==================== design 1
**Design 1: clock network drawn from the DEF**

Scale: 2 px per µm.
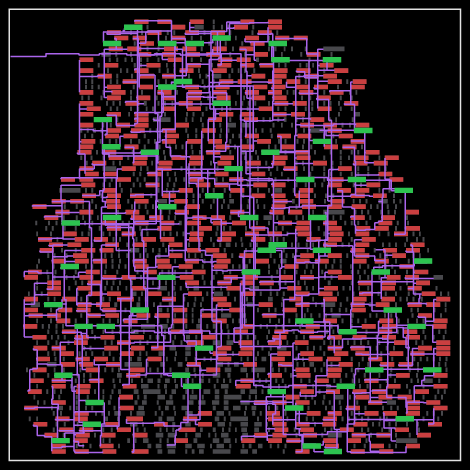

File: config.mk
export PLATFORM = sky130hd
export DESIGN_NAME = store_tank
export DESIGN_NICKNAME = d
export VERILOG_FILES = /design/src/rtl/store_tank.sv
export SDC_FILE = /design/constraint.sdc
export NUM_CORES = 1
export LEC_CHECK = 0
export ABC_AREA = 1
export CAP_MARGIN = 15
export CELL_PAD_IN_SITES_DETAIL_PLACEMENT = 2
export CELL_PAD_IN_SITES_GLOBAL_PLACEMENT = 2
export CORE_MARGIN = 2
export CORE_UTILIZATION = 35
export DETAILED_ROUTE_END_ITERATION = 10
export PLACE_DENSITY = 0.83
export RECOVER_POWER = 25
export SETUP_SLACK_MARGIN = 0.4
export SYNTH_ARGS = -nofsm -noshare
export SYNTH_HDL_FRONTEND = slang
export SYNTH_SLANG_ARGS = --single-unit
export TNS_END_PERCENT = 20
File: constraint.sdc
create_clock -name clk -period 1.5 [get_ports clk]
set_clock_uncertainty 0.2 [all_clocks]
set_input_delay 0.3 -clock clk [delete_from_list [all_inputs] [get_ports clk]]
set_output_delay 0.3 -clock clk [all_outputs]
set_load 0.02 [all_outputs]
File: src/rtl/store_tank.sv
// store_tank: 16x36 long-tank main store in one recirculating delay line,
// serial read onto mib and serial write from mob, addressed by waiting for the word.
module store_tank #(
  parameter int WORDS = 16,
  parameter int WIDTH = 36,
  parameter int AW = 4
) (
  input  logic          clk,
  input  logic          rst_n,
  input  logic          req,
  input  logic          wr,
  input  logic [AW-1:0] addr,
  input  logic          mob,
  output logic          mib,
  output logic          mib_valid,
  output logic          busy,
  output logic          done,
  output logic          minor_start,
  output logic [AW-1:0] word_cnt
);
  localparam int N = WORDS * WIDTH;
  localparam int BW = $clog2(WIDTH);
  localparam logic [1:0] IDLE = 2'd0, WAIT = 2'd1, XFER = 2'd2, DONE = 2'd3;
  logic [N-1:0] line;
  logic [BW-1:0] bit_cnt;
  logic [1:0] state, state_nx;
  logic [AW-1:0] addr_q;
  logic wr_q, last, hit, xfer, in_bit;
  assign last = bit_cnt == BW'(WIDTH - 1);
  assign hit = state == WAIT && bit_cnt == '0 && word_cnt == addr_q;
  // the hit slot is already bit 0 of the transfer, before the state reaches XFER
  assign xfer = hit || state == XFER;
  assign in_bit = xfer && wr_q ? mob : line[0];
  assign mib = line[0] & xfer & ~wr_q;
  assign mib_valid = xfer & ~wr_q;
  assign busy = state == WAIT || state == XFER;
  assign done = state == DONE;
  assign minor_start = bit_cnt == '0;
  always_comb
    state_nx = state == IDLE ? (req ? WAIT : IDLE) :
               state == WAIT ? (hit ? XFER : WAIT) :
               state == XFER ? (last ? DONE : XFER) : IDLE;
  always_ff @(posedge clk)
    if (!rst_n) begin
      line <= '0;
      bit_cnt <= '0;
      word_cnt <= '0;
      state <= IDLE;
      addr_q <= '0;
      wr_q <= 1'b0;
    end else begin
      line <= {in_bit, line[N-1:1]};
      bit_cnt <= last ? '0 : bit_cnt + 1'b1;
      if (last) word_cnt <= word_cnt + 1'b1;
      if (state == IDLE && req) begin
        addr_q <= addr;
        wr_q <= wr;
      end
      state <= state_nx;
    end
endmodule

==================== design 2
## src/rtl/pip_hazard_ctrl_pkg.sv

```systemverilog
// -----------------------------------------------------------------------------
// pip_hazard_ctrl_pkg
//   Shared types and encodings for the pipeline hazard controller:
//   register-address and forward-select types, the EX operand source
//   encodings, the RUN/WAIT state encoding, and the forwarding hit test
//   used by every forwarding unit.
// -----------------------------------------------------------------------------
package pip_hazard_ctrl_pkg;

  typedef logic [4:0] reg_ad_t;
  typedef logic [1:0] fwd_sel_t;

  // EX operand source encodings
  localparam fwd_sel_t FWD_RF  = 2'b00;
  localparam fwd_sel_t FWD_WB  = 2'b01;
  localparam fwd_sel_t FWD_MEM = 2'b10;

  localparam reg_ad_t REG_X0 = 5'd0;

  // Memory-stall sequencer states
  typedef enum logic [0:0] {
    ST_RUN  = 1'b0,
    ST_WAIT = 1'b1
  } hz_state_e;

  // A later stage can supply an EX operand when the operand is really read,
  // the later stage writes back, the addresses match, and the register is
  // not x0 (x0 is hard-wired to zero and must always come from the regfile).
  function automatic logic fwd_hit(input logic    rs_read,
                                   input reg_ad_t rs_ad,
                                   input logic    src_en,
                                   input reg_ad_t src_ad);
    return rs_read & src_en & (src_ad == rs_ad) & (rs_ad != REG_X0);
  endfunction

endpackage

```

## src/rtl/pip_hazard_ctrl_if.sv

```systemverilog
// -----------------------------------------------------------------------------
// pip_hazard_ctrl_if
//   Bundle between the pipeline and the hazard controller.
//   Pipeline -> controller : decode, EX, MEM and WB stage control fields.
//   Controller -> pipeline : pc_en, en/discard pair per pipeline register,
//                            EX forwarding selects, stall/flush perf counters.
//   master : pipeline side (drives stage fields)
//   slave  : hazard controller side
// -----------------------------------------------------------------------------
interface pip_hazard_ctrl_if
  import pip_hazard_ctrl_pkg::*;
#(
  parameter int PERF_W = 32
);

  // decode stage
  reg_ad_t     id_rs1_ad;
  reg_ad_t     id_rs2_ad;
  logic        id_rs1_read;
  logic        id_rs2_read;
  // EX stage
  reg_ad_t     ex_rs1_ad;
  reg_ad_t     ex_rs2_ad;
  logic        ex_rs1_read;
  logic        ex_rs2_read;
  reg_ad_t     ex_rd_ad;
  logic        ex_rdEn;
  logic        ex_DMread;
  logic        ex_branch_comm;
  logic        ex_branch_taken;
  // MEM stage
  logic        mem_DM_access;
  reg_ad_t     mem_rd_ad;
  logic        mem_rdEn;
  // WB stage
  reg_ad_t     wb_rd_ad;
  logic        wb_rdEn;

  // controls back to the pipeline
  logic        pc_en;
  logic        if_id_en;
  logic        if_id_discard;
  logic        id_ex_en;
  logic        id_ex_discard;
  logic        ex_mem_en;
  logic        ex_mem_discard;
  logic        mem_wb_en;
  logic        mem_wb_discard;
  fwd_sel_t    fwd_a_sel;
  fwd_sel_t    fwd_b_sel;
  logic [PERF_W-1:0] stall_cnt;
  logic [PERF_W-1:0] flush_cnt;

  modport master (
    output id_rs1_ad, id_rs2_ad, id_rs1_read, id_rs2_read,
    output ex_rs1_ad, ex_rs2_ad, ex_rs1_read, ex_rs2_read,
    output ex_rd_ad, ex_rdEn, ex_DMread, ex_branch_comm, ex_branch_taken,
    output mem_DM_access, mem_rd_ad, mem_rdEn, wb_rd_ad, wb_rdEn,
    input  pc_en, if_id_en, if_id_discard, id_ex_en, id_ex_discard,
    input  ex_mem_en, ex_mem_discard, mem_wb_en, mem_wb_discard,
    input  fwd_a_sel, fwd_b_sel, stall_cnt, flush_cnt
  );

  modport slave (
    input  id_rs1_ad, id_rs2_ad, id_rs1_read, id_rs2_read,
    input  ex_rs1_ad, ex_rs2_ad, ex_rs1_read, ex_rs2_read,
    input  ex_rd_ad, ex_rdEn, ex_DMread, ex_branch_comm, ex_branch_taken,
    input  mem_DM_access, mem_rd_ad, mem_rdEn, wb_rd_ad, wb_rdEn,
    output pc_en, if_id_en, if_id_discard, id_ex_en, id_ex_discard,
    output ex_mem_en, ex_mem_discard, mem_wb_en, mem_wb_discard,
    output fwd_a_sel, fwd_b_sel, stall_cnt, flush_cnt
  );

endinterface

```

## src/rtl/pip_hazard_ctrl_fwd_unit.sv

```systemverilog
// -----------------------------------------------------------------------------
// pip_fwd_unit
//   Combinational EX operand forwarding select for one operand.
//   Ports:
//     rs_ad, rs_read        EX-stage source address / read flag
//     mem_rd_ad, mem_rd_en  MEM-stage destination / write enable
//     wb_rd_ad, wb_rd_en    WB-stage destination / write enable
//     fwd_sel               FWD_MEM, FWD_WB or FWD_RF
// -----------------------------------------------------------------------------
module pip_fwd_unit
  import pip_hazard_ctrl_pkg::*;
(
  input  reg_ad_t  rs_ad,
  input  logic     rs_read,
  input  reg_ad_t  mem_rd_ad,
  input  logic     mem_rd_en,
  input  reg_ad_t  wb_rd_ad,
  input  logic     wb_rd_en,
  output fwd_sel_t fwd_sel
);

  logic hit_mem_s;
  logic hit_wb_s;

  // Select the youngest producer: MEM holds a newer value than WB.
  always_comb begin
    hit_mem_s = fwd_hit(rs_read, rs_ad, mem_rd_en, mem_rd_ad);
    hit_wb_s  = fwd_hit(rs_read, rs_ad, wb_rd_en, wb_rd_ad);
    if (hit_mem_s) begin
      fwd_sel = FWD_MEM;
    end else if (hit_wb_s) begin
      fwd_sel = FWD_WB;
    end else begin
      fwd_sel = FWD_RF;
    end
  end

endmodule

```

## src/rtl/pip_hazard_ctrl.sv

```systemverilog
// -----------------------------------------------------------------------------
// pip_hazard_ctrl
//   Pipeline hazard controller. Drives the en/discard pair of every pipeline
//   register, the PC enable and the EX forwarding selects, handling load-use
//   stalls, taken-branch flushes and multi-cycle data-memory waits.
//   Ports:
//     clk  rising-edge clock
//     rst  synchronous active-high reset; while high every register is
//          enabled with discard set so that bubbles are loaded everywhere
//     hz   pip_hazard_ctrl_if.slave (stage fields in, controls/counters out)
//   Control outputs are combinational from state and inputs; the RUN/WAIT
//   sequencer, the wait counter and the perf counters are registered.
// -----------------------------------------------------------------------------
module pip_hazard_ctrl
  import pip_hazard_ctrl_pkg::*;
#(
  parameter int MEM_WAIT = 1,
  parameter int CNT_W    = 4,
  parameter int PERF_W   = 32
)(
  input  logic             clk,
  input  logic             rst,
  pip_hazard_ctrl_if.slave hz
);

  localparam bit MEM_WAIT_EN = (MEM_WAIT > 0);
  // The triggering cycle is itself the first stall cycle, so the counter
  // loads MEM_WAIT-1 and the cycle where it reads zero is the release.
  localparam logic [CNT_W-1:0]  WAIT_LOAD = (MEM_WAIT > 0) ? CNT_W'(MEM_WAIT - 1)
                                                            : {CNT_W{1'b0}};
  localparam logic [CNT_W-1:0]  CNT_ZERO  = {CNT_W{1'b0}};
  localparam logic [CNT_W-1:0]  CNT_ONE   = {{(CNT_W-1){1'b0}}, 1'b1};
  localparam logic [PERF_W-1:0] PERF_ZERO = {PERF_W{1'b0}};
  localparam logic [PERF_W-1:0] PERF_ONE  = {{(PERF_W-1){1'b0}}, 1'b1};
  localparam logic [PERF_W-1:0] PERF_MAX  = {PERF_W{1'b1}};

  hz_state_e         state_r;
  hz_state_e         state_nx_s;
  logic [CNT_W-1:0]  cnt_r;
  logic [CNT_W-1:0]  cnt_nx_s;
  logic [PERF_W-1:0] stall_cnt_r;
  logic [PERF_W-1:0] flush_cnt_r;

  fwd_sel_t fwd_a_s;
  fwd_sel_t fwd_b_s;

  logic mem_stall_s;
  logic flush_s;
  logic load_use_s;
  logic stall_inc_s;
  logic flush_inc_s;

  logic     pc_en_s;
  logic     if_id_en_s;
  logic     if_id_discard_s;
  logic     id_ex_en_s;
  logic     id_ex_discard_s;
  logic     ex_mem_en_s;
  logic     ex_mem_discard_s;
  logic     mem_wb_en_s;
  logic     mem_wb_discard_s;
  fwd_sel_t fwd_a_sel_s;
  fwd_sel_t fwd_b_sel_s;

  pip_fwd_unit u_fwd_a (
    .rs_ad     (hz.ex_rs1_ad),
    .rs_read   (hz.ex_rs1_read),
    .mem_rd_ad (hz.mem_rd_ad),
    .mem_rd_en (hz.mem_rdEn),
    .wb_rd_ad  (hz.wb_rd_ad),
    .wb_rd_en  (hz.wb_rdEn),
    .fwd_sel   (fwd_a_s)
  );

  pip_fwd_unit u_fwd_b (
    .rs_ad     (hz.ex_rs2_ad),
    .rs_read   (hz.ex_rs2_read),
    .mem_rd_ad (hz.mem_rd_ad),
    .mem_rd_en (hz.mem_rdEn),
    .wb_rd_ad  (hz.wb_rd_ad),
    .wb_rd_en  (hz.wb_rdEn),
    .fwd_sel   (fwd_b_s)
  );

  // Raw hazard conditions from the EX and decode stage fields.
  always_comb begin
    flush_s    = hz.ex_branch_comm & hz.ex_branch_taken;
    load_use_s = hz.ex_DMread & hz.ex_rdEn & (hz.ex_rd_ad != REG_X0) &
                 ((hz.id_rs1_read & (hz.id_rs1_ad == hz.ex_rd_ad)) |
                  (hz.id_rs2_read & (hz.id_rs2_ad == hz.ex_rd_ad)));
  end

  // Memory-wait sequencer next state and the stall decision for this cycle.
  always_comb begin
    state_nx_s  = state_r;
    cnt_nx_s    = cnt_r;
    mem_stall_s = 1'b0;
    case (state_r)
      ST_RUN: begin
        if (MEM_WAIT_EN && hz.mem_DM_access) begin
          mem_stall_s = 1'b1;
          state_nx_s  = ST_WAIT;
          cnt_nx_s    = WAIT_LOAD;
        end else begin
          state_nx_s  = ST_RUN;
        end
      end
      ST_WAIT: begin
        if (cnt_r != CNT_ZERO) begin
          mem_stall_s = 1'b1;
          cnt_nx_s    = cnt_r - CNT_ONE;
        end else begin
          // release cycle: the same access is still visible but must not re-arm
          state_nx_s  = ST_RUN;
        end
      end
      default: begin
        state_nx_s = ST_RUN;
        cnt_nx_s   = CNT_ZERO;
      end
    endcase
  end

  // Pipeline register controls: reset > memory stall > flush > load-use > run.
  always_comb begin
    pc_en_s          = 1'b1;
    if_id_en_s       = 1'b1;
    if_id_discard_s  = 1'b0;
    id_ex_en_s       = 1'b1;
    id_ex_discard_s  = 1'b0;
    ex_mem_en_s      = 1'b1;
    ex_mem_discard_s = 1'b0;
    mem_wb_en_s      = 1'b1;
    mem_wb_discard_s = 1'b0;
    fwd_a_sel_s      = fwd_a_s;
    fwd_b_sel_s      = fwd_b_s;
    flush_inc_s      = 1'b0;
    if (rst) begin
      // registers without reset get loaded with bubbles
      pc_en_s          = 1'b0;
      if_id_discard_s  = 1'b1;
      id_ex_discard_s  = 1'b1;
      ex_mem_discard_s = 1'b1;
      mem_wb_discard_s = 1'b1;
      fwd_a_sel_s      = FWD_RF;
      fwd_b_sel_s      = FWD_RF;
    end else if (mem_stall_s) begin
      // freeze everything up to EX/MEM; feed a bubble into WB
      pc_en_s          = 1'b0;
      if_id_en_s       = 1'b0;
      id_ex_en_s       = 1'b0;
      ex_mem_en_s      = 1'b0;
      mem_wb_discard_s = 1'b1;
    end else if (flush_s) begin
      if_id_discard_s  = 1'b1;
      id_ex_discard_s  = 1'b1;
      flush_inc_s      = 1'b1;
    end else if (load_use_s) begin
      // hold fetch/decode one cycle; a bubble enters EX behind the load
      pc_en_s          = 1'b0;
      if_id_en_s       = 1'b0;
      id_ex_discard_s  = 1'b1;
    end else begin
      pc_en_s          = 1'b1;
    end
    stall_inc_s = ~rst & ~pc_en_s;
  end

  // Sequencer state and wait counter; reset abandons any pending wait.
  always_ff @(posedge clk) begin
    if (rst) begin
      state_r <= ST_RUN;
      cnt_r   <= CNT_ZERO;
    end else begin
      state_r <= state_nx_s;
      cnt_r   <= cnt_nx_s;
    end
  end

  // Saturating stall and flush performance counters.
  always_ff @(posedge clk) begin
    if (rst) begin
      stall_cnt_r <= PERF_ZERO;
      flush_cnt_r <= PERF_ZERO;
    end else begin
      if (stall_inc_s && (stall_cnt_r != PERF_MAX)) begin
        stall_cnt_r <= stall_cnt_r + PERF_ONE;
      end
      if (flush_inc_s && (flush_cnt_r != PERF_MAX)) begin
        flush_cnt_r <= flush_cnt_r + PERF_ONE;
      end
    end
  end

  assign hz.pc_en          = pc_en_s;
  assign hz.if_id_en       = if_id_en_s;
  assign hz.if_id_discard  = if_id_discard_s;
  assign hz.id_ex_en       = id_ex_en_s;
  assign hz.id_ex_discard  = id_ex_discard_s;
  assign hz.ex_mem_en      = ex_mem_en_s;
  assign hz.ex_mem_discard = ex_mem_discard_s;
  assign hz.mem_wb_en      = mem_wb_en_s;
  assign hz.mem_wb_discard = mem_wb_discard_s;
  assign hz.fwd_a_sel      = fwd_a_sel_s;
  assign hz.fwd_b_sel      = fwd_b_sel_s;
  assign hz.stall_cnt      = stall_cnt_r;
  assign hz.flush_cnt      = flush_cnt_r;

endmodule

```

## src/flat_wrapper.sv

```systemverilog
// flat-port wrapper written by rule: the top's interface ports become plain ports
module pip_hazard_ctrl_flat import pip_hazard_ctrl_pkg::*;
#(
  parameter int MEM_WAIT = 1,
  parameter int CNT_W    = 4,
  parameter int PERF_W   = 32
)
  (clk, rst, hz_id_rs1_ad, hz_id_rs2_ad, hz_id_rs1_read, hz_id_rs2_read, hz_ex_rs1_ad, hz_ex_rs2_ad, hz_ex_rs1_read, hz_ex_rs2_read, hz_ex_rd_ad, hz_ex_rdEn, hz_ex_DMread, hz_ex_branch_comm, hz_ex_branch_taken, hz_mem_DM_access, hz_mem_rd_ad, hz_mem_rdEn, hz_wb_rd_ad, hz_wb_rdEn, hz_pc_en, hz_if_id_en, hz_if_id_discard, hz_id_ex_en, hz_id_ex_discard, hz_ex_mem_en, hz_ex_mem_discard, hz_mem_wb_en, hz_mem_wb_discard, hz_fwd_a_sel, hz_fwd_b_sel, hz_stall_cnt, hz_flush_cnt);
  pip_hazard_ctrl_if #(.PERF_W(PERF_W)) hz_i ();
  input  logic clk;
  input  logic rst;
  input wire logic [$bits(hz_i.id_rs1_ad)-1:0] hz_id_rs1_ad;
  input wire logic [$bits(hz_i.id_rs2_ad)-1:0] hz_id_rs2_ad;
  input wire logic [$bits(hz_i.id_rs1_read)-1:0] hz_id_rs1_read;
  input wire logic [$bits(hz_i.id_rs2_read)-1:0] hz_id_rs2_read;
  input wire logic [$bits(hz_i.ex_rs1_ad)-1:0] hz_ex_rs1_ad;
  input wire logic [$bits(hz_i.ex_rs2_ad)-1:0] hz_ex_rs2_ad;
  input wire logic [$bits(hz_i.ex_rs1_read)-1:0] hz_ex_rs1_read;
  input wire logic [$bits(hz_i.ex_rs2_read)-1:0] hz_ex_rs2_read;
  input wire logic [$bits(hz_i.ex_rd_ad)-1:0] hz_ex_rd_ad;
  input wire logic [$bits(hz_i.ex_rdEn)-1:0] hz_ex_rdEn;
  input wire logic [$bits(hz_i.ex_DMread)-1:0] hz_ex_DMread;
  input wire logic [$bits(hz_i.ex_branch_comm)-1:0] hz_ex_branch_comm;
  input wire logic [$bits(hz_i.ex_branch_taken)-1:0] hz_ex_branch_taken;
  input wire logic [$bits(hz_i.mem_DM_access)-1:0] hz_mem_DM_access;
  input wire logic [$bits(hz_i.mem_rd_ad)-1:0] hz_mem_rd_ad;
  input wire logic [$bits(hz_i.mem_rdEn)-1:0] hz_mem_rdEn;
  input wire logic [$bits(hz_i.wb_rd_ad)-1:0] hz_wb_rd_ad;
  input wire logic [$bits(hz_i.wb_rdEn)-1:0] hz_wb_rdEn;
  output wire logic [$bits(hz_i.pc_en)-1:0] hz_pc_en;
  output wire logic [$bits(hz_i.if_id_en)-1:0] hz_if_id_en;
  output wire logic [$bits(hz_i.if_id_discard)-1:0] hz_if_id_discard;
  output wire logic [$bits(hz_i.id_ex_en)-1:0] hz_id_ex_en;
  output wire logic [$bits(hz_i.id_ex_discard)-1:0] hz_id_ex_discard;
  output wire logic [$bits(hz_i.ex_mem_en)-1:0] hz_ex_mem_en;
  output wire logic [$bits(hz_i.ex_mem_discard)-1:0] hz_ex_mem_discard;
  output wire logic [$bits(hz_i.mem_wb_en)-1:0] hz_mem_wb_en;
  output wire logic [$bits(hz_i.mem_wb_discard)-1:0] hz_mem_wb_discard;
  output wire logic [$bits(hz_i.fwd_a_sel)-1:0] hz_fwd_a_sel;
  output wire logic [$bits(hz_i.fwd_b_sel)-1:0] hz_fwd_b_sel;
  output wire logic [$bits(hz_i.stall_cnt)-1:0] hz_stall_cnt;
  output wire logic [$bits(hz_i.flush_cnt)-1:0] hz_flush_cnt;
  assign hz_i.id_rs1_ad = hz_id_rs1_ad;
  assign hz_i.id_rs2_ad = hz_id_rs2_ad;
  assign hz_i.id_rs1_read = hz_id_rs1_read;
  assign hz_i.id_rs2_read = hz_id_rs2_read;
  assign hz_i.ex_rs1_ad = hz_ex_rs1_ad;
  assign hz_i.ex_rs2_ad = hz_ex_rs2_ad;
  assign hz_i.ex_rs1_read = hz_ex_rs1_read;
  assign hz_i.ex_rs2_read = hz_ex_rs2_read;
  assign hz_i.ex_rd_ad = hz_ex_rd_ad;
  assign hz_i.ex_rdEn = hz_ex_rdEn;
  assign hz_i.ex_DMread = hz_ex_DMread;
  assign hz_i.ex_branch_comm = hz_ex_branch_comm;
  assign hz_i.ex_branch_taken = hz_ex_branch_taken;
  assign hz_i.mem_DM_access = hz_mem_DM_access;
  assign hz_i.mem_rd_ad = hz_mem_rd_ad;
  assign hz_i.mem_rdEn = hz_mem_rdEn;
  assign hz_i.wb_rd_ad = hz_wb_rd_ad;
  assign hz_i.wb_rdEn = hz_wb_rdEn;
  assign hz_pc_en = hz_i.pc_en;
  assign hz_if_id_en = hz_i.if_id_en;
  assign hz_if_id_discard = hz_i.if_id_discard;
  assign hz_id_ex_en = hz_i.id_ex_en;
  assign hz_id_ex_discard = hz_i.id_ex_discard;
  assign hz_ex_mem_en = hz_i.ex_mem_en;
  assign hz_ex_mem_discard = hz_i.ex_mem_discard;
  assign hz_mem_wb_en = hz_i.mem_wb_en;
  assign hz_mem_wb_discard = hz_i.mem_wb_discard;
  assign hz_fwd_a_sel = hz_i.fwd_a_sel;
  assign hz_fwd_b_sel = hz_i.fwd_b_sel;
  assign hz_stall_cnt = hz_i.stall_cnt;
  assign hz_flush_cnt = hz_i.flush_cnt;
  pip_hazard_ctrl #(.MEM_WAIT(MEM_WAIT), .CNT_W(CNT_W), .PERF_W(PERF_W)) u_core (.clk(clk), .rst(rst), .hz(hz_i));
endmodule
```

## config.mk

```make
export PLATFORM = sky130hd
export DESIGN_NAME = pip_hazard_ctrl_flat
export DESIGN_NICKNAME = d
export VERILOG_FILES = /design/src/rtl/pip_hazard_ctrl_pkg.sv /design/src/rtl/pip_hazard_ctrl_if.sv /design/src/rtl/pip_hazard_ctrl_fwd_unit.sv /design/src/rtl/pip_hazard_ctrl.sv /design/src/flat_wrapper.sv
export SDC_FILE = /design/constraint.sdc
export NUM_CORES = 1
export LEC_CHECK = 0
export CAP_MARGIN = 40
export CORE_ASPECT_RATIO = 1.5
export CORE_MARGIN = 10
export CORE_UTILIZATION = 42
export CTS_CLUSTER_SIZE = 20
export DETAILED_ROUTE_END_ITERATION = 12
export PLACE_DENSITY = 0.77
export SYNTH_ARGS = -nofsm -noshare
export SYNTH_HDL_FRONTEND = slang
export SYNTH_SLANG_ARGS = --single-unit
```

## constraint.sdc

```tcl
create_clock -name clk -period 2.6 [get_ports clk]
set_input_delay 0.52 -clock clk [delete_from_list [all_inputs] [get_ports clk]]
set_output_delay 0.52 -clock clk [all_outputs]
set_load 0.005 [all_outputs]
```

==================== design 3
==> src/rtl/memory_loader.sv <==
// memory_loader: 64 x 9 program/data memory for the accumulator CPU, with a
// word-serial valid/ready load port. The host fills the memory after
// ld_start, and the CPU is then released via run. Every flop uses the
// rising edge of clk.
module memory_loader #(
    parameter int DEPTH = 64,
    parameter int AW    = 6,
    parameter int DW    = 9
) (
    input  logic          clk,
    input  logic          rst_n,
    input  logic          ld_start,
    input  logic          ld_valid,
    input  logic [DW-1:0] ld_data,
    input  logic          ld_last,
    output logic          ld_ready,
    output logic          run,
    output logic [AW:0]   ld_count,
    input  logic          READ,
    input  logic          WRITE,
    input  logic [AW-1:0] A,
    input  logic [DW-1:0] DATA,
    output logic [DW-1:0] D,
    output logic          access_err
);

    typedef enum logic [1:0] {
        ST_IDLE = 2'd0,
        ST_LOAD = 2'd1,
        ST_RUN  = 2'd2
    } state_e;

    localparam logic [AW-1:0] LAST_PTR = AW'(DEPTH - 1);
    localparam logic [AW-1:0] PTR_ONE  = AW'(1);
    localparam logic [AW:0]   CNT_ONE  = (AW + 1)'(1);

    state_e        state_q;
    logic [AW-1:0] ptr_q;
    logic [AW:0]   count_q;
    logic          ready_q;
    logic          run_q;
    logic [DW-1:0] d_q;
    logic          err_q;

    logic [DW-1:0] mem_q [DEPTH];

    logic          accept_s;
    logic          final_s;
    logic          cpu_wr_s;
    logic          cpu_rd_s;
    logic          mem_we_s;
    logic [AW-1:0] mem_addr_s;
    logic [DW-1:0] mem_wdata_s;

    // A restart pulse takes priority over a word offered on the same edge.
    assign accept_s = (state_q == ST_LOAD) && ld_valid && !ld_start;
    // The last address is always the final word, so the pointer never wraps.
    assign final_s  = accept_s && (ld_last || (ptr_q == LAST_PTR));
    // CPU strobes act only in RUN; a write beats a simultaneous read.
    assign cpu_wr_s = (state_q == ST_RUN) && WRITE;
    assign cpu_rd_s = (state_q == ST_RUN) && READ && !WRITE;

    // Single memory write port shared by loader and CPU (never both active).
    always_comb begin
        mem_we_s    = 1'b0;
        mem_addr_s  = ptr_q;
        mem_wdata_s = ld_data;
        if (accept_s) begin
            mem_we_s    = 1'b1;
            mem_addr_s  = ptr_q;
            mem_wdata_s = ld_data;
        end else if (cpu_wr_s) begin
            mem_we_s    = 1'b1;
            mem_addr_s  = A;
            mem_wdata_s = DATA;
        end else begin
            mem_we_s    = 1'b0;
        end
    end

    // Storage array: not reset, so contents survive rst_n and restarts.
    always_ff @(posedge clk) begin
        if (mem_we_s) begin
            mem_q[mem_addr_s] <= mem_wdata_s;
        end
    end

    // Session FSM with registered ld_ready/run and load pointer/counter.
    always_ff @(posedge clk or negedge rst_n) begin
        if (!rst_n) begin
            state_q <= ST_IDLE;
            ptr_q   <= {AW{1'b0}};
            count_q <= {(AW + 1){1'b0}};
            ready_q <= 1'b0;
            run_q   <= 1'b0;
        end else begin
            case (state_q)
                ST_IDLE, ST_RUN: begin
                    if (ld_start) begin
                        state_q <= ST_LOAD;
                        ptr_q   <= {AW{1'b0}};
                        count_q <= {(AW + 1){1'b0}};
                        ready_q <= 1'b1;
                        run_q   <= 1'b0;
                    end
                end
                ST_LOAD: begin
                    if (ld_start) begin
                        ptr_q   <= {AW{1'b0}};
                        count_q <= {(AW + 1){1'b0}};
                        ready_q <= 1'b1;
                        run_q   <= 1'b0;
                    end else if (accept_s) begin
                        count_q <= count_q + CNT_ONE;
                        if (final_s) begin
                            state_q <= ST_RUN;
                            ready_q <= 1'b0;
                            run_q   <= 1'b1;
                        end else begin
                            ptr_q   <= ptr_q + PTR_ONE;
                        end
                    end
                end
                default: begin
                    state_q <= ST_IDLE;
                    ready_q <= 1'b0;
                    run_q   <= 1'b0;
                end
            endcase
        end
    end

    // Registered CPU read data; holds unless a RUN-mode read is serviced.
    always_ff @(posedge clk or negedge rst_n) begin
        if (!rst_n) begin
            d_q <= {DW{1'b0}};
        end else if (cpu_rd_s) begin
            d_q <= mem_q[A];
        end else begin
            d_q <= d_q;
        end
    end

    // Sticky flag for CPU strobes seen outside RUN; only reset clears it.
    always_ff @(posedge clk or negedge rst_n) begin
        if (!rst_n) begin
            err_q <= 1'b0;
        end else if ((READ || WRITE) && (state_q != ST_RUN)) begin
            err_q <= 1'b1;
        end else begin
            err_q <= err_q;
        end
    end

    assign ld_ready   = ready_q;
    assign run        = run_q;
    assign ld_count   = count_q;
    assign D          = d_q;
    assign access_err = err_q;

endmodule

==> config.mk <==
export PLATFORM = sky130hd
export DESIGN_NAME = memory_loader
export DESIGN_NICKNAME = d
export VERILOG_FILES = /design/src/rtl/memory_loader.sv
export SDC_FILE = /design/constraint.sdc
export NUM_CORES = 1
export LEC_CHECK = 0
export ABC_AREA = 1
export CAP_MARGIN = 10
export CORE_UTILIZATION = 56
export DETAILED_ROUTE_END_ITERATION = 6
export GPL_TIMING_DRIVEN = 1
export PLACE_DENSITY = 0.76
export RECOVER_POWER = 100
export SLEW_MARGIN = 20
export SYNTH_ARGS = -nofsm -noshare
export SYNTH_HDL_FRONTEND = slang
export SYNTH_SLANG_ARGS = --single-unit
==> constraint.sdc <==
create_clock -name clk -period 2.21 [get_ports clk]
set_clock_uncertainty 0.15 [all_clocks]
set_input_delay 0.663 -clock clk [delete_from_list [all_inputs] [get_ports clk]]
set_output_delay 0.663 -clock clk [all_outputs]
set_load 0.05 [all_outputs]
**Design 1: met3 routing**

Scale: 1.5 px per µm. Cells faint in the background.
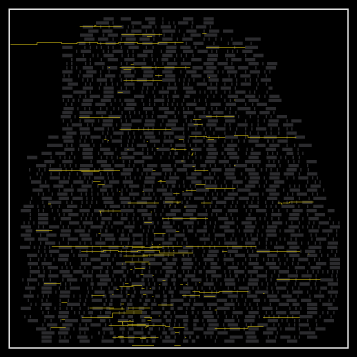
The longest straight run is 47.8 µm. The wires run mostly horizontal. The layer carries 1520 µm of wire. The layer holds 2.8% of the routed length.
DR vias: 11300
met3 layer usage reported by global route: 3.23%
final routed wirelength across all metal layers: 53400 µm

Notes on 'clock network drawn from the DEF' of design 1 above:
Key: red = flip-flops [count 593]; green = clock drivers [count 58]; purple = clock wires [length 8570 µm]
There are 59 routed clock nets.

==> results.rst, design 1 <==
Flow metrics
------------

.. list-table::
   :header-rows: 1

   * - Metric
     - Value
   * - Outcome
     - finished, violations left
   * - Failing checks
     - negative setup slack
   * - Logic area
     - 2770 µm²
   * - Worst Hold Launch
     - line[515]
   * - Filler Cells Inserted
     - 5070
   * - Number of synthesis warnings
     - 0
   * - Post-layout worst setup margin
     - -1.11 ns
   * - Share of layout cells above drive strength 1
     - 10.7%
   * - Most instantiated logic cell after routing
     - sky130_fd_sc_hd__nand2_1
   * - Arrival time of data at the critical path endpoint
     - 2.11 ns
   * - Worst path cell trace
     - inv_2 -> ha_4 -> inv_2 -> a21oi_2 -> nand2_1 -> nor2_2 -> nand2_2 -> nand2_4 -> nand2_4 -> nor2_4 -> buf_6
   * - Init Core Util
     - 35.6%
   * - DP Worst Slack
     - -0.936 ns
   * - RePlAce Congestion
     - 0.716
   * - Worst supply voltage drop on vdd
     - 0.896 mV
   * - Smallest hold slack
     - 0.205 ns
   * - Horizontal die size
     - 225 µm
   * - Global-route usage over all layers
     - 20.1%
   * - Part of the power in registers
     - 49.1%
   * - Share of the core filled with cells
     - 42.7%
   * - Buffer share of cell area
     - 3.63%
   * - Startpoint-to-endpoint class of the critical path
     - reg2out
   * - Clock tree from TritonCTS
     - done
   * - Simple-Gate Fraction of Synth Area
     - 13.8%
   * - Async S/R FF share, synth
     - 0%
   * - CP Launch Type
     - flop
   * - Setup violators final
     - 178
   * - Synth area leader
     - sky130_fd_sc_hd__dfxtp_1
-- design 1: timing repair --
item / 4_1_cts / 5_1_grt
cloned: 0 / 0
endpoints found under the hold margin: 56 / 16
gates resized: 86 / 21
setup buffers: 9 / 3
pin swaps: 12 / 3
setup endpoints to repair: 27 / 32
hold buffers: 2 / 3
-- design 1: power by group through the flow --
| stage | registers [mW] | logic, mW | clock network (mW) |
|---|---|---|---|
| after floorplan | 16.1 | 0.364 | 0 |
| after global placement | 16.1 | 0.539 | 0 |
| after detailed placement | 16.1 | 0.574 | 0 |
| after CTS | 15.8 | 0.661 | 15.8 |
| after global routing | 15.8 | 0.735 | 16.7 |
| final | 15.8 | 0.688 | 15.7 |
-- design 1: layer usage --
layer	vias up	global-route usage (%)	share of wire (%)	routed length, µm
met2	184	41.1	57	30500
met1	5617	19.6	36	19300
met5	-	0	0	0
li1	5332	-	-	-
met4	0	8.12	4.0	2120
met3	130	3.23	2.8	1520
-- design 1: tightest hold or removal path: stages (launching register included) --
cell                      delay [ns]
sky130_fd_sc_hd__dfxtp_1        0.31
sky130_fd_sc_hd__nand2_1        0.05
sky130_fd_sc_hd__inv_1          0.04
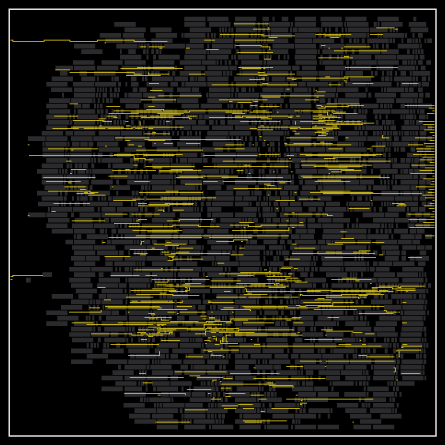
**Above:** design 3 (met3 routing).
Scale: 2 px per µm. Cells faint in the background.
The wires run mostly horizontal. 360 nets have wire on it. The layer carries 6710 µm of wire. The layer holds 9.9% of the routed length. The longest straight run is 76.4 µm.
final routed wirelength across all metal layers: 67700 µm
met3 layer usage reported by global route: 4.21%
DR vias: 18100

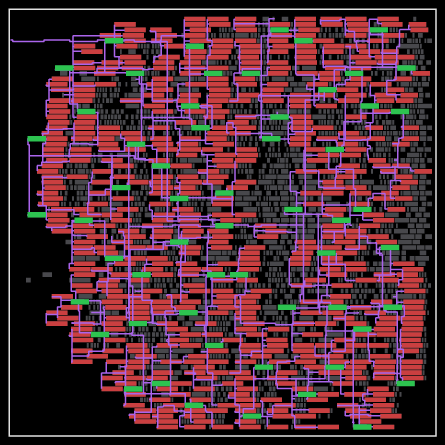
**Above:** design 3 (clock network drawn from the DEF).
Scale: 2 px per µm.
Key: purple = clock wires [length 6250 µm]; green = clock drivers [count 57]; red = flip-flops [count 603]
There are 58 routed clock nets. Position of the flops: widely spread.

==> results.rst, design 3 <==
Flow metrics
------------

.. list-table::
   :header-rows: 1

   * - Metric
     - Value
   * - Outcome
     - finished, violations left
   * - Failing checks
     - negative setup slack
   * - Async S/R FF share, synth
     - 4.48%
   * - Antenna violations before repair
     - 0
   * - Highest layer used for signal routing
     - met4
   * - Path depth of the worst reg2reg path
     - 11
   * - Endpoint of the most critical setup path
     - mem_q[61][6]
   * - Starting DRT DRC Count
     - 2607
   * - Most Crowded Layer GR
     - met2
   * - Most frequent cells after synthesis
     - sky130_fd_sc_hd__nand2_1, sky130_fd_sc_hd__edfxtp_1, sky130_fd_sc_hd__nand3_1
   * - Setup violators final
     - 440
   * - Clock-pin slew of the registers on the worst-case setup and hold paths
     - 0.06 ns
   * - Layout overhead on the synthesized area
     - 23.6%
   * - Arrival time of data at the critical path endpoint
     - 2.47 ns
   * - Synth area leader
     - sky130_fd_sc_hd__edfxtp_1
   * - Post-layout worst setup margin
     - -0.0823 ns
   * - Part of the power in registers
     - 49.8%
## design 3: cells by family after synthesis
kind of cell	Yosys count
flip-flops	603
AND-OR/OR-AND	24
adder cells (fa/ha/maj)	2
AND/OR/NAND/NOR	1347
multiplexers	9
buffers and inverters	156
XOR/XNOR	2
## design 3: through the flow
stage | area (µm²) | setup TNS [ns] | total power, mW | setup WS [ns] | util [%]
3_3_place_gp | 28000 | -634.55 | 15.8 | -0.695 | 64.6
4_1_cts | 30000 | -0.881 | 25.7 | -0.0227 | 69.1
2_1_floorplan | 25000 | -105.57 | 14.6 | -0.209 | -
3_5_place_dp | 28000 | -677.11 | 15.9 | -0.725 | 64.6
5_1_grt | 30700 | -46.11 | 26.5 | -0.135 | 70.8
6_report | 30700 | -10.03 | 25.8 | -0.0823 | 70.8
## design 3: what timing repair did
item	4_1_cts	5_1_grt
pin swaps	0	12
hold endpoints to repair	0	0
resized	7	133
buffers inserted	0	8
cloned	0	19
endpoints found under the setup margin	572	576
## design 3: layout make-up
type                            instances  area [µm²]
Sequential cell                       603       18000
Fill cell                            2850       12700
Multi-Input combinational cell       1385        6660
Timing Repair Buffer                  275        3270
Clock buffer                           65        1500
Tap cell                              585         732
Clock inverter                         43         417
Inverter                               34         138
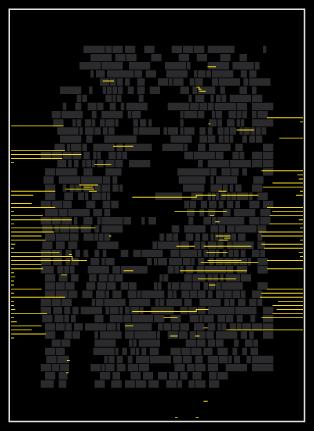
**Above:** design 2 (met3 routing).
Scale: 3 px per µm. Cells faint in the background.
103 nets have wire on it. The layer carries 935 µm of wire. The layer holds 7.7% of the routed length. The wires run mostly horizontal.

==> results.rst, design 2 <==
Flow metrics
------------

.. list-table::
   :header-rows: 1

   * - Metric
     - Value
   * - Detailed route wirelength on metal2
     - 6400 µm
   * - Non-clock inverters
     - 7
   * - XOR/XNOR Fraction of Synth Area
     - 13.3%
   * - Root buf cell
     - sky130_fd_sc_hd__clkbuf_16
   * - Worst max-slew margin expressed relative to the limit
     - 58.4%
   * - Layout overhead on the synthesized area
     - 52.3%
   * - Tapcells
     - 110
   * - Endpoint of the most critical setup path
     - hz_fwd_b_sel[1]
   * - Placeable core area
     - 8880 µm²
   * - Logic area
     - 2390 µm²
   * - Number of H-tree levels
     - 3
   * - Hold violation total from the final report
     - 0
   * - Outcome
     - complete, no violations
   * - Met2 usage in global routing
     - 33.3%
   * - TritonCTS buffer count
     - 9
   * - Sequential standard cell area
     - 1380 µm²
   * - Dominant non-sequential cell family after synthesis
     - simple AND/OR/NAND/NOR gates
   * - Logic share of the area
     - 41.1%
   * - Number of port buffers
     - 123
   * - Internal power
     - 2.07 mW
   * - Worst path cell trace
     - clkdlybuf4s50_1 -> or4_4 -> o21ai_2 -> nor3_1 -> dlygate4sd2_1
   * - Required time of the worst setup path
     - 2.08 ns
   * - Number of hold-repair buffers added at the cts stage
     - 0
-- design 2: layout by cell type (no fill, tap or decap), types with 5 or more instances in the layout --
cell	synthesis	final
sky130_fd_sc_hd__a21oi_1	36	35
sky130_fd_sc_hd__and3_1	7	7
sky130_fd_sc_hd__buf_4	3	50
sky130_fd_sc_hd__clkbuf_16	0	9
sky130_fd_sc_hd__clkbuf_2	1	5
sky130_fd_sc_hd__clkdlybuf4s50_1	0	103
sky130_fd_sc_hd__dfxtp_1	69	67
sky130_fd_sc_hd__dlygate4sd2_1	0	6
sky130_fd_sc_hd__inv_1	7	7
sky130_fd_sc_hd__nand2_1	34	33
sky130_fd_sc_hd__nand3_1	29	29
sky130_fd_sc_hd__nand4_1	14	14
sky130_fd_sc_hd__nor2_1	46	45
sky130_fd_sc_hd__nor3_1	15	15
sky130_fd_sc_hd__nor3b_1	7	6
sky130_fd_sc_hd__nor4_1	18	18
sky130_fd_sc_hd__nor4b_1	6	5
sky130_fd_sc_hd__o21ai_0	25	23
sky130_fd_sc_hd__o31ai_1	10	10
sky130_fd_sc_hd__or3_1	20	20
sky130_fd_sc_hd__or4_1	14	11
sky130_fd_sc_hd__xnor2_1	40	40
sky130_fd_sc_hd__xor2_1	18	18

==> screenshots <==
I/O nets highlighted.
picture 1
Scale: 2 px per µm.
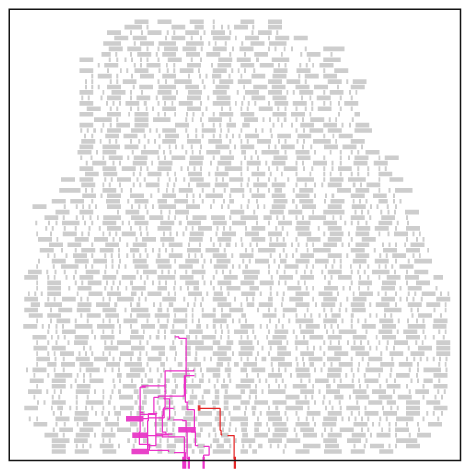
picture 2
Scale: 2 px per µm.
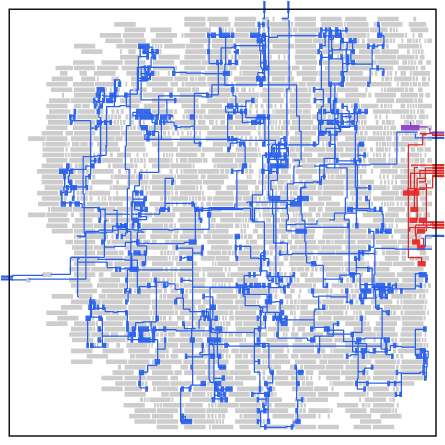
picture 3
Scale: 3 px per µm.
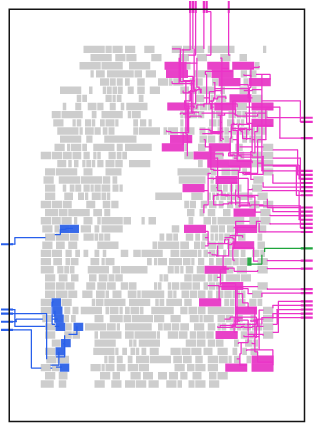
- picture 3 = design 2
- picture 1 = design 1
- picture 2 = design 3
- fewest cells: picture 3
- smallest die: picture 3

Key to picture 3:
Key: magenta = hz_stall_cnt [direction output, end cells 32, buffers 32, wire 1700 µm]; blue = hz_wb_rd_ad [direction input, end cells 10, buffers 7, wire 139 µm]; green = hz_pc_en [direction output, end cells 1, buffers 1, wire 21.5 µm]


==================== design 4
**Design 4: clock network drawn from the DEF**

Scale: 8 px per µm.
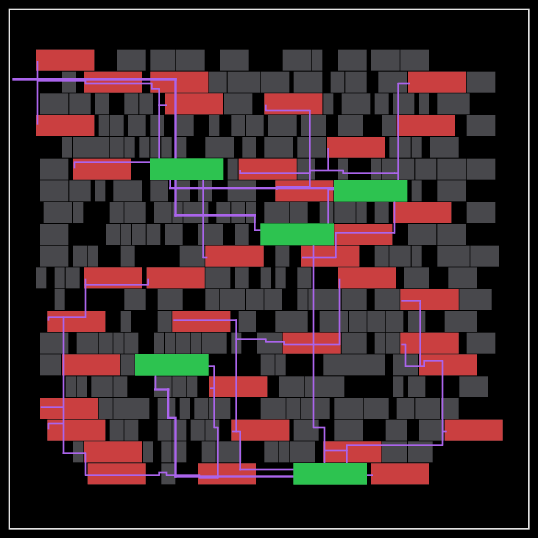

## src/rtl/serlcd_line_scheduler.sv

```systemverilog
// ============================================================================
//  Module      : serlcd_line_scheduler
//  Description : Shares one serial-LCD byte stream between two line writers.
//                For each grant it sends the cursor command 0xFE, the row
//                position byte, waits GAP_CYCLES, then streams LINE_LEN
//                characters from the winner's synchronous line buffer.
//  Ports       : clk_50            system clock, all logic on posedge
//                rst               synchronous active-high reset
//                req[1:0]          line-send requests (row 0, row 1)
//                done[1:0]         one-cycle completion pulse per requester
//                char_addr[3:0]    shared read address into both line buffers
//                char_data0/1[7:0] buffer read data (1-cycle latency)
//                tx_data[7:0]      byte to the UART transmitter
//                tx_valid          tx_data valid (accepted with tx_ready)
//                tx_ready          UART transmitter can take a byte
//                busy              high whenever a transfer is in progress
//  Revision    : 1.0  initial release
// ============================================================================
`default_nettype none

module serlcd_line_scheduler #(
  parameter int unsigned LINE_LEN   = 16,
  parameter int unsigned GAP_CYCLES = 50000
) (
  input  logic       clk_50,
  input  logic       rst,
  input  logic [1:0] req,
  output logic [1:0] done,
  output logic [3:0] char_addr,
  input  logic [7:0] char_data0,
  input  logic [7:0] char_data1,
  output logic [7:0] tx_data,
  output logic       tx_valid,
  input  logic       tx_ready,
  output logic       busy
);

  // The counter keeps at least one bit so a zero gap still elaborates.
  localparam int unsigned            c_GAP_W     = (GAP_CYCLES > 0) ? $clog2(GAP_CYCLES + 1) : 1;
  localparam logic [c_GAP_W-1:0]     c_GAP_LAST  = (GAP_CYCLES > 0) ? c_GAP_W'(GAP_CYCLES - 1) : '0;
  localparam logic [3:0]             c_LAST_ADDR = 4'(LINE_LEN - 1);
  localparam logic [7:0]             c_CMD_BYTE  = 8'hFE;
  localparam logic [7:0]             c_POS_ROW0  = 8'h80;
  localparam logic [7:0]             c_POS_ROW1  = 8'hC0;

  typedef enum logic [2:0] {
    S_IDLE  = 3'd0,
    S_CMD   = 3'd1,
    S_POS   = 3'd2,
    S_GAP   = 3'd3,
    S_FETCH = 3'd4,
    S_WAIT  = 3'd5,
    S_SEND  = 3'd6,
    S_FIN   = 3'd7
  } state_t;

  state_t               r_state,     w_state_nx;
  logic                 r_sel,       w_sel_nx;
  logic                 r_rr_last,   w_rr_last_nx;
  logic [c_GAP_W-1:0]   r_gap_cnt,   w_gap_cnt_nx;
  logic [3:0]           r_char_addr, w_char_addr_nx;
  logic [7:0]           r_tx_data,   w_tx_data_nx;
  logic                 r_tx_valid,  w_tx_valid_nx;
  logic [1:0]           r_done,      w_done_nx;
  logic                 w_accept;

  // A handshake only counts when a byte is actually offered.
  assign w_accept = r_tx_valid & tx_ready;

  always_comb begin
    w_state_nx     = r_state;
    w_sel_nx       = r_sel;
    w_rr_last_nx   = r_rr_last;
    w_gap_cnt_nx   = r_gap_cnt;
    w_char_addr_nx = r_char_addr;
    w_tx_data_nx   = r_tx_data;
    w_tx_valid_nx  = r_tx_valid;
    w_done_nx      = 2'b00;

    case (r_state)
      S_IDLE: begin
        if (req != 2'b00) begin
          // Single requester wins outright; a tie goes to the row not served last.
          w_sel_nx      = (req == 2'b11) ? ~r_rr_last : req[1];
          w_rr_last_nx  = w_sel_nx;
          w_tx_data_nx  = c_CMD_BYTE;
          w_tx_valid_nx = 1'b1;
          w_state_nx    = S_CMD;
        end
      end

      S_CMD: begin
        if (w_accept) begin
          w_tx_data_nx = r_sel ? c_POS_ROW1 : c_POS_ROW0;
          w_state_nx   = S_POS;
        end
      end

      S_POS: begin
        if (w_accept) begin
          w_tx_valid_nx = 1'b0;
          if (GAP_CYCLES == 0) begin
            w_char_addr_nx = 4'd0;
            w_state_nx     = S_FETCH;
          end else begin
            w_gap_cnt_nx = '0;
            w_state_nx   = S_GAP;
          end
        end
      end

      S_GAP: begin
        if (r_gap_cnt == c_GAP_LAST) begin
          w_char_addr_nx = 4'd0;
          w_state_nx     = S_FETCH;
        end else begin
          w_gap_cnt_nx = r_gap_cnt + c_GAP_W'(1);
        end
      end

      // char_addr is already presented; the buffer returns data one cycle later.
      S_FETCH: w_state_nx = S_WAIT;

      S_WAIT: begin
        w_tx_data_nx  = r_sel ? char_data1 : char_data0;
        w_tx_valid_nx = 1'b1;
        w_state_nx    = S_SEND;
      end

      S_SEND: begin
        if (w_accept) begin
          w_tx_valid_nx = 1'b0;
          if (r_char_addr == c_LAST_ADDR) begin
            w_done_nx  = r_sel ? 2'b10 : 2'b01;
            w_state_nx = S_FIN;
          end else begin
            w_char_addr_nx = r_char_addr + 4'd1;
            w_state_nx     = S_FETCH;
          end
        end
      end

      S_FIN: begin
        w_char_addr_nx = 4'd0;
        w_state_nx     = S_IDLE;
      end

      default: w_state_nx = S_IDLE;
    endcase
  end

  always_ff @(posedge clk_50) begin
    if (rst) begin
      r_state     <= S_IDLE;
      r_sel       <= 1'b0;
      r_rr_last   <= 1'b1;
      r_gap_cnt   <= '0;
      r_char_addr <= 4'd0;
      r_tx_data   <= 8'h00;
      r_tx_valid  <= 1'b0;
      r_done      <= 2'b00;
    end else begin
      r_state     <= w_state_nx;
      r_sel       <= w_sel_nx;
      r_rr_last   <= w_rr_last_nx;
      r_gap_cnt   <= w_gap_cnt_nx;
      r_char_addr <= w_char_addr_nx;
      r_tx_data   <= w_tx_data_nx;
      r_tx_valid  <= w_tx_valid_nx;
      r_done      <= w_done_nx;
    end
  end

  assign done      = r_done;
  assign char_addr = r_char_addr;
  assign tx_data   = r_tx_data;
  assign tx_valid  = r_tx_valid;
  assign busy      = (r_state != S_IDLE);

endmodule

`default_nettype wire
```

## config.mk

```make
export PLATFORM = sky130hd
export DESIGN_NAME = serlcd_line_scheduler
export DESIGN_NICKNAME = d
export VERILOG_FILES = /design/src/rtl/serlcd_line_scheduler.sv
export SDC_FILE = /design/constraint.sdc
export NUM_CORES = 1
export LEC_CHECK = 0
export ABC_CLOCK_PERIOD_IN_PS = 6700
export CAP_MARGIN = 20
export CORE_MARGIN = 3
export CORE_UTILIZATION = 55
export CTS_BUF_LIST = sky130_fd_sc_hd__clkbuf_16
export DETAILED_ROUTE_END_ITERATION = 12
export GPL_ROUTABILITY_DRIVEN = 0
export PLACE_DENSITY = 0.84
export SYNTH_ARGS = -nofsm -noshare
export SYNTH_HDL_FRONTEND = slang
export SYNTH_SLANG_ARGS = --single-unit
```

## constraint.sdc

```tcl
create_clock -name clk_50 -period 6.7 [get_ports clk_50]
set_clock_uncertainty 0.15 [all_clocks]
set_input_delay 2.01 -clock clk_50 [delete_from_list [all_inputs] [get_ports clk_50]]
set_output_delay 2.01 -clock clk_50 [all_outputs]
set_load 0.01 [all_outputs]
```

==================== design 5
==> src/rtl/apb_completer_regfile_if.sv <==
// APB bus bundle between a requester and the register-file completer.
// Clock and reset stay outside so several completers can share one bus clock.
interface apb_completer_regfile_if #(
    parameter int AW = 8,
    parameter int DW = 8
);
    logic          psel;
    logic          penable;
    logic          pwrite;
    logic [AW-1:0] paddr;
    logic [DW-1:0] pwdata;
    logic [DW-1:0] prdata;
    logic          pready;
    logic          pslverr;

    modport master (
        output psel, penable, pwrite, paddr, pwdata,
        input  prdata, pready, pslverr
    );

    modport slave (
        input  psel, penable, pwrite, paddr, pwdata,
        output prdata, pready, pslverr
    );
endinterface

==> src/rtl/apb_completer_regfile.sv <==
// APB completer with a DEPTH-entry register file and WAIT_CYCLES extra wait states.
// Setup values are captured once; all bus outputs come straight from flops.
module apb_completer_regfile #(
    parameter int AW          = 8,
    parameter int DW          = 8,
    parameter int DEPTH       = 64,
    parameter int WAIT_CYCLES = 1
) (
    input  logic pclk,
    input  logic presetn,
    apb_completer_regfile_if.slave bus
);
    localparam int IW = (DEPTH > 1) ? $clog2(DEPTH) : 1;
    localparam logic [3:0] WAIT_LD = 4'(WAIT_CYCLES);

    typedef enum logic [1:0] {IDLE, ACCESS, DONE} state_t;

    state_t        state_q;
    logic [3:0]    cnt_q;
    logic [AW-1:0] addr_q;
    logic          write_q;
    logic [DW-1:0] wdata_q;
    logic [DW-1:0] prdata_q;
    logic          pready_q;
    logic          pslverr_q;
    logic [DW-1:0] mem_q [DEPTH];

    logic          in_range;
    logic [IW-1:0] idx;
    logic          setup;

    assign in_range = (32'(addr_q) < DEPTH);
    assign idx      = addr_q[IW-1:0];
    assign setup    = bus.psel && !bus.penable;

    always_ff @(posedge pclk) begin
        // NOTE: state updates use <= so every flop samples pre-edge values regardless of statement order.
        if (!presetn) begin
            state_q   <= IDLE;
            cnt_q     <= '0;
            addr_q    <= '0;
            write_q   <= 1'b0;
            wdata_q   <= '0;
            prdata_q  <= '0;
            pready_q  <= 1'b0;
            pslverr_q <= 1'b0;
            // NOTE: the register file is cleared on reset, so it maps to flops rather than a RAM macro.
            for (int i = 0; i < DEPTH; i++) mem_q[i] <= '0;
        end else begin
            case (state_q)
                IDLE: begin
                    if (setup) begin
                        addr_q  <= bus.paddr;
                        write_q <= bus.pwrite;
                        wdata_q <= bus.pwdata;
                        cnt_q   <= WAIT_LD;
                        state_q <= ACCESS;
                    end
                end
                ACCESS: begin
                    if (!bus.psel) begin
                        state_q <= IDLE;
                    end else if (bus.penable) begin
                        if (cnt_q != 4'd0) begin
                            cnt_q <= cnt_q - 4'd1;
                        end else begin
                            pready_q <= 1'b1;
                            state_q  <= DONE;
                            if (!in_range) begin
                                pslverr_q <= 1'b1;
                                prdata_q  <= '0;
                            end else if (write_q) begin
                                mem_q[idx] <= wdata_q;
                                pslverr_q  <= 1'b0;
                                prdata_q   <= '0;
                            end else begin
                                prdata_q  <= mem_q[idx];
                                pslverr_q <= 1'b0;
                            end
                        end
                    end
                end
                DONE: begin
                    pready_q  <= 1'b0;
                    pslverr_q <= 1'b0;
                    prdata_q  <= '0;
                    // A setup presented during the completion cycle chains straight into the next access.
                    if (setup) begin
                        addr_q  <= bus.paddr;
                        write_q <= bus.pwrite;
                        wdata_q <= bus.pwdata;
                        cnt_q   <= WAIT_LD;
                        state_q <= ACCESS;
                    end else begin
                        state_q <= IDLE;
                    end
                end
                default: state_q <= IDLE;
            endcase
        end
    end

    assign bus.prdata  = prdata_q;
    assign bus.pready  = pready_q;
    assign bus.pslverr = pslverr_q;
endmodule

==> src/flat_wrapper.sv <==
// flat-port wrapper written by rule: the top's interface ports become plain ports
module apb_completer_regfile_flat 
#(
    parameter int AW          = 8,
    parameter int DW          = 8,
    parameter int DEPTH       = 64,
    parameter int WAIT_CYCLES = 1
)
  (pclk, presetn, bus_psel, bus_penable, bus_pwrite, bus_paddr, bus_pwdata, bus_prdata, bus_pready, bus_pslverr);
  apb_completer_regfile_if #(.AW(AW), .DW(DW)) bus_i ();
  input  logic pclk;
  input  logic presetn;
  input wire logic [$bits(bus_i.psel)-1:0] bus_psel;
  input wire logic [$bits(bus_i.penable)-1:0] bus_penable;
  input wire logic [$bits(bus_i.pwrite)-1:0] bus_pwrite;
  input wire logic [$bits(bus_i.paddr)-1:0] bus_paddr;
  input wire logic [$bits(bus_i.pwdata)-1:0] bus_pwdata;
  output wire logic [$bits(bus_i.prdata)-1:0] bus_prdata;
  output wire logic [$bits(bus_i.pready)-1:0] bus_pready;
  output wire logic [$bits(bus_i.pslverr)-1:0] bus_pslverr;
  assign bus_i.psel = bus_psel;
  assign bus_i.penable = bus_penable;
  assign bus_i.pwrite = bus_pwrite;
  assign bus_i.paddr = bus_paddr;
  assign bus_i.pwdata = bus_pwdata;
  assign bus_prdata = bus_i.prdata;
  assign bus_pready = bus_i.pready;
  assign bus_pslverr = bus_i.pslverr;
  apb_completer_regfile #(.AW(AW), .DW(DW), .DEPTH(DEPTH), .WAIT_CYCLES(WAIT_CYCLES)) u_core (.pclk(pclk), .presetn(presetn), .bus(bus_i));
endmodule
==> config.mk <==
export PLATFORM = sky130hd
export DESIGN_NAME = apb_completer_regfile_flat
export DESIGN_NICKNAME = d
export VERILOG_FILES = /design/src/rtl/apb_completer_regfile_if.sv /design/src/rtl/apb_completer_regfile.sv /design/src/flat_wrapper.sv
export SDC_FILE = /design/constraint.sdc
export NUM_CORES = 1
export LEC_CHECK = 0
export ABC_AREA = 1
export CELL_PAD_IN_SITES_DETAIL_PLACEMENT = 1
export CELL_PAD_IN_SITES_GLOBAL_PLACEMENT = 1
export CORE_MARGIN = 2
export CORE_UTILIZATION = 52
export CTS_BUF_LIST = sky130_fd_sc_hd__clkbuf_8
export CTS_CLUSTER_SIZE = 28
export DETAILED_ROUTE_END_ITERATION = 16
export GPL_ROUTABILITY_DRIVEN = 1
export PLACE_DENSITY = 0.87
export SYNTH_ARGS = -nofsm -noshare
export SYNTH_HDL_FRONTEND = slang
export SYNTH_SLANG_ARGS = --single-unit
export TNS_END_PERCENT = 1
==> constraint.sdc <==
create_clock -name pclk -period 3 [get_ports pclk]
set_input_delay 0.3 -clock pclk [delete_from_list [all_inputs] [get_ports pclk]]
set_output_delay 0.3 -clock pclk [all_outputs]
set_load 0.03 [all_outputs]
==================== design 6
File: src/rtl/karat_div.sv
// karat_div: iterative radix-2 restoring divider for unsigned operands.
//
// One quotient bit is produced per clock. A request is accepted in IDLE,
// wI steps run in BUSY, and the result is held in DONE until the consumer
// takes it. A zero divisor skips the iteration: the result (all-ones
// quotient, remainder equal to the dividend) is presented one cycle after
// accept and oDivZero is raised.
//
// Ports
//   iClk      clock, rising edge active
//   iRst_n    asynchronous active-low reset
//   iValid    request valid (iX/iY presented)
//   oReady    request accepted this cycle (high only in IDLE)
//   iX, iY    dividend, divisor (unsigned, wI bits)
//   oValid    result valid (high only in DONE)
//   iReady    consumer takes the result
//   oQ, oR    quotient, remainder
//   oDivZero  result comes from a zero divisor
module karat_div #(
    parameter int wI = 64,
    parameter int wC = $clog2(wI) + 1
) (
    input  logic          iClk,
    input  logic          iRst_n,
    input  logic          iValid,
    output logic          oReady,
    input  logic [wI-1:0] iX,
    input  logic [wI-1:0] iY,
    output logic          oValid,
    input  logic          iReady,
    output logic [wI-1:0] oQ,
    output logic [wI-1:0] oR,
    output logic          oDivZero
);

    typedef enum logic [1:0] {
        IDLE = 2'd0,
        BUSY = 2'd1,
        DONE = 2'd2
    } state_t;

    localparam logic [wC-1:0] LAST_STEP = wC'(wI - 1);

    state_t          state_q;
    state_t          state_d;
    logic [wI:0]     rem_q;     // partial remainder, one guard bit wide
    logic [wI-1:0]   quo_q;     // dividend shifts out, quotient shifts in
    logic [wI-1:0]   div_q;
    logic [wC-1:0]   cnt_q;
    logic            dz_q;

    // One restoring step. The compare and subtract run at wI+1 bits so the
    // bit shifted out of the top of the remainder is not lost when the
    // divisor is at or above 2^(wI-1). Returns {next_rem, next_quo}.
    function automatic logic [2*wI:0] div_step(
        input logic [wI:0]   rem,
        input logic [wI-1:0] quo,
        input logic [wI-1:0] dvs
    );
        logic [wI:0] sh;
        logic [wI:0] dvs_x;
        sh    = (rem << 1) | {{wI{1'b0}}, quo[wI-1]};
        dvs_x = {1'b0, dvs};
        if (sh >= dvs_x) begin
            return {sh - dvs_x, quo[wI-2:0], 1'b1};
        end
        return {sh, quo[wI-2:0], 1'b0};
    endfunction

    // Next-state logic
    always_comb begin
        state_d = state_q;
        case (state_q)
            IDLE: if (iValid) state_d = BUSY;
            // A zero-divisor request spends exactly one cycle here.
            BUSY: if (dz_q || cnt_q == LAST_STEP) state_d = DONE;
            DONE: if (iReady) state_d = IDLE;
            default: state_d = IDLE;
        endcase
    end

    // State and datapath registers
    always_ff @(posedge iClk or negedge iRst_n) begin
        if (!iRst_n) begin
            state_q <= IDLE;
            rem_q   <= '0;
            quo_q   <= '0;
            div_q   <= '0;
            cnt_q   <= '0;
            dz_q    <= 1'b0;
        end else begin
            state_q <= state_d;
            case (state_q)
                IDLE: begin
                    if (iValid) begin
                        div_q <= iY;
                        cnt_q <= '0;
                        if (iY == '0) begin
                            dz_q  <= 1'b1;
                            quo_q <= '1;
                            rem_q <= {1'b0, iX};
                        end else begin
                            dz_q  <= 1'b0;
                            quo_q <= iX;
                            rem_q <= '0;
                        end
                    end
                end
                BUSY: begin
                    if (!dz_q) begin
                        {rem_q, quo_q} <= div_step(rem_q, quo_q, div_q);
                        cnt_q          <= cnt_q + wC'(1);
                    end
                end
                default: ;
            endcase
        end
    end

    // The remainder never exceeds the divisor, so its guard bit is always
    // zero once a step completes.
    assign oReady   = (state_q == IDLE);
    assign oValid   = (state_q == DONE);
    assign oQ       = quo_q;
    assign oR       = rem_q[wI-1:0];
    assign oDivZero = dz_q;

endmodule

File: config.mk
export PLATFORM = sky130hd
export DESIGN_NAME = karat_div
export DESIGN_NICKNAME = d
export VERILOG_FILES = /design/src/rtl/karat_div.sv
export SDC_FILE = /design/constraint.sdc
export NUM_CORES = 1
export LEC_CHECK = 0
export ABC_AREA = 1
export ABC_CLOCK_PERIOD_IN_PS = 2850
export CAP_MARGIN = 20
export CORE_MARGIN = 2
export CORE_UTILIZATION = 45
export DETAILED_ROUTE_END_ITERATION = 6
export PLACE_DENSITY = 0.67
export REMOVE_ABC_BUFFERS = 1
export SLEW_MARGIN = 20
export SYNTH_ARGS = -nofsm -noshare
export SYNTH_HDL_FRONTEND = slang
export SYNTH_SLANG_ARGS = --single-unit
File: constraint.sdc
create_clock -name iClk -period 2.85 [get_ports iClk]
set_clock_uncertainty 0.2 [all_clocks]
set_input_delay 0.285 -clock iClk [delete_from_list [all_inputs] [get_ports iClk]]
set_output_delay 0.285 -clock iClk [all_outputs]
set_load 0.01 [all_outputs]
==================== design 7
`config.mk`:
```
export PLATFORM = sky130hd
export DESIGN_NAME = uart_tx_feeder
export DESIGN_NICKNAME = d
export VERILOG_FILES = /design/src/rtl/uart_tx_feeder.sv
export SDC_FILE = /design/constraint.sdc
export NUM_CORES = 1
export LEC_CHECK = 0
export CAP_MARGIN = 20
export CORE_MARGIN = 2
export CORE_UTILIZATION = 45
export DETAILED_ROUTE_END_ITERATION = 12
export PLACE_DENSITY_LB_ADDON = 0.05
export SYNTH_ARGS = -nofsm -noshare
export SYNTH_HDL_FRONTEND = slang
export SYNTH_SLANG_ARGS = --single-unit
```
`constraint.sdc`:
```
create_clock -name clk -period 4.4 [get_ports clk]
set_clock_uncertainty 0.15 [all_clocks]
set_input_delay 0.44 -clock clk [delete_from_list [all_inputs] [get_ports clk]]
set_output_delay 0.44 -clock clk [all_outputs]
set_load 0.05 [all_outputs]
```
`src/rtl/uart_tx_feeder.sv`:
```
// Byte FIFO that feeds a UART transmitter one frame at a time. It hands each byte over
// with a single-cycle start pulse and flags a transmitter that never goes busy.
module uart_tx_feeder #(
  parameter int DEPTH    = 16,
  parameter int ADDR_W   = 4,
  parameter int START_TO = 4
) (
  input  logic              clk,
  input  logic              rst,
  input  logic [7:0]        wr_data,
  input  logic              wr_valid,
  output logic              wr_ready,
  input  logic              flush,
  output logic [7:0]        tx_data,
  output logic              tx_start,
  input  logic              tx_ready,
  output logic [ADDR_W:0]   count,
  output logic              busy,
  output logic              overflow,
  output logic              start_err,
  input  logic              clr_err,
  output logic [1:0]        dbg_state
);

  // Write side: a byte moves when wr_valid && wr_ready in the same cycle (and no flush).
  // wr_ready is driven from registered state only, so it never depends on wr_valid.
  localparam int CNT_W = ADDR_W + 1;
  localparam int TO_W  = (START_TO > 1) ? $clog2(START_TO + 1) : 1;
  localparam logic [TO_W-1:0] TO_LAST = TO_W'(START_TO - 1);

  typedef enum logic [1:0] {
    IDLE      = 2'd0,
    LOAD      = 2'd1,
    WAIT_BUSY = 2'd2,
    WAIT_DONE = 2'd3
  } state_t;

  state_t            state_q, state_d;
  logic [ADDR_W-1:0] wr_ptr_q, wr_ptr_d;
  logic [ADDR_W-1:0] rd_ptr_q, rd_ptr_d;
  logic [CNT_W-1:0]  count_q, count_d;
  logic [TO_W-1:0]   timer_q, timer_d;
  logic [7:0]        tx_data_q, tx_data_d;
  logic              tx_start_q, tx_start_d;
  logic              overflow_q, overflow_d;
  logic              start_err_q, start_err_d;
  logic [7:0]        mem_q [DEPTH];

  logic full;
  logic push;
  logic pop;
  logic timeout;

  assign full     = (count_q == CNT_W'(DEPTH));
  assign wr_ready = !full && !rst;
  assign push     = wr_valid && wr_ready && !flush;

  always_ff @(posedge clk) begin
    if (push) begin
      mem_q[wr_ptr_q] <= wr_data;
    end
  end

  always_comb begin
    state_d    = state_q;
    tx_data_d  = tx_data_q;
    tx_start_d = 1'b0;
    timer_d    = timer_q;
    pop        = 1'b0;
    timeout    = 1'b0;
    case (state_q)
      IDLE: begin
        if (count_q != '0 && tx_ready) state_d = LOAD;
      end
      LOAD: begin
        // A flush in the IDLE->LOAD cycle can leave nothing to pop.
        if (count_q != '0) begin
          pop        = 1'b1;
          tx_data_d  = mem_q[rd_ptr_q];
          tx_start_d = 1'b1;
          timer_d    = '0;
          state_d    = WAIT_BUSY;
        end else begin
          state_d = IDLE;
        end
      end
      WAIT_BUSY: begin
        if (!tx_ready) begin
          state_d = WAIT_DONE;
        end else if (timer_q == TO_LAST) begin
          timeout = 1'b1;
          state_d = IDLE;
        end else begin
          timer_d = timer_q + TO_W'(1);
        end
      end
      WAIT_DONE: begin
        if (tx_ready) state_d = IDLE;
      end
      default: state_d = IDLE;
    endcase
  end

  always_comb begin
    wr_ptr_d = wr_ptr_q;
    rd_ptr_d = rd_ptr_q;
    count_d  = count_q;
    if (flush) begin
      wr_ptr_d = '0;
      rd_ptr_d = '0;
      count_d  = '0;
    end else begin
      if (push) wr_ptr_d = wr_ptr_q + ADDR_W'(1);
      if (pop)  rd_ptr_d = rd_ptr_q + ADDR_W'(1);
      case ({push, pop})
        2'b10:   count_d = count_q + CNT_W'(1);
        2'b01:   count_d = count_q - CNT_W'(1);
        default: count_d = count_q;
      endcase
    end
  end

  // Sticky flags: a set event in the same cycle beats clr_err.
  always_comb begin
    overflow_d  = overflow_q;
    start_err_d = start_err_q;
    if (clr_err) begin
      overflow_d  = 1'b0;
      start_err_d = 1'b0;
    end
    if (wr_valid && full) overflow_d  = 1'b1;
    if (timeout)          start_err_d = 1'b1;
  end

  always_ff @(posedge clk) begin
    if (rst) begin
      state_q     <= IDLE;
      wr_ptr_q    <= '0;
      rd_ptr_q    <= '0;
      count_q     <= '0;
      timer_q     <= '0;
      tx_data_q   <= 8'h00;
      tx_start_q  <= 1'b0;
      overflow_q  <= 1'b0;
      start_err_q <= 1'b0;
    end else begin
      state_q     <= state_d;
      wr_ptr_q    <= wr_ptr_d;
      rd_ptr_q    <= rd_ptr_d;
      count_q     <= count_d;
      timer_q     <= timer_d;
      tx_data_q   <= tx_data_d;
      tx_start_q  <= tx_start_d;
      overflow_q  <= overflow_d;
      start_err_q <= start_err_d;
    end
  end

  assign tx_data   = tx_data_q;
  assign tx_start  = tx_start_q;
  assign count     = count_q;
  assign busy      = (count_q != '0) || (state_q != IDLE);
  assign overflow  = overflow_q;
  assign start_err = start_err_q;
  assign dbg_state = state_q;

endmodule
```
==================== design 8
## config.mk

```make
export PLATFORM = sky130hd
export DESIGN_NAME = mem_port_arbiter
export DESIGN_NICKNAME = d
export VERILOG_FILES = /design/src/rtl/mem_port_arbiter.sv
export SDC_FILE = /design/constraint.sdc
export NUM_CORES = 1
export LEC_CHECK = 0
export CAP_MARGIN = 20
export CORE_MARGIN = 2
export CORE_UTILIZATION = 38
export DETAILED_ROUTE_END_ITERATION = 8
export GPL_ROUTABILITY_DRIVEN = 0
export HOLD_SLACK_MARGIN = 0.05
export PLACE_DENSITY = 0.78
export RECOVER_POWER = 100
export SLEW_MARGIN = 20
export SYNTH_ARGS = -nofsm -noshare
export SYNTH_HDL_FRONTEND = slang
export SYNTH_SLANG_ARGS = --single-unit
```

## constraint.sdc

```tcl
create_clock -name clk -period 1.66 [get_ports clk]
set_input_delay 0.332 -clock clk [delete_from_list [all_inputs] [get_ports clk]]
set_output_delay 0.332 -clock clk [all_outputs]
set_load 0.01 [all_outputs]
```

## src/rtl/mem_port_arbiter.sv

```systemverilog
// Arbitrates one single-ported SRAM between instruction fetch and the data stage.
// Every access holds the port for SRAM_WAIT cycles, then spends one DONE cycle pulsing done/gnt.
// Backpressure: requesters hold their request and see a combinational stall until their done/gnt.
module mem_port_arbiter #(
    parameter int unsigned SRAM_WAIT = 5
) (
    input  logic        clk,
    input  logic        rst,
    input  logic        if_req,
    input  logic [31:0] if_addr,
    input  logic        if_flush,
    output logic        if_gnt,
    output logic [31:0] if_rdata,
    output logic        if_stall,
    input  logic        mem_rd,
    input  logic        mem_wr,
    input  logic [31:0] mem_addr,
    input  logic [31:0] mem_wdata,
    output logic        mem_done,
    output logic [31:0] mem_rdata,
    output logic        mem_stall,
    output logic        sram_en,
    output logic        sram_we,
    output logic [29:0] sram_addr,
    output logic [31:0] sram_wdata,
    input  logic [31:0] sram_rdata
);

    typedef enum logic [1:0] {
        IDLE,
        SERVE_MEM,
        SERVE_IF,
        DONE
    } state_t;

    state_t      state, state_nxt;
    logic [3:0]  cnt;
    logic [29:0] addr_q;
    logic [31:0] wdata_q;
    logic        wr_q;
    logic        kill_q;
    logic        mem_go;
    logic        last;
    logic        serving;
    logic        unused_addr_lsbs;

    // Byte-offset bits are irrelevant to a word-wide SRAM.
    assign unused_addr_lsbs = ^{mem_addr[1:0], if_addr[1:0]};

    assign mem_go  = mem_rd | mem_wr;
    assign last    = (cnt == 4'(SRAM_WAIT - 1));
    assign serving = (state == SERVE_MEM) || (state == SERVE_IF);

    always_ff @(posedge clk) begin
        if (rst) begin
            state <= IDLE;
        end else begin
            state <= state_nxt;
        end
    end

    always_comb begin
        state_nxt = state;
        case (state)
            IDLE: begin
                if (mem_go) begin
                    state_nxt = SERVE_MEM;
                end else if (if_req) begin
                    state_nxt = SERVE_IF;
                end
            end
            SERVE_MEM, SERVE_IF: begin
                if (last) begin
                    state_nxt = DONE;
                end
            end
            DONE:    state_nxt = IDLE;
            default: state_nxt = IDLE;
        endcase
    end

    always_ff @(posedge clk) begin
        if (rst) begin
            cnt       <= '0;
            addr_q    <= '0;
            wdata_q   <= '0;
            wr_q      <= 1'b0;
            kill_q    <= 1'b0;
            if_gnt    <= 1'b0;
            mem_done  <= 1'b0;
            if_rdata  <= '0;
            mem_rdata <= '0;
        end else begin
            if_gnt   <= 1'b0;
            mem_done <= 1'b0;
            case (state)
                IDLE: begin
                    cnt <= '0;
                    if (mem_go) begin
                        addr_q  <= mem_addr[31:2];
                        wdata_q <= mem_wdata;
                        wr_q    <= mem_wr;
                        kill_q  <= 1'b0;
                    end else if (if_req) begin
                        addr_q <= if_addr[31:2];
                        wr_q   <= 1'b0;
                        kill_q <= if_flush;
                    end
                end
                SERVE_MEM: begin
                    cnt <= cnt + 4'd1;
                    if (last) begin
                        mem_done <= 1'b1;
                        if (!wr_q) begin
                            mem_rdata <= sram_rdata;
                        end
                    end
                end
                SERVE_IF: begin
                    cnt <= cnt + 4'd1;
                    if (if_flush) begin
                        kill_q <= 1'b1;
                    end
                    // A flush on the final cycle still has to kill this fetch.
                    if (last && !(kill_q || if_flush)) begin
                        if_gnt   <= 1'b1;
                        if_rdata <= sram_rdata;
                    end
                end
                DONE: begin
                    cnt    <= '0;
                    kill_q <= 1'b0;
                end
                default: cnt <= '0;
            endcase
        end
    end

    assign sram_en    = serving;
    assign sram_addr  = serving ? addr_q : '0;
    assign sram_we    = (state == SERVE_MEM) && wr_q;
    assign sram_wdata = (state == SERVE_MEM) ? wdata_q : '0;

    assign mem_stall = mem_go & ~mem_done;
    assign if_stall  = if_req & ~if_gnt;

endmodule
```


==> gallery <==
I/O nets highlighted.
image #1
Scale: 2 px per µm.
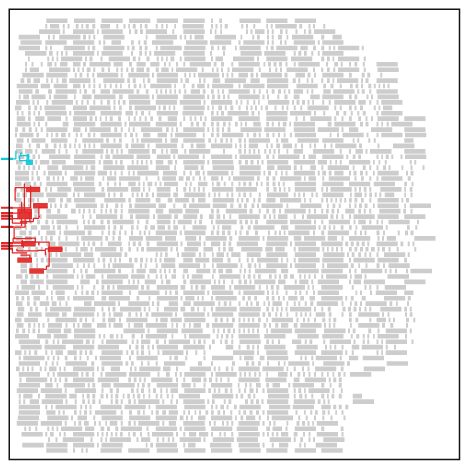
image #2
Scale: 4 px per µm.
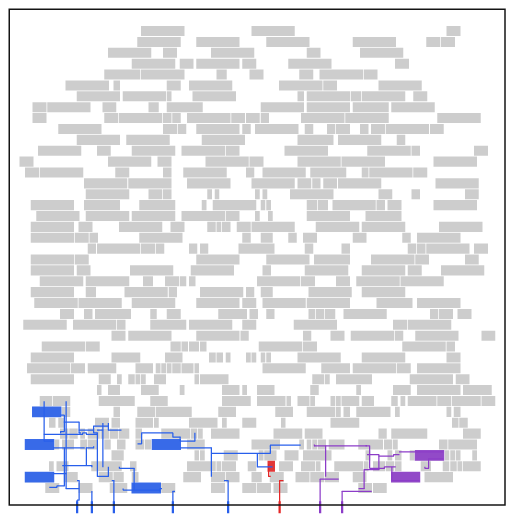
image #3
Scale: 8 px per µm.
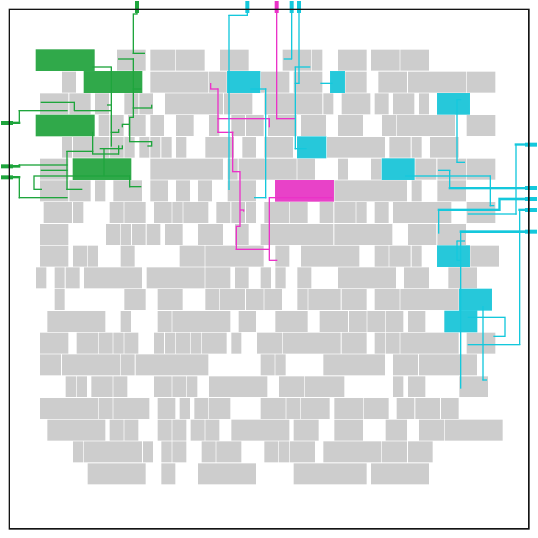
image #4
Scale: 2 px per µm.
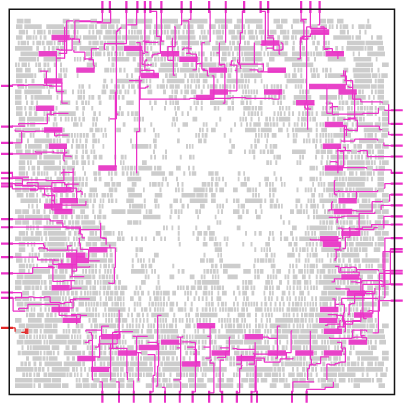
image #5
Scale: 4 px per µm.
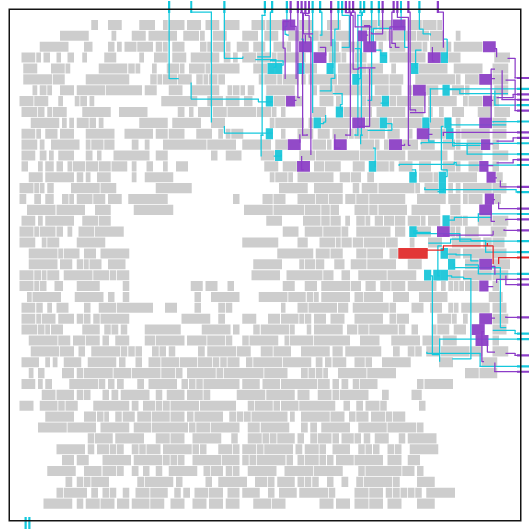
The one with the smallest die is image #3.
The one with the largest die is image #1.
design 7 -> image #2
design 6 -> image #4
design 5 -> image #1
design 8 -> image #5
design 4 -> image #3

**Design 4: met3 routing**

Scale: 6 px per µm. Cells faint in the background.
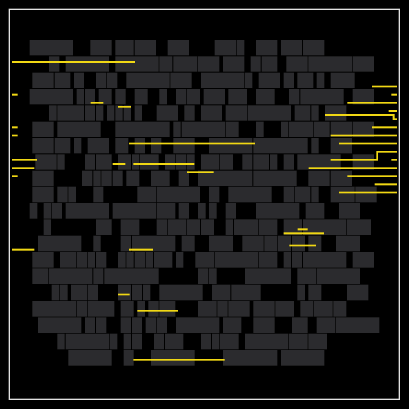
The layer carries 211 µm of wire. The layer holds 4.6% of the routed length. 32 nets have wire on it. The wires run mostly horizontal. The longest straight run is 20.7 µm.

Notes on 'clock network drawn from the DEF' of design 4 above:
Key: red = flip-flops [count 36]; purple = clock wires [length 481 µm]; green = clock drivers [count 5]
There are 6 routed clock nets. Position of the flops: widely spread.
insertion delay at the late pin of the worst-skew pair: 0.28 ns

==> results.rst, design 4 <==
Flow metrics
------------

.. list-table::
   :header-rows: 1

   * - Metric
     - Value
   * - Outcome
     - complete, no violations
   * - Most used standard cell by instance count after synthesis
     - sky130_fd_sc_hd__dfxtp_1
   * - Starting DRT DRC Count
     - 127
   * - Max Cap Violations
     - 0
   * - Dpl cells
     - 295
   * - Cell count in the Yosys report
     - 226
   * - Floorplan die height
     - 64.8 µm
   * - Post-layout worst setup margin
     - 2.62 ns
   * - TritonCTS buffer count
     - 5
   * - Element type at the critical path end
     - output pin
   * - Total congestion overflow after global routing
     - 0
   * - Worst max-slew margin expressed relative to the limit
     - 34.6%
   * - Metal-1 WL
     - 2210 µm
   * - Number of detailed-routing iterations run before antenna repair
     - 5
   * - Layout overhead on the synthesized area
     - 26.0%
   * - DR vias
     - 1825
   * - Minimum period implied by the final worst setup slack
     - 4.08 ns
   * - Total of cells resized after clock tree synthesis
     - 0
   * - Half-perimeter wire length of the detailed placement result
     - 3210 µm
   * - Chip Area
     - 4190 µm²
   * - Total clock sinks
     - 36
   * - Number of top-level pins
     - 37
   * - Clock tree from TritonCTS
     - done
   * - Number of standard cells in the layout, taps in and fillers out
     - 302
   * - Share of layout cells above drive strength 1
     - 10.1%
   * - Setup violators final
     - 0
   * - DP Worst Slack
     - 2.48 ns
   * - Met2 usage in global routing
     - 36.4%
   * - Share of the core filled with cells
     - 75.3%
   * - Hold violation total from the final report
     - 0
design 4: flip-flops by register name, indices dropped and copies added (netlist names):
signal,flops
r_gap_cnt,16
tx_data,8
char_addr,4
r_state,3
done,2
r_rr_last,1
r_sel,1
tx_valid,1
design 4: final cells by class:
class | instances | area, µm²
Clock buffer | 5 | 125
Multi-Input combinational cell | 175 | 1100
Inverter | 3 | 11.3
Timing Repair Buffer | 37 | 368
Tap cell | 44 | 55.1
Sequential cell | 36 | 721
Clock inverter | 2 | 8.76
Fill cell | 262 | 785
design 4: worst max-delay path: stages, from the launching register on:
cell and delay [ns]:
sky130_fd_sc_hd__dfxtp_1 0.83, sky130_fd_sc_hd__nor3_1 0.18, sky130_fd_sc_hd__inv_1 0.09, sky130_fd_sc_hd__clkdlybuf4s50_1 0.53
design 4: cells by family (layout without fill, tap and decap cells):
family                   Yosys count  in the layout  share of synthesized area, %
flip-flops                        36             36                          37.9
XOR/XNOR                           1              1                         0.461
AND-OR/OR-AND                     67             67                          23.0
adder cells (fa/ha/maj)            2              2                          1.32
AND/OR/NAND/NOR                   97             97                          28.8
buffers and inverters             15             47                          3.89
multiplexers                       8              8                          4.61
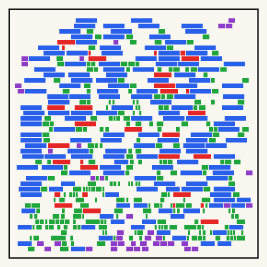
**Above:** design 7 (cells coloured by class).
Scale: 2 px per µm.
Key: purple = other buffers and delay cells [cells 40, share of their area 5.3%]; blue = flops [cells 157, share of their area 61%]; red = clock drivers and dummy loads [cells 31, share of their area 8.3%]; green = combinational and other logic [cells 256, share of their area 26%]

==> results.rst, design 7 <==
Flow metrics
------------

.. list-table::
   :header-rows: 1

   * - Metric
     - Value
   * - Met1 Use GR
     - 26.3%
   * - Arrival time of data at the critical path endpoint
     - 3.60 ns
   * - Number of hold-repair buffers added at the cts stage
     - 0
   * - Sequential area share after synthesis
     - 68.8%
   * - Most frequent cells after synthesis
     - sky130_fd_sc_hd__edfxtp_1, sky130_fd_sc_hd__mux2i_1, sky130_fd_sc_hd__nor2_1
   * - Netlist Area Pre-Place
     - 6430 µm²
   * - Worst reg2reg setup slack
     - 1.00 ns
   * - Share of cell area taken by flip-flops and latches
     - 58.9%
   * - Outcome
     - complete, no violations
   * - Unrepaired setup endpoints after global routing
     - false
   * - AND-OR/OR-AND Cells, Area Fraction
     - 7.41%
   * - Most instantiated logic cell after routing
     - sky130_fd_sc_hd__edfxtp_1
   * - Reg2reg end
     - count[4]
   * - Share of layout cells above drive strength 1
     - 11.2%
   * - Cell area reported after detailed placement
     - 6910 µm²
   * - Commonest cells after routing, fill and taps aside
     - sky130_fd_sc_hd__edfxtp_1, sky130_fd_sc_hd__mux2i_1, sky130_fd_sc_hd__nor2_1, sky130_fd_sc_hd__o22ai_1, sky130_fd_sc_hd__clkdlybuf4s50_1
   * - Met2 usage in global routing
     - 28.4%
   * - Logic area
     - 1830 µm²
   * - Root buf cell
     - sky130_fd_sc_hd__clkbuf_16
   * - Sequential standard cell area
     - 4430 µm²
   * - Endpoint of the most critical setup path
     - count[4]
   * - Avg Cell Area, Syn
     - 14.7 µm²
   * - Worst Hold Launch
     - timer_q[1]
   * - Antenna violations before repair
     - 0
   * - Element type at the critical path end
     - flop
## design 7: per-stage QoR
step,cells
detailed placement,633
global route,664
finish,664
global placement,633
CTS,664
floorplan,437
## design 7: registers in the layout (all words and copies together) (netlist names)
name       flops
count          5
dbg_state      2
mem_q        128
overflow       1
rd_ptr_q       4
start_err      1
timer_q        3
tx_data        8
tx_start       1
wr_ptr_q       4
## design 7: critical path, stage by stage (launching register included)
cell and delay, ns:
sky130_fd_sc_hd__dfxtp_1 0.42, sky130_fd_sc_hd__nor4_4 0.61, sky130_fd_sc_hd__nand2_4 0.11, sky130_fd_sc_hd__nand3_4 0.15, sky130_fd_sc_hd__inv_4 0.13, sky130_fd_sc_hd__ha_1 0.35
sky130_fd_sc_hd__xor2_1 0.19, sky130_fd_sc_hd__ha_1 0.23, sky130_fd_sc_hd__a211o_2 0.31, sky130_fd_sc_hd__a21oi_1 0.15, sky130_fd_sc_hd__a211oi_1 0.06, sky130_fd_sc_hd__or3_1 0.32
sky130_fd_sc_hd__a21oi_1 0.14
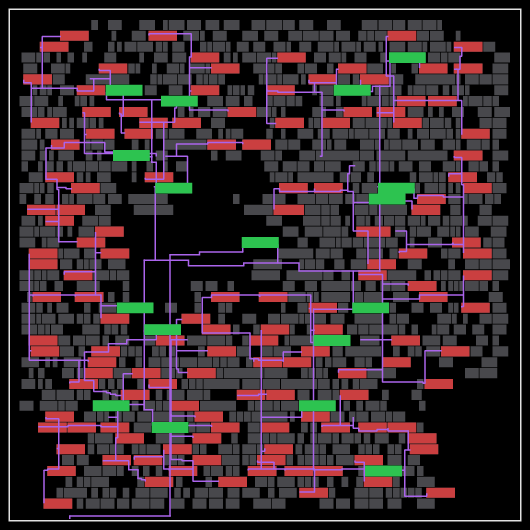
**Above:** design 8 (clock network drawn from the DEF).
Scale: 4 px per µm.
Key: purple = clock wires [length 1810 µm]; red = flip-flops [count 136]; green = clock drivers [count 17]
Position of the flops: widely spread.
Worst Skew: 0.00590 ns

==> results.rst, design 8 <==
Flow metrics
------------

.. list-table::
   :header-rows: 1

   * - Metric
     - Value
   * - Metal-1 WL
     - 8440 µm
   * - Worst max-slew margin expressed relative to the limit
     - 61.7%
   * - Post-layout worst setup margin
     - -0.294 ns
   * - Filler Cells Inserted
     - 1198
   * - Clkbuf count
     - 21
   * - Max Cap Violations
     - 0
   * - Endpoint of the worst hold-timing path
     - state[1]
   * - Setup violators final
     - 65
   * - Netlist Area Pre-Place
     - 5800 µm²
   * - Number of logged tool warnings
     - 38
   * - DR vias
     - 6397
   * - Reg2reg end
     - if_rdata[29]
   * - Critical path fanouts, max
     - 8
   * - Slew of the pin with the lowest slew margin
     - 0.574 ns
   * - Largest cell class
     - non-clock buffers
   * - Starting DRT DRC Count
     - 412
   * - Final routed wirelength across all metal layers
     - 21200 µm
   * - Insertion delay at the late pin of the worst-skew pair
     - 0.42 ns
   * - Cells after Synth
     - 734
   * - Outcome
     - finished, violations left
   * - Clock tree from TritonCTS
     - done
   * - Failing checks
     - negative setup slack
   * - XOR/XNOR Fraction of Synth Area
     - 0.302%
## design 8: per-stage QoR
| stage | instance area [µm²] | utilization [%] |
|---|---|---|
| after global placement | 8770 | 58.3 |
| after CTS | 9680 | 64.4 |
| after detailed placement | 8770 | 58.3 |
| final | 10100 | 67.3 |
| after floorplan | 5800 | - |
| after global routing | 10100 | 67.3 |
## design 8: timing repair
item                       in CTS  in global routing
pin swaps                      49                  9
gates resized                 380                129
gates cloned                    6                  5
buffers inserted                9                  7
setup endpoints to repair     140                132
## design 8: worst register-to-register path, delay by kind of cell (launching register included)
family	cells	cell delay (ns)
AOI/OAI and AO/OA	2	0.23
adders and majority gates	1	0.13
buffers and inverters	3	0.41
DFF	1	0.33
and+or+nand+nor	1	0.47
## design 8: registers in the layout (all words and copies together) (netlist names)
signal and flops:
wdata_q 32, state 2, cnt 4, mem_done 1, if_rdata 32, wr_q 1
kill_q 1, if_gnt 1, mem_rdata 32, addr_q 30
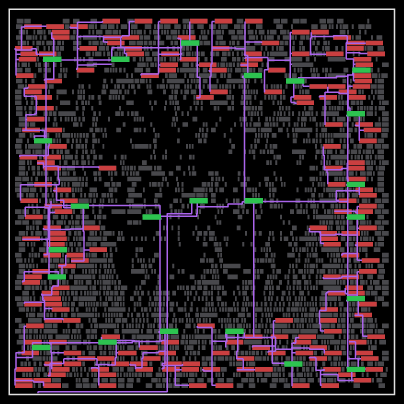
**Above:** design 6 (clock network drawn from the DEF).
Scale: 2 px per µm.
Key: green = clock drivers [count 23]; purple = clock wires [length 2950 µm]; red = flip-flops [count 202]
Position of the flops: widely spread. There are 24 routed clock nets.

==> results.rst, design 6 <==
Flow metrics
------------

.. list-table::
   :header-rows: 1

   * - Metric
     - Value
   * - Outcome
     - complete, no violations
   * - Floorplan die height
     - 192 µm
   * - Number of synthesis warnings
     - 0
   * - Arrival time of data at the critical path endpoint
     - 2.98 ns
   * - Final period util
     - 96.7%
   * - Number of diodes
     - 0
   * - Filler Cells Inserted
     - 3062
   * - Number of H-tree levels
     - 1
   * - Global-route wire length before repair
     - 93000 µm
   * - Cells after Synth
     - 2528
   * - Root buf cell
     - sky130_fd_sc_hd__clkbuf_16
   * - XOR/XNOR Fraction of Synth Area
     - 2.37%
   * - Post-synth EDFFs
     - 0
   * - Worst path cell trace
     - ha_4 -> nand2_1 -> inv_1 -> nand2_1 -> nand2_1 -> nand3b_1 -> nand2_1 -> nand3_1 -> buf_4 -> xor2_1 -> nand2_1 -> nand3_1 -> nand2_1 -> inv_1
   * - Worst max-slew margin expressed relative to the limit
     - 49.2%
   * - Total number of multi-input combinational cells
     - 1790
   * - DP Worst Slack
     - -0.103 ns
   * - Async S/R FF share, synth
     - 100%
   * - Number of top-level pins
     - 263
   * - Logic area
     - 9570 µm²
   * - RR Startpoint
     - rem_q[8]
   * - Worst path top cell family by delay
     - simple AND/OR/NAND/NOR gates
   * - Synthesis area per yosys
     - 15900 µm²
   * - Critical path fanouts, max
     - 4
   * - Layout overhead on the synthesized area
     - 38.3%
   * - Total congestion overflow after global routing
     - 0
   * - Dominant non-sequential cell family after synthesis
     - simple AND/OR/NAND/NOR gates
==> design 6: metal layers <==
| metal | routed length (µm) | vias up | global-route usage [%] |
|---|---|---|---|
| li1 | - | 8675 | - |
| met3 | 4020 | 90 | 3.01 |
| met5 | 0 | - | 0 |
| met2 | 28900 | 666 | 54.3 |
| met1 | 27800 | 8404 | 45.4 |
| met4 | 1590 | 0 | 6.95 |
==> design 6: repair_timing <==
action / 4_1_cts / 5_1_grt
setup buffers: 0 / 10
setup endpoints to repair: 7 / 65
hold buffers: 1 / 0
hold endpoints to repair: 71 / 0
gates cloned: 0 / 5
resized: 8 / 130
pin swaps: 0 / 11
==> design 6: per-stage QoR <==
stage / area, µm² / setup TNS, ns / std cells / hold WS [ns]
global route: 22000 / -0.146 / 3377 / 0.137
finish: 22000 / 0 / 3377 / 0.128
global placement: 20200 / -0.210 / 3321 / 0.162
CTS: 21000 / 0 / 3362 / 0.109
floorplan: 15500 / -1018.57 / 2434 / -0.211
detailed placement: 20200 / -1.39 / 3321 / 0.161
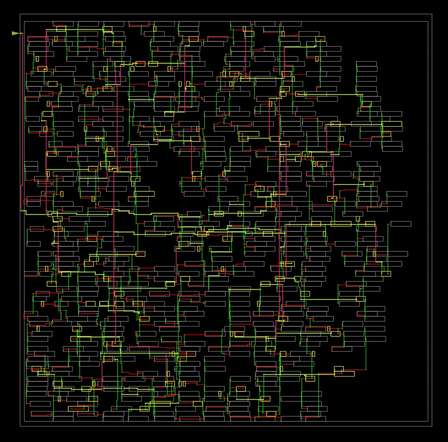
**Above:** design 5 (the clock network).
flip-flops: 551
total clock sinks: 551
clkbuf count: 95
insertion delay at the late pin of the worst-skew pair: 0.69 ns

==> results.rst, design 5 <==
Flow metrics
------------

.. list-table::
   :header-rows: 1

   * - Metric
     - Value
   * - Met3 layer usage reported by global route
     - 7.28%
   * - Largest cell class
     - flip-flops and latches
   * - Minimum period implied by the final worst setup slack
     - 2.96 ns
   * - Chip Area
     - 50300 µm²
   * - Starting DRT DRC Count
     - 2635
   * - Share of the core filled with cells
     - 59.3%
   * - Outcome
     - complete, no violations
   * - Number of placement rows
     - 80
   * - Number of H-tree levels
     - 3
   * - Dpl cells
     - 3126
   * - Worst Hold Launch
     - bus_pwdata[3]
   * - Aggregate negative setup slack
     - 0 ns
   * - Total of flip-flops plus latches after synthesis
     - 551
   * - Filler Cells Inserted
     - 5175
   * - CP Launch Type
     - flop
   * - DR vias
     - 20500
   * - Maximum clock frequency
     - 0.338 GHz
   * - Critical path fanouts, max
     - 9
   * - Share of layout cells above drive strength 1
     - 12.1%
   * - Layout overhead on the synthesized area
     - 12.3%
   * - Number of logged tool warnings
     - 32
   * - Tapcells
     - 615
   * - RR Startpoint
     - u_core.cnt_q[0]
   * - Leading register cell type out of synthesis
     - sky130_fd_sc_hd__edfxtp_1
   * - Arrival time of data at the critical path endpoint
     - 3.29 ns
design 5: synthesized netlist by cell type (all sizes together) (3+ instances only):
cell type | number | area share, %
inv | 30 | 0.45
edfxtp | 512 | 61
a21oi | 28 | 0.56
nor2 | 532 | 8.5
clkbuf | 157 | 2.3
o21ai | 20 | 0.40
nand3 | 437 | 8.7
clkinv | 3 | 0.045
dfxtp | 39 | 3.1
nor3 | 10 | 0.57
nand2 | 809 | 14
buf | 24 | 0.38
design 5: final timing paths:
check	to	depth (start not counted)
worst max-delay path	u_core.mem_q[28][3]	14
worst min-delay path	u_core.wdata_q[3]	3
worst min register to register	u_core.bus.prdata[4]	2
worst max register to register	u_core.mem_q[28][3]	14
design 5: worst min-delay path, delay by kind of cell:
| kind | cells | cell delay, ns |
|---|---|---|
| buffers and inverters | 1 | 0.39 |
| AOI/OAI and AO/OA | 2 | 0.21 |
design 5: sequential cells by signal (all words and copies together) (netlist names), named ones only:
register and count:
u_core.cnt_q 4, u_core.write_q 1, u_core.bus.prdata 8, u_core.state_q 2, u_core.wdata_q 8, u_core.mem_q 512
u_core.addr_q 8, u_core.bus.pready 1, u_core.bus.pslverr 1

==================== design 9
**Design 9: clock network drawn from the DEF**

Scale: 4 px per µm.
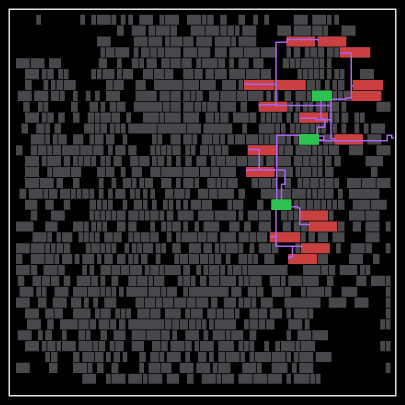

==> src/rtl/pc_ctrl_pkg.sv <==
// pc_ctrl_pkg: shared types and constants for the next-PC controller.
//   - pc_state_e : controller FSM states (RUN, HALTED)
//   - pc_sel_e   : 2-bit next-PC source select (SEQ, HOLD, BR, JMP)
//   - TRAP       : handled as a separate override line next to the 2-bit select
//   - PC_STEP, RESET_PC, TRAP_VEC constants
package pc_ctrl_pkg;

    localparam int unsigned PC_W  = 32;
    localparam int unsigned CNT_W = 16;

    localparam logic [PC_W-1:0] PC_STEP  = 32'd4;
    localparam logic [PC_W-1:0] RESET_PC = 32'h0000_0000;
    localparam logic [PC_W-1:0] TRAP_VEC = 32'h0000_1000;

    typedef enum logic {
        ST_RUN    = 1'b0,
        ST_HALTED = 1'b1
    } pc_state_e;

    typedef enum logic [1:0] {
        SEL_SEQ  = 2'd0,
        SEL_HOLD = 2'd1,
        SEL_BR   = 2'd2,
        SEL_JMP  = 2'd3
    } pc_sel_e;

    // Redirect targets must be word aligned.
    function automatic logic is_misaligned(input logic [PC_W-1:0] addr);
        return addr[1:0] != 2'b00;
    endfunction

endpackage

==> src/rtl/pc_sel_mux.sv <==
// pc_sel_mux: combinational next-PC source mux.
//   sel        : 2-bit source select (SEQ/HOLD/BR/JMP)
//   rst_sel    : force RESET_PC (highest)
//   trap_sel   : force TRAP_VEC (above sel)
//   pc         : current PC
//   br_target  : EX branch target
//   jmp_target : ID jump target
//   next_pc    : selected next PC
module pc_sel_mux
    import pc_ctrl_pkg::*;
(
    input  pc_sel_e         sel,
    input  logic            rst_sel,
    input  logic            trap_sel,
    input  logic [PC_W-1:0] pc,
    input  logic [PC_W-1:0] br_target,
    input  logic [PC_W-1:0] jmp_target,
    output logic [PC_W-1:0] next_pc
);

    logic [PC_W-1:0] pc_plus;

    // Sequential increment wraps naturally at 2^32.
    assign pc_plus = PC_W'(pc + PC_STEP);

    always_comb begin
        next_pc = pc_plus;
        if (rst_sel) begin
            next_pc = RESET_PC;
        end else if (trap_sel) begin
            next_pc = TRAP_VEC;
        end else begin
            unique case (sel)
                SEL_SEQ:  next_pc = pc_plus;
                SEL_HOLD: next_pc = pc;
                SEL_BR:   next_pc = br_target;
                SEL_JMP:  next_pc = jmp_target;
            endcase
        end
    end

endmodule

==> src/rtl/pc_next_ctrl.sv <==
// pc_next_ctrl: next-PC sequencing policy for the fetch stage.
// Chooses PC+4, branch target, jump target or hold; drives IF/ID and ID/EX
// flushes; tracks halt; counts accepted redirects.
// Optional feature macro: PC_TRAP_EN (misaligned redirect traps to TRAP_VEC).
// Ports:
//   clk, rst       : clock, synchronous active-high reset
//   pc             : current PC register value
//   stall_req      : load-use hazard, hold PC
//   br_taken/br_target   : EX-stage taken branch
//   jmp_valid/jmp_target : ID-stage jump
//   halt           : halt retiring in WB
//   next_pc        : PC register D input (combinational)
//   if_flush, id_flush : pipeline bubbles (combinational)
//   halted         : in HALTED state (registered)
//   redirect_cnt   : accepted redirect count (registered, wraps)
//   trap, epc      : misaligned redirect pulse / faulting target (registered)
module pc_next_ctrl
    import pc_ctrl_pkg::*;
(
    input  logic              clk,
    input  logic              rst,
    input  logic [PC_W-1:0]   pc,
    input  logic              stall_req,
    input  logic              br_taken,
    input  logic [PC_W-1:0]   br_target,
    input  logic              jmp_valid,
    input  logic [PC_W-1:0]   jmp_target,
    input  logic              halt,
    output logic [PC_W-1:0]   next_pc,
    output logic              if_flush,
    output logic              id_flush,
    output logic              halted,
    output logic [CNT_W-1:0]  redirect_cnt,
    output logic              trap,
    output logic [PC_W-1:0]   epc
);

    pc_state_e        state_q, state_d;
    pc_sel_e          sel;
    logic             rst_sel;
    logic             trap_hit;
    logic             cnt_inc;
    logic [PC_W-1:0]  fault_addr;
    logic [CNT_W-1:0] cnt_q;

    // State register.
    always_ff @(posedge clk) begin
        if (rst) begin
            state_q <= ST_RUN;
        end else begin
            state_q <= state_d;
        end
    end

    // Priority decode: next state, select and flushes.
    always_comb begin
        state_d    = state_q;
        sel        = SEL_SEQ;
        rst_sel    = 1'b0;
        trap_hit   = 1'b0;
        cnt_inc    = 1'b0;
        fault_addr = br_target;
        if_flush   = 1'b0;
        id_flush   = 1'b0;

        if (rst) begin
            rst_sel  = 1'b1;
            if_flush = 1'b1;
            id_flush = 1'b1;
            state_d  = ST_RUN;
        end else if (state_q == ST_HALTED) begin
            sel      = SEL_HOLD;
            if_flush = 1'b1;
        end else if (halt) begin
            sel      = SEL_HOLD;
            if_flush = 1'b1;
            id_flush = 1'b1;
            state_d  = ST_HALTED;
        end else if (br_taken) begin
            // Branch in EX is older than a stalled ID, so it wins over stall.
            sel      = SEL_BR;
            if_flush = 1'b1;
            id_flush = 1'b1;
            cnt_inc  = 1'b1;
`ifdef PC_TRAP_EN
            fault_addr = br_target;
            trap_hit   = is_misaligned(br_target);
`endif
        end else if (stall_req) begin
            // Jump stays parked in ID until the stall clears.
            sel      = SEL_HOLD;
            id_flush = 1'b1;
        end else if (jmp_valid) begin
            sel      = SEL_JMP;
            if_flush = 1'b1;
            cnt_inc  = 1'b1;
`ifdef PC_TRAP_EN
            fault_addr = jmp_target;
            trap_hit   = is_misaligned(jmp_target);
            if (trap_hit) begin
                id_flush = 1'b1;
            end
`endif
        end
    end

    pc_sel_mux u_pc_sel_mux (
        .sel        (sel),
        .rst_sel    (rst_sel),
        .trap_sel   (trap_hit),
        .pc         (pc),
        .br_target  (br_target),
        .jmp_target (jmp_target),
        .next_pc    (next_pc)
    );

    // Redirect counter, wraps at 2^16.
    always_ff @(posedge clk) begin
        if (rst) begin
            cnt_q <= '0;
        end else if (cnt_inc) begin
            cnt_q <= CNT_W'(cnt_q + 16'd1);
        end
    end

    assign redirect_cnt = cnt_q;
    assign halted       = (state_q == ST_HALTED);

`ifdef PC_TRAP_EN
    logic            trap_q;
    logic [PC_W-1:0] epc_q;

    // One-cycle trap pulse and faulting-target capture.
    always_ff @(posedge clk) begin
        if (rst) begin
            trap_q <= 1'b0;
            epc_q  <= '0;
        end else begin
            trap_q <= trap_hit;
            if (trap_hit) begin
                epc_q <= fault_addr;
            end
        end
    end

    assign trap = trap_q;
    assign epc  = epc_q;
`else
    logic unused_fault;
    assign unused_fault = ^{trap_hit, fault_addr};
    assign trap = 1'b0;
    assign epc  = '0;
`endif

endmodule

==> config.mk <==
export PLATFORM = sky130hd
export DESIGN_NAME = pc_next_ctrl
export DESIGN_NICKNAME = d
export VERILOG_FILES = /design/src/rtl/pc_ctrl_pkg.sv /design/src/rtl/pc_sel_mux.sv /design/src/rtl/pc_next_ctrl.sv
export SDC_FILE = /design/constraint.sdc
export NUM_CORES = 1
export LEC_CHECK = 0
export ABC_AREA = 1
export CORE_UTILIZATION = 36
export DETAILED_ROUTE_END_ITERATION = 10
export HOLD_SLACK_MARGIN = 0.03
export PLACE_DENSITY_LB_ADDON = 0.3
export SKIP_LAST_GASP = 1
export SLEW_MARGIN = 15
export SYNTH_ARGS = -nofsm -noshare
export SYNTH_HDL_FRONTEND = slang
export SYNTH_SLANG_ARGS = --single-unit
==> constraint.sdc <==
create_clock -name clk -period 1.55 [get_ports clk]
set_input_delay 0.31 -clock clk [delete_from_list [all_inputs] [get_ports clk]]
set_output_delay 0.31 -clock clk [all_outputs]
set_load 0.01 [all_outputs]
==================== design 10
--- config.mk ---
export PLATFORM = sky130hd
export DESIGN_NAME = i2c_mem_master
export DESIGN_NICKNAME = d
export VERILOG_FILES = /design/src/rtl/i2c_mem_master.sv
export SDC_FILE = /design/constraint.sdc
export NUM_CORES = 1
export LEC_CHECK = 0
export ABC_AREA = 1
export CAP_MARGIN = 30
export CORE_UTILIZATION = 47
export CTS_CLUSTER_DIAMETER = 60
export DETAILED_ROUTE_END_ITERATION = 16
export PLACE_DENSITY = 0.81
export SYNTH_ARGS = -nofsm -noshare
export SYNTH_HDL_FRONTEND = slang
export SYNTH_SLANG_ARGS = --single-unit
--- constraint.sdc ---
create_clock -name clk -period 1.9 [get_ports clk]
set_clock_uncertainty 0.05 [all_clocks]
set_input_delay 0.38 -clock clk [delete_from_list [all_inputs] [get_ports clk]]
set_output_delay 0.38 -clock clk [all_outputs]
set_load 0.01 [all_outputs]
--- src/rtl/i2c_mem_master.sv ---
// rtl/i2c_mem_master.sv - two-requester round-robin I2C master for single-byte memory reads/writes
// Optional clock stretching on SCL is enabled by defining I2C_MEM_MASTER_STRETCH_EN.
module i2c_mem_master #(
   parameter int CLK_DIV = 4
) (
   input  logic       clk,
   input  logic       rst,
   input  logic [1:0] req,
   input  logic [1:0] rw,
   input  logic [6:0] addr0,
   input  logic [6:0] addr1,
   input  logic [7:0] wdata0,
   input  logic [7:0] wdata1,
   output logic [1:0] gnt,
   output logic       done,
   output logic       nack,
   output logic [7:0] rdata,
   output logic       busy,
   output logic       scl_oe,
   input  logic       scl_in,
   output logic       sda_oe,
   input  logic       sda_in
);

   typedef enum logic [2:0] {
      S_IDLE,
      S_START,
      S_ADDR,
      S_AACK,
      S_DATA,
      S_DACK,
      S_STOP,
      S_DONE
   } state_t;

   localparam logic [7:0] CNT_MAX = 8'(CLK_DIV - 1);

   state_t     state_q, state_d;
   logic [7:0] cnt_q, cnt_d;
   logic [1:0] qtr_q, qtr_d;
   logic [2:0] bit_q, bit_d;
   logic       ptr_q, ptr_d;
   logic       rw_q, rw_d;
   logic [6:0] addr_q, addr_d;
   logic [7:0] wdata_q, wdata_d;
   logic [7:0] shift_q, shift_d;
   logic       flag_q, flag_d;
   logic [1:0] gnt_q, gnt_d;
   logic       done_q, done_d;
   logic       nack_q, nack_d;
   logic [7:0] rdata_q, rdata_d;
   logic       busy_q, busy_d;
   logic       scl_oe_q, scl_oe_d;
   logic       sda_oe_q, sda_oe_d;

   logic       adv;
   logic       last_cyc;
   logic       bit_end;
   logic       sample;
   logic       pick;
   logic [7:0] abyte;

`ifdef I2C_MEM_MASTER_STRETCH_EN
   // A slave holding SCL low freezes the bit timing in quarter 2.
   assign adv = !(qtr_q == 2'd2 && !scl_in);
`else
   logic unused_scl;
   assign unused_scl = scl_in;
   assign adv = 1'b1;
`endif

   assign last_cyc = (cnt_q == CNT_MAX);
   assign bit_end  = adv && last_cyc && (qtr_q == 2'd3);
   assign sample   = adv && (cnt_q == 8'd0) && (qtr_q == 2'd2);
   assign abyte    = {addr_q, rw_q};
   assign pick     = (req == 2'b11) ? ~ptr_q : req[1];

   always_comb begin
      state_d = state_q;
      cnt_d   = cnt_q;
      qtr_d   = qtr_q;
      bit_d   = bit_q;
      ptr_d   = ptr_q;
      rw_d    = rw_q;
      addr_d  = addr_q;
      wdata_d = wdata_q;
      shift_d = shift_q;
      flag_d  = flag_q;
      gnt_d   = gnt_q;
      done_d  = 1'b0;
      nack_d  = nack_q;
      rdata_d = rdata_q;
      busy_d  = busy_q;

      if (state_q != S_IDLE && state_q != S_DONE && adv) begin
         if (last_cyc) begin
            cnt_d = 8'd0;
            qtr_d = qtr_q + 2'd1;
         end else begin
            cnt_d = cnt_q + 8'd1;
         end
      end

      case (state_q)
         S_IDLE: begin
            if (gnt_q != 2'b00) begin
               state_d = S_START;
            end else if (req != 2'b00) begin
               gnt_d   = pick ? 2'b10 : 2'b01;
               busy_d  = 1'b1;
               rw_d    = rw[pick];
               addr_d  = pick ? addr1 : addr0;
               wdata_d = pick ? wdata1 : wdata0;
               flag_d  = 1'b0;
            end
         end
         S_START: begin
            if (bit_end) begin
               state_d = S_ADDR;
               bit_d   = 3'd7;
            end
         end
         S_ADDR: begin
            if (bit_end) begin
               if (bit_q == 3'd0) state_d = S_AACK;
               else               bit_d   = bit_q - 3'd1;
            end
         end
         S_AACK: begin
            if (sample && sda_in) flag_d = 1'b1;
            if (bit_end) begin
               state_d = flag_q ? S_STOP : S_DATA;
               bit_d   = 3'd7;
            end
         end
         S_DATA: begin
            if (sample && rw_q) shift_d = {shift_q[6:0], sda_in};
            if (bit_end) begin
               if (bit_q == 3'd0) state_d = S_DACK;
               else               bit_d   = bit_q - 3'd1;
            end
         end
         S_DACK: begin
            if (sample && !rw_q && sda_in) flag_d = 1'b1;
            if (bit_end) state_d = S_STOP;
         end
         S_STOP: begin
            if (bit_end) begin
               state_d = S_DONE;
               done_d  = 1'b1;
               nack_d  = flag_q;
               if (rw_q && !flag_q) rdata_d = shift_q;
            end
         end
         S_DONE: begin
            state_d = S_IDLE;
            gnt_d   = 2'b00;
            busy_d  = 1'b0;
            ptr_d   = gnt_q[1];
         end
         default: state_d = S_IDLE;
      endcase

      // Pin drives follow the next bit position so they line up with the counters.
      scl_oe_d = 1'b0;
      sda_oe_d = 1'b0;
      case (state_d)
         S_START: begin
            scl_oe_d = (qtr_d < 2'd2);
            sda_oe_d = (qtr_d >= 2'd2);
         end
         S_ADDR: begin
            scl_oe_d = (qtr_d < 2'd2);
            sda_oe_d = ~abyte[bit_d];
         end
         S_AACK, S_DACK: begin
            scl_oe_d = (qtr_d < 2'd2);
         end
         S_DATA: begin
            scl_oe_d = (qtr_d < 2'd2);
            sda_oe_d = rw_q ? 1'b0 : ~wdata_q[bit_d];
         end
         S_STOP: begin
            scl_oe_d = (qtr_d < 2'd2);
            sda_oe_d = (qtr_d < 2'd2);
         end
         default: begin
            scl_oe_d = 1'b0;
            sda_oe_d = 1'b0;
         end
      endcase
   end

   always_ff @(posedge clk or negedge rst) begin
      if (!rst) begin
         state_q  <= S_IDLE;
         cnt_q    <= 8'd0;
         qtr_q    <= 2'd0;
         bit_q    <= 3'd0;
         ptr_q    <= 1'b1;
         rw_q     <= 1'b0;
         addr_q   <= 7'd0;
         wdata_q  <= 8'd0;
         shift_q  <= 8'd0;
         flag_q   <= 1'b0;
         gnt_q    <= 2'b00;
         done_q   <= 1'b0;
         nack_q   <= 1'b0;
         rdata_q  <= 8'd0;
         busy_q   <= 1'b0;
         scl_oe_q <= 1'b0;
         sda_oe_q <= 1'b0;
      end else begin
         state_q  <= state_d;
         cnt_q    <= cnt_d;
         qtr_q    <= qtr_d;
         bit_q    <= bit_d;
         ptr_q    <= ptr_d;
         rw_q     <= rw_d;
         addr_q   <= addr_d;
         wdata_q  <= wdata_d;
         shift_q  <= shift_d;
         flag_q   <= flag_d;
         gnt_q    <= gnt_d;
         done_q   <= done_d;
         nack_q   <= nack_d;
         rdata_q  <= rdata_d;
         busy_q   <= busy_d;
         scl_oe_q <= scl_oe_d;
         sda_oe_q <= sda_oe_d;
      end
   end

   assign gnt    = gnt_q;
   assign done   = done_q;
   assign nack   = nack_q;
   assign rdata  = rdata_q;
   assign busy   = busy_q;
   assign scl_oe = scl_oe_q;
   assign sda_oe = sda_oe_q;

endmodule

**Design 10: clock network drawn from the DEF**

Scale: 6 px per µm.
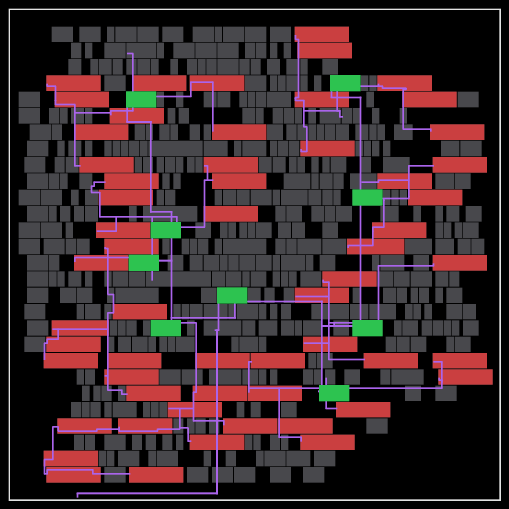
Key: red = flip-flops [count 57]; green = clock drivers [count 9]; purple = clock wires [length 701 µm]
There are 10 routed clock nets.
portion of total power attributed to the clock network: 45.3%
clock-net power: 1.12 mW
insertion delay at the late pin of the worst-skew pair: 0.33 ns

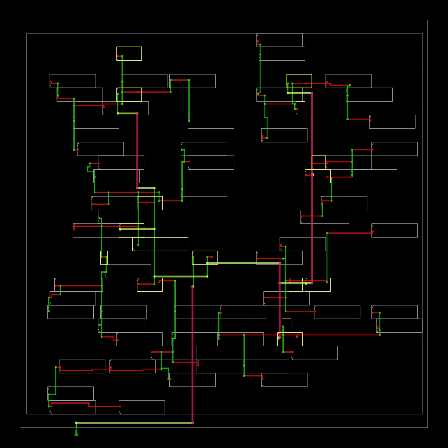
**Above:** design 10 (the clock network).
flip-flops: 57
total clock sinks: 57
clkbuf count: 11
TritonCTS buffer count: 9

==> results.rst, design 10 <==
Flow metrics
------------

.. list-table::
   :header-rows: 1

   * - Metric
     - Value
   * - Cells after Synth
     - 366
   * - Switching Fraction
     - 21.7%
   * - Endpoint of the worst hold-timing path
     - cnt_q[7]
   * - Chip Area
     - 6650 µm²
   * - Failing checks
     - negative setup slack
   * - Wire length per cell after detailed routing
     - 12.8 µm
   * - Final design area excluding fillers
     - 4180 µm²
   * - Root buf cell
     - sky130_fd_sc_hd__clkbuf_8
   * - Worst path cell trace
     - buf_4 -> inv_2 -> nand2_1 -> nor2_2 -> nor2_2 -> inv_2 -> nand3_4 -> nor2_4 -> clkbuf_16 -> nor2_1 -> a31oi_1
   * - Combinational cell fraction of total power
     - 5.4%
   * - Commonest cells after routing, fill and taps aside
     - sky130_fd_sc_hd__nand2_1, sky130_fd_sc_hd__dfrtp_1, sky130_fd_sc_hd__clkdlybuf4s50_1, sky130_fd_sc_hd__nand3_1
   * - Number of stages on the worst setup path
     - 11
   * - Outcome
     - finished, violations left
   * - Switching power of the nets
     - 536 µW
   * - Sequential area share after synthesis
     - 48.0%
   * - Post-synth EDFFs
     - 0
   * - Slew of the pin with the lowest slew margin
     - 0.524 ns
   * - Number of H-tree levels
     - 3
   * - Setup violators final
     - 3
   * - Worst path top cell family by delay
     - simple AND/OR/NAND/NOR gates
   * - Arrival time of data at the critical path endpoint
     - 2.12 ns
   * - Design Power
     - 2.47 mW
   * - Post-layout worst setup margin
     - -0.0206 ns
   * - Leading register cell type out of synthesis
     - sky130_fd_sc_hd__dfrtp_1
   * - Avg Cell Area, Syn
     - 8.13 µm²
   * - Post-CTS setup repair buffer count
     - 1
design 10: flip-flops by register name (all words and copies together), names as in the netlist, 2 cells and up:
register  flops
qtr_q         2
bit_q         3
rdata         8
gnt           2
cnt_q         8
addr_q        7
shift_q       8
wdata_q       8
state_q       3
design 10: power by group through the flow:
stage	registers (mW)	logic, mW	clock network, mW
after detailed placement	1.24	0.135	0
final	1.22	0.134	1.12
after global placement	1.24	0.133	0
after floorplan	1.24	0.0280	0
after CTS	1.22	0.137	1.13
after global routing	1.21	0.149	1.20
design 10: area by class of cell:
cell class,count,area [µm²],area share [%]
Clock buffer,11,141,3.38
Sequential cell,57,1430,34.2
Tap cell,75,93.8,2.24
Inverter,46,180,4.31
Clock inverter,5,55.1,1.32
Multi-Input combinational cell,255,1410,33.7
Timing Repair Buffer,93,871,20.8
design 10: per-layer routing:
| layer | global-route usage (%) | vias up | routed length, µm |
|---|---|---|---|
| met1 | 27.0 | 1349 | 3030 |
| met3 | 4.33 | 18 | 249 |
| li1 | - | 1391 | - |
| met4 | 10.4 | 0 | 158 |
| met2 | 35.1 | 63 | 3510 |
| met5 | 0 | - | 0 |
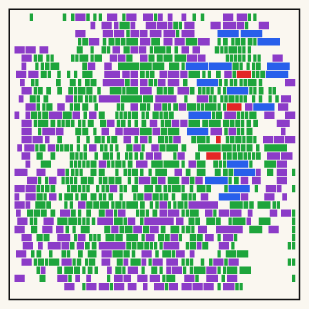
**Above:** design 9 (cells coloured by class).
Scale: 3 px per µm.
Key: green = combinational and other logic [cells 609, share of their area 54%]; purple = other buffers and delay cells [cells 254, share of their area 39%]; red = clock drivers and dummy loads [cells 4, share of their area 0.79%]; blue = flops [cells 17, share of their area 5.9%]
placeable core area: 8680 µm²
number of placement rows: 34
final design area excluding fillers: 6030 µm²

## Picture notes: 'clock network drawn from the DEF' of design 9
Key: red = flip-flops [count 17]; green = clock drivers [count 3]; purple = clock wires [length 230 µm]
There are 4 routed clock nets.

==> results.rst, design 9 <==
Flow metrics
------------

.. list-table::
   :header-rows: 1

   * - Metric
     - Value
   * - Global-route wire length before repair
     - 21500 µm
   * - Unrepaired setup endpoints after global routing
     - true
   * - Most used standard cell by instance count after synthesis
     - sky130_fd_sc_hd__nand2_1
   * - Number of hold-repair buffers added at the cts stage
     - 0
   * - Part of the power in registers
     - 21.0%
   * - Leading register cell type out of synthesis
     - sky130_fd_sc_hd__dfxtp_1
   * - Arrival time of data at the critical path endpoint
     - 1.81 ns
   * - Total of flip-flops plus latches after synthesis
     - 17
   * - Number of logged tool warnings
     - 29
   * - Smallest hold slack
     - 0.383 ns
   * - Dpl cells
     - 956
   * - Final period util
     - 137%
   * - Chip Area
     - 9270 µm²
   * - TritonCTS buffer count
     - 3
   * - Post-layout worst setup margin
     - -0.574 ns
   * - Buffer and inverter count on the worst path
     - 4
   * - Final-stage net count
     - 989
   * - Setup violators final
     - 35
   * - XOR/XNOR Fraction of Synth Area
     - 1.64%
   * - Failing checks
     - negative setup slack
   * - Cell area reported after detailed placement
     - 5290 µm²
   * - Number of standard cells in the layout, taps in and fillers out
     - 992
   * - Global-route usage over all layers
     - 29.5%
   * - Total clock sinks
     - 17
   * - Worst min path class
     - in2reg
   * - Hold Path Cell Cnt
     - 2
   * - Portion of total power attributed to the clock network
     - 16.2%
   * - Outcome
     - finished, violations left
   * - Share of the core filled with cells
     - 69.5%
   * - Post-synth EDFFs
     - 0
   * - Insertion delay at the late pin of the worst-skew pair
     - 0.26 ns
   * - Netlist Area Pre-Place
     - 3200 µm²
design 9: layout make-up:
| type | count | area [µm²] | area share, % |
|---|---|---|---|
| Clock buffer | 3 | 41.3 | 0.685 |
| Clock inverter | 1 | 5.00 | 0.0830 |
| Tap cell | 108 | 135 | 2.24 |
| Inverter | 56 | 220 | 3.65 |
| Timing Repair Buffer | 254 | 2310 | 38.3 |
| Sequential cell | 17 | 349 | 5.79 |
| Multi-Input combinational cell | 553 | 2970 | 49.2 |
design 9: power by group through the flow:
stage               registers, mW  clock network [mW]  logic [mW]
floorplan                   0.457                   0       0.566
global placement            0.454                   0        1.16
detailed placement          0.454                   0        1.17
CTS                         0.444               0.341        1.25
global route                0.445               0.366        1.44
finish                      0.444               0.343        1.33
design 9: worst max-delay path by stage:
| stage | slack, ns | start | cells past startpoint | to |
|---|---|---|---|---|
| after floorplan | -0.11 | rst | 11 | next_pc[24] |
| after global placement | -1.25 | rst | 10 | next_pc[29] |
| after detailed placement | -1.25 | rst | 10 | next_pc[20] |
| after CTS | -0.58 | halted | 13 | next_pc[28] |
| after global routing | -0.65 | halted | 12 | next_pc[29] |
| final | -0.57 | jmp_valid | 10 | next_pc[2] |

## Gallery

Met3 routing.
Scale: 4 px per µm. Cells faint in the background.
Plate I
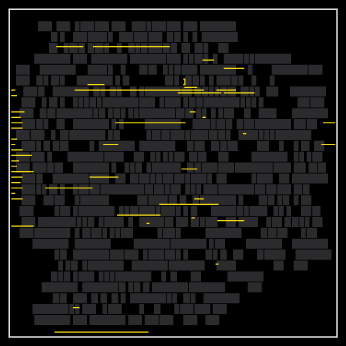
Plate II
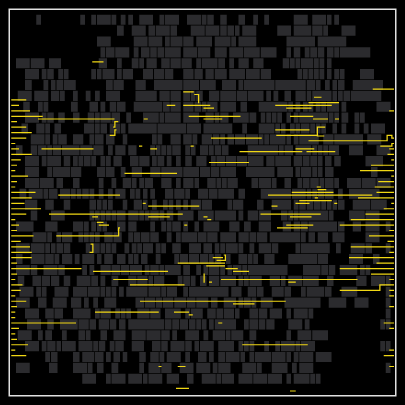
Of these, largest die: Plate II
Plate II -> design 9
Plate I -> design 10

Key to Plate II:
The layer holds 6.4% of the routed length. The wires run mostly horizontal. The layer carries 903 µm of wire. The longest straight run is 36.1 µm. 145 nets have wire on it.



==> gallery <==
Clock network drawn from the DEF.
panel A
Scale: 2 px per µm.
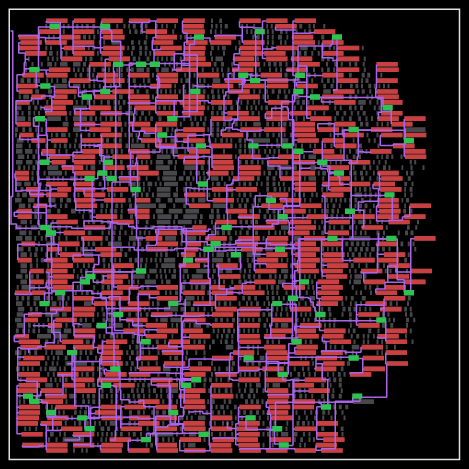
panel B
Scale: 3 px per µm.
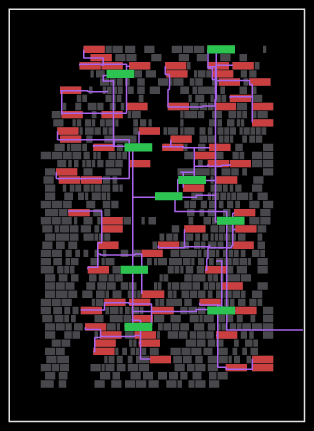
panel C
Scale: 4 px per µm.
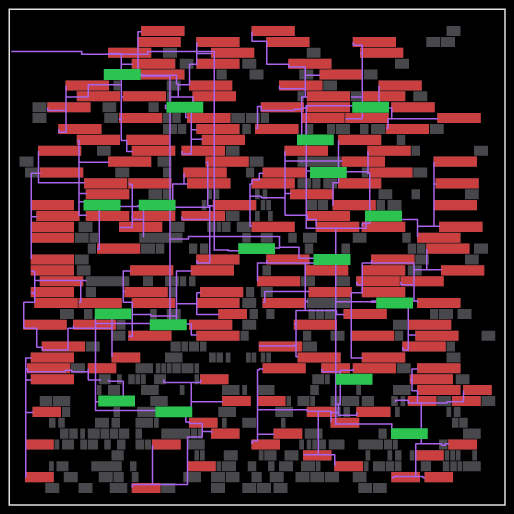
Of these, fewest sequential cells: panel B
Design 5 is panel A.
Design 7 is panel C.
Design 2 is panel B.

Key to panel C:
Key: green = clock drivers [count 17]; purple = clock wires [length 1740 µm]; red = flip-flops [count 157]
Position of the flops: widely spread. There are 18 routed clock nets.


==> screenshots <==
Cells coloured by class.
shot_01.png
Scale: 1 px per µm.
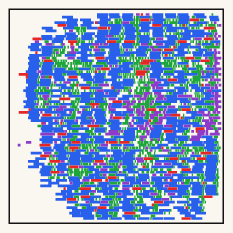
shot_02.png
Scale: 1 px per µm.
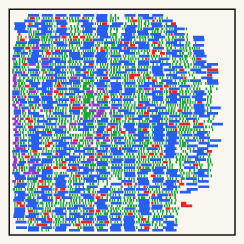
shot_03.png
Scale: 1.5 px per µm.
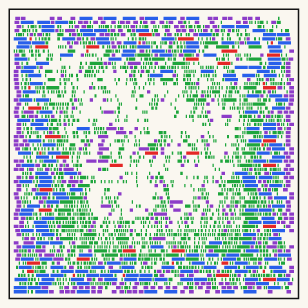
shot_04.png
Scale: 4 px per µm.
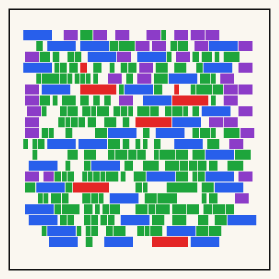
shot_05.png
Scale: 2 px per µm.
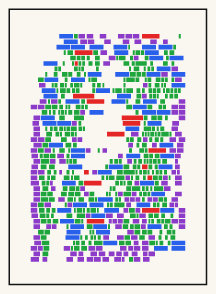
shot_06.png
Scale: 3 px per µm.
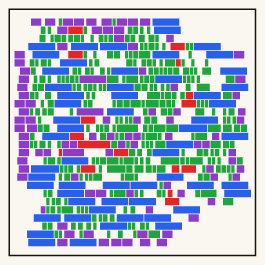
shot_04.png comes from design 4.
shot_06.png comes from design 10.
shot_02.png comes from design 5.
shot_01.png comes from design 3.
shot_05.png comes from design 2.
shot_03.png comes from design 6.

No activity file was given, so power comes from the tool's default toggle rates.
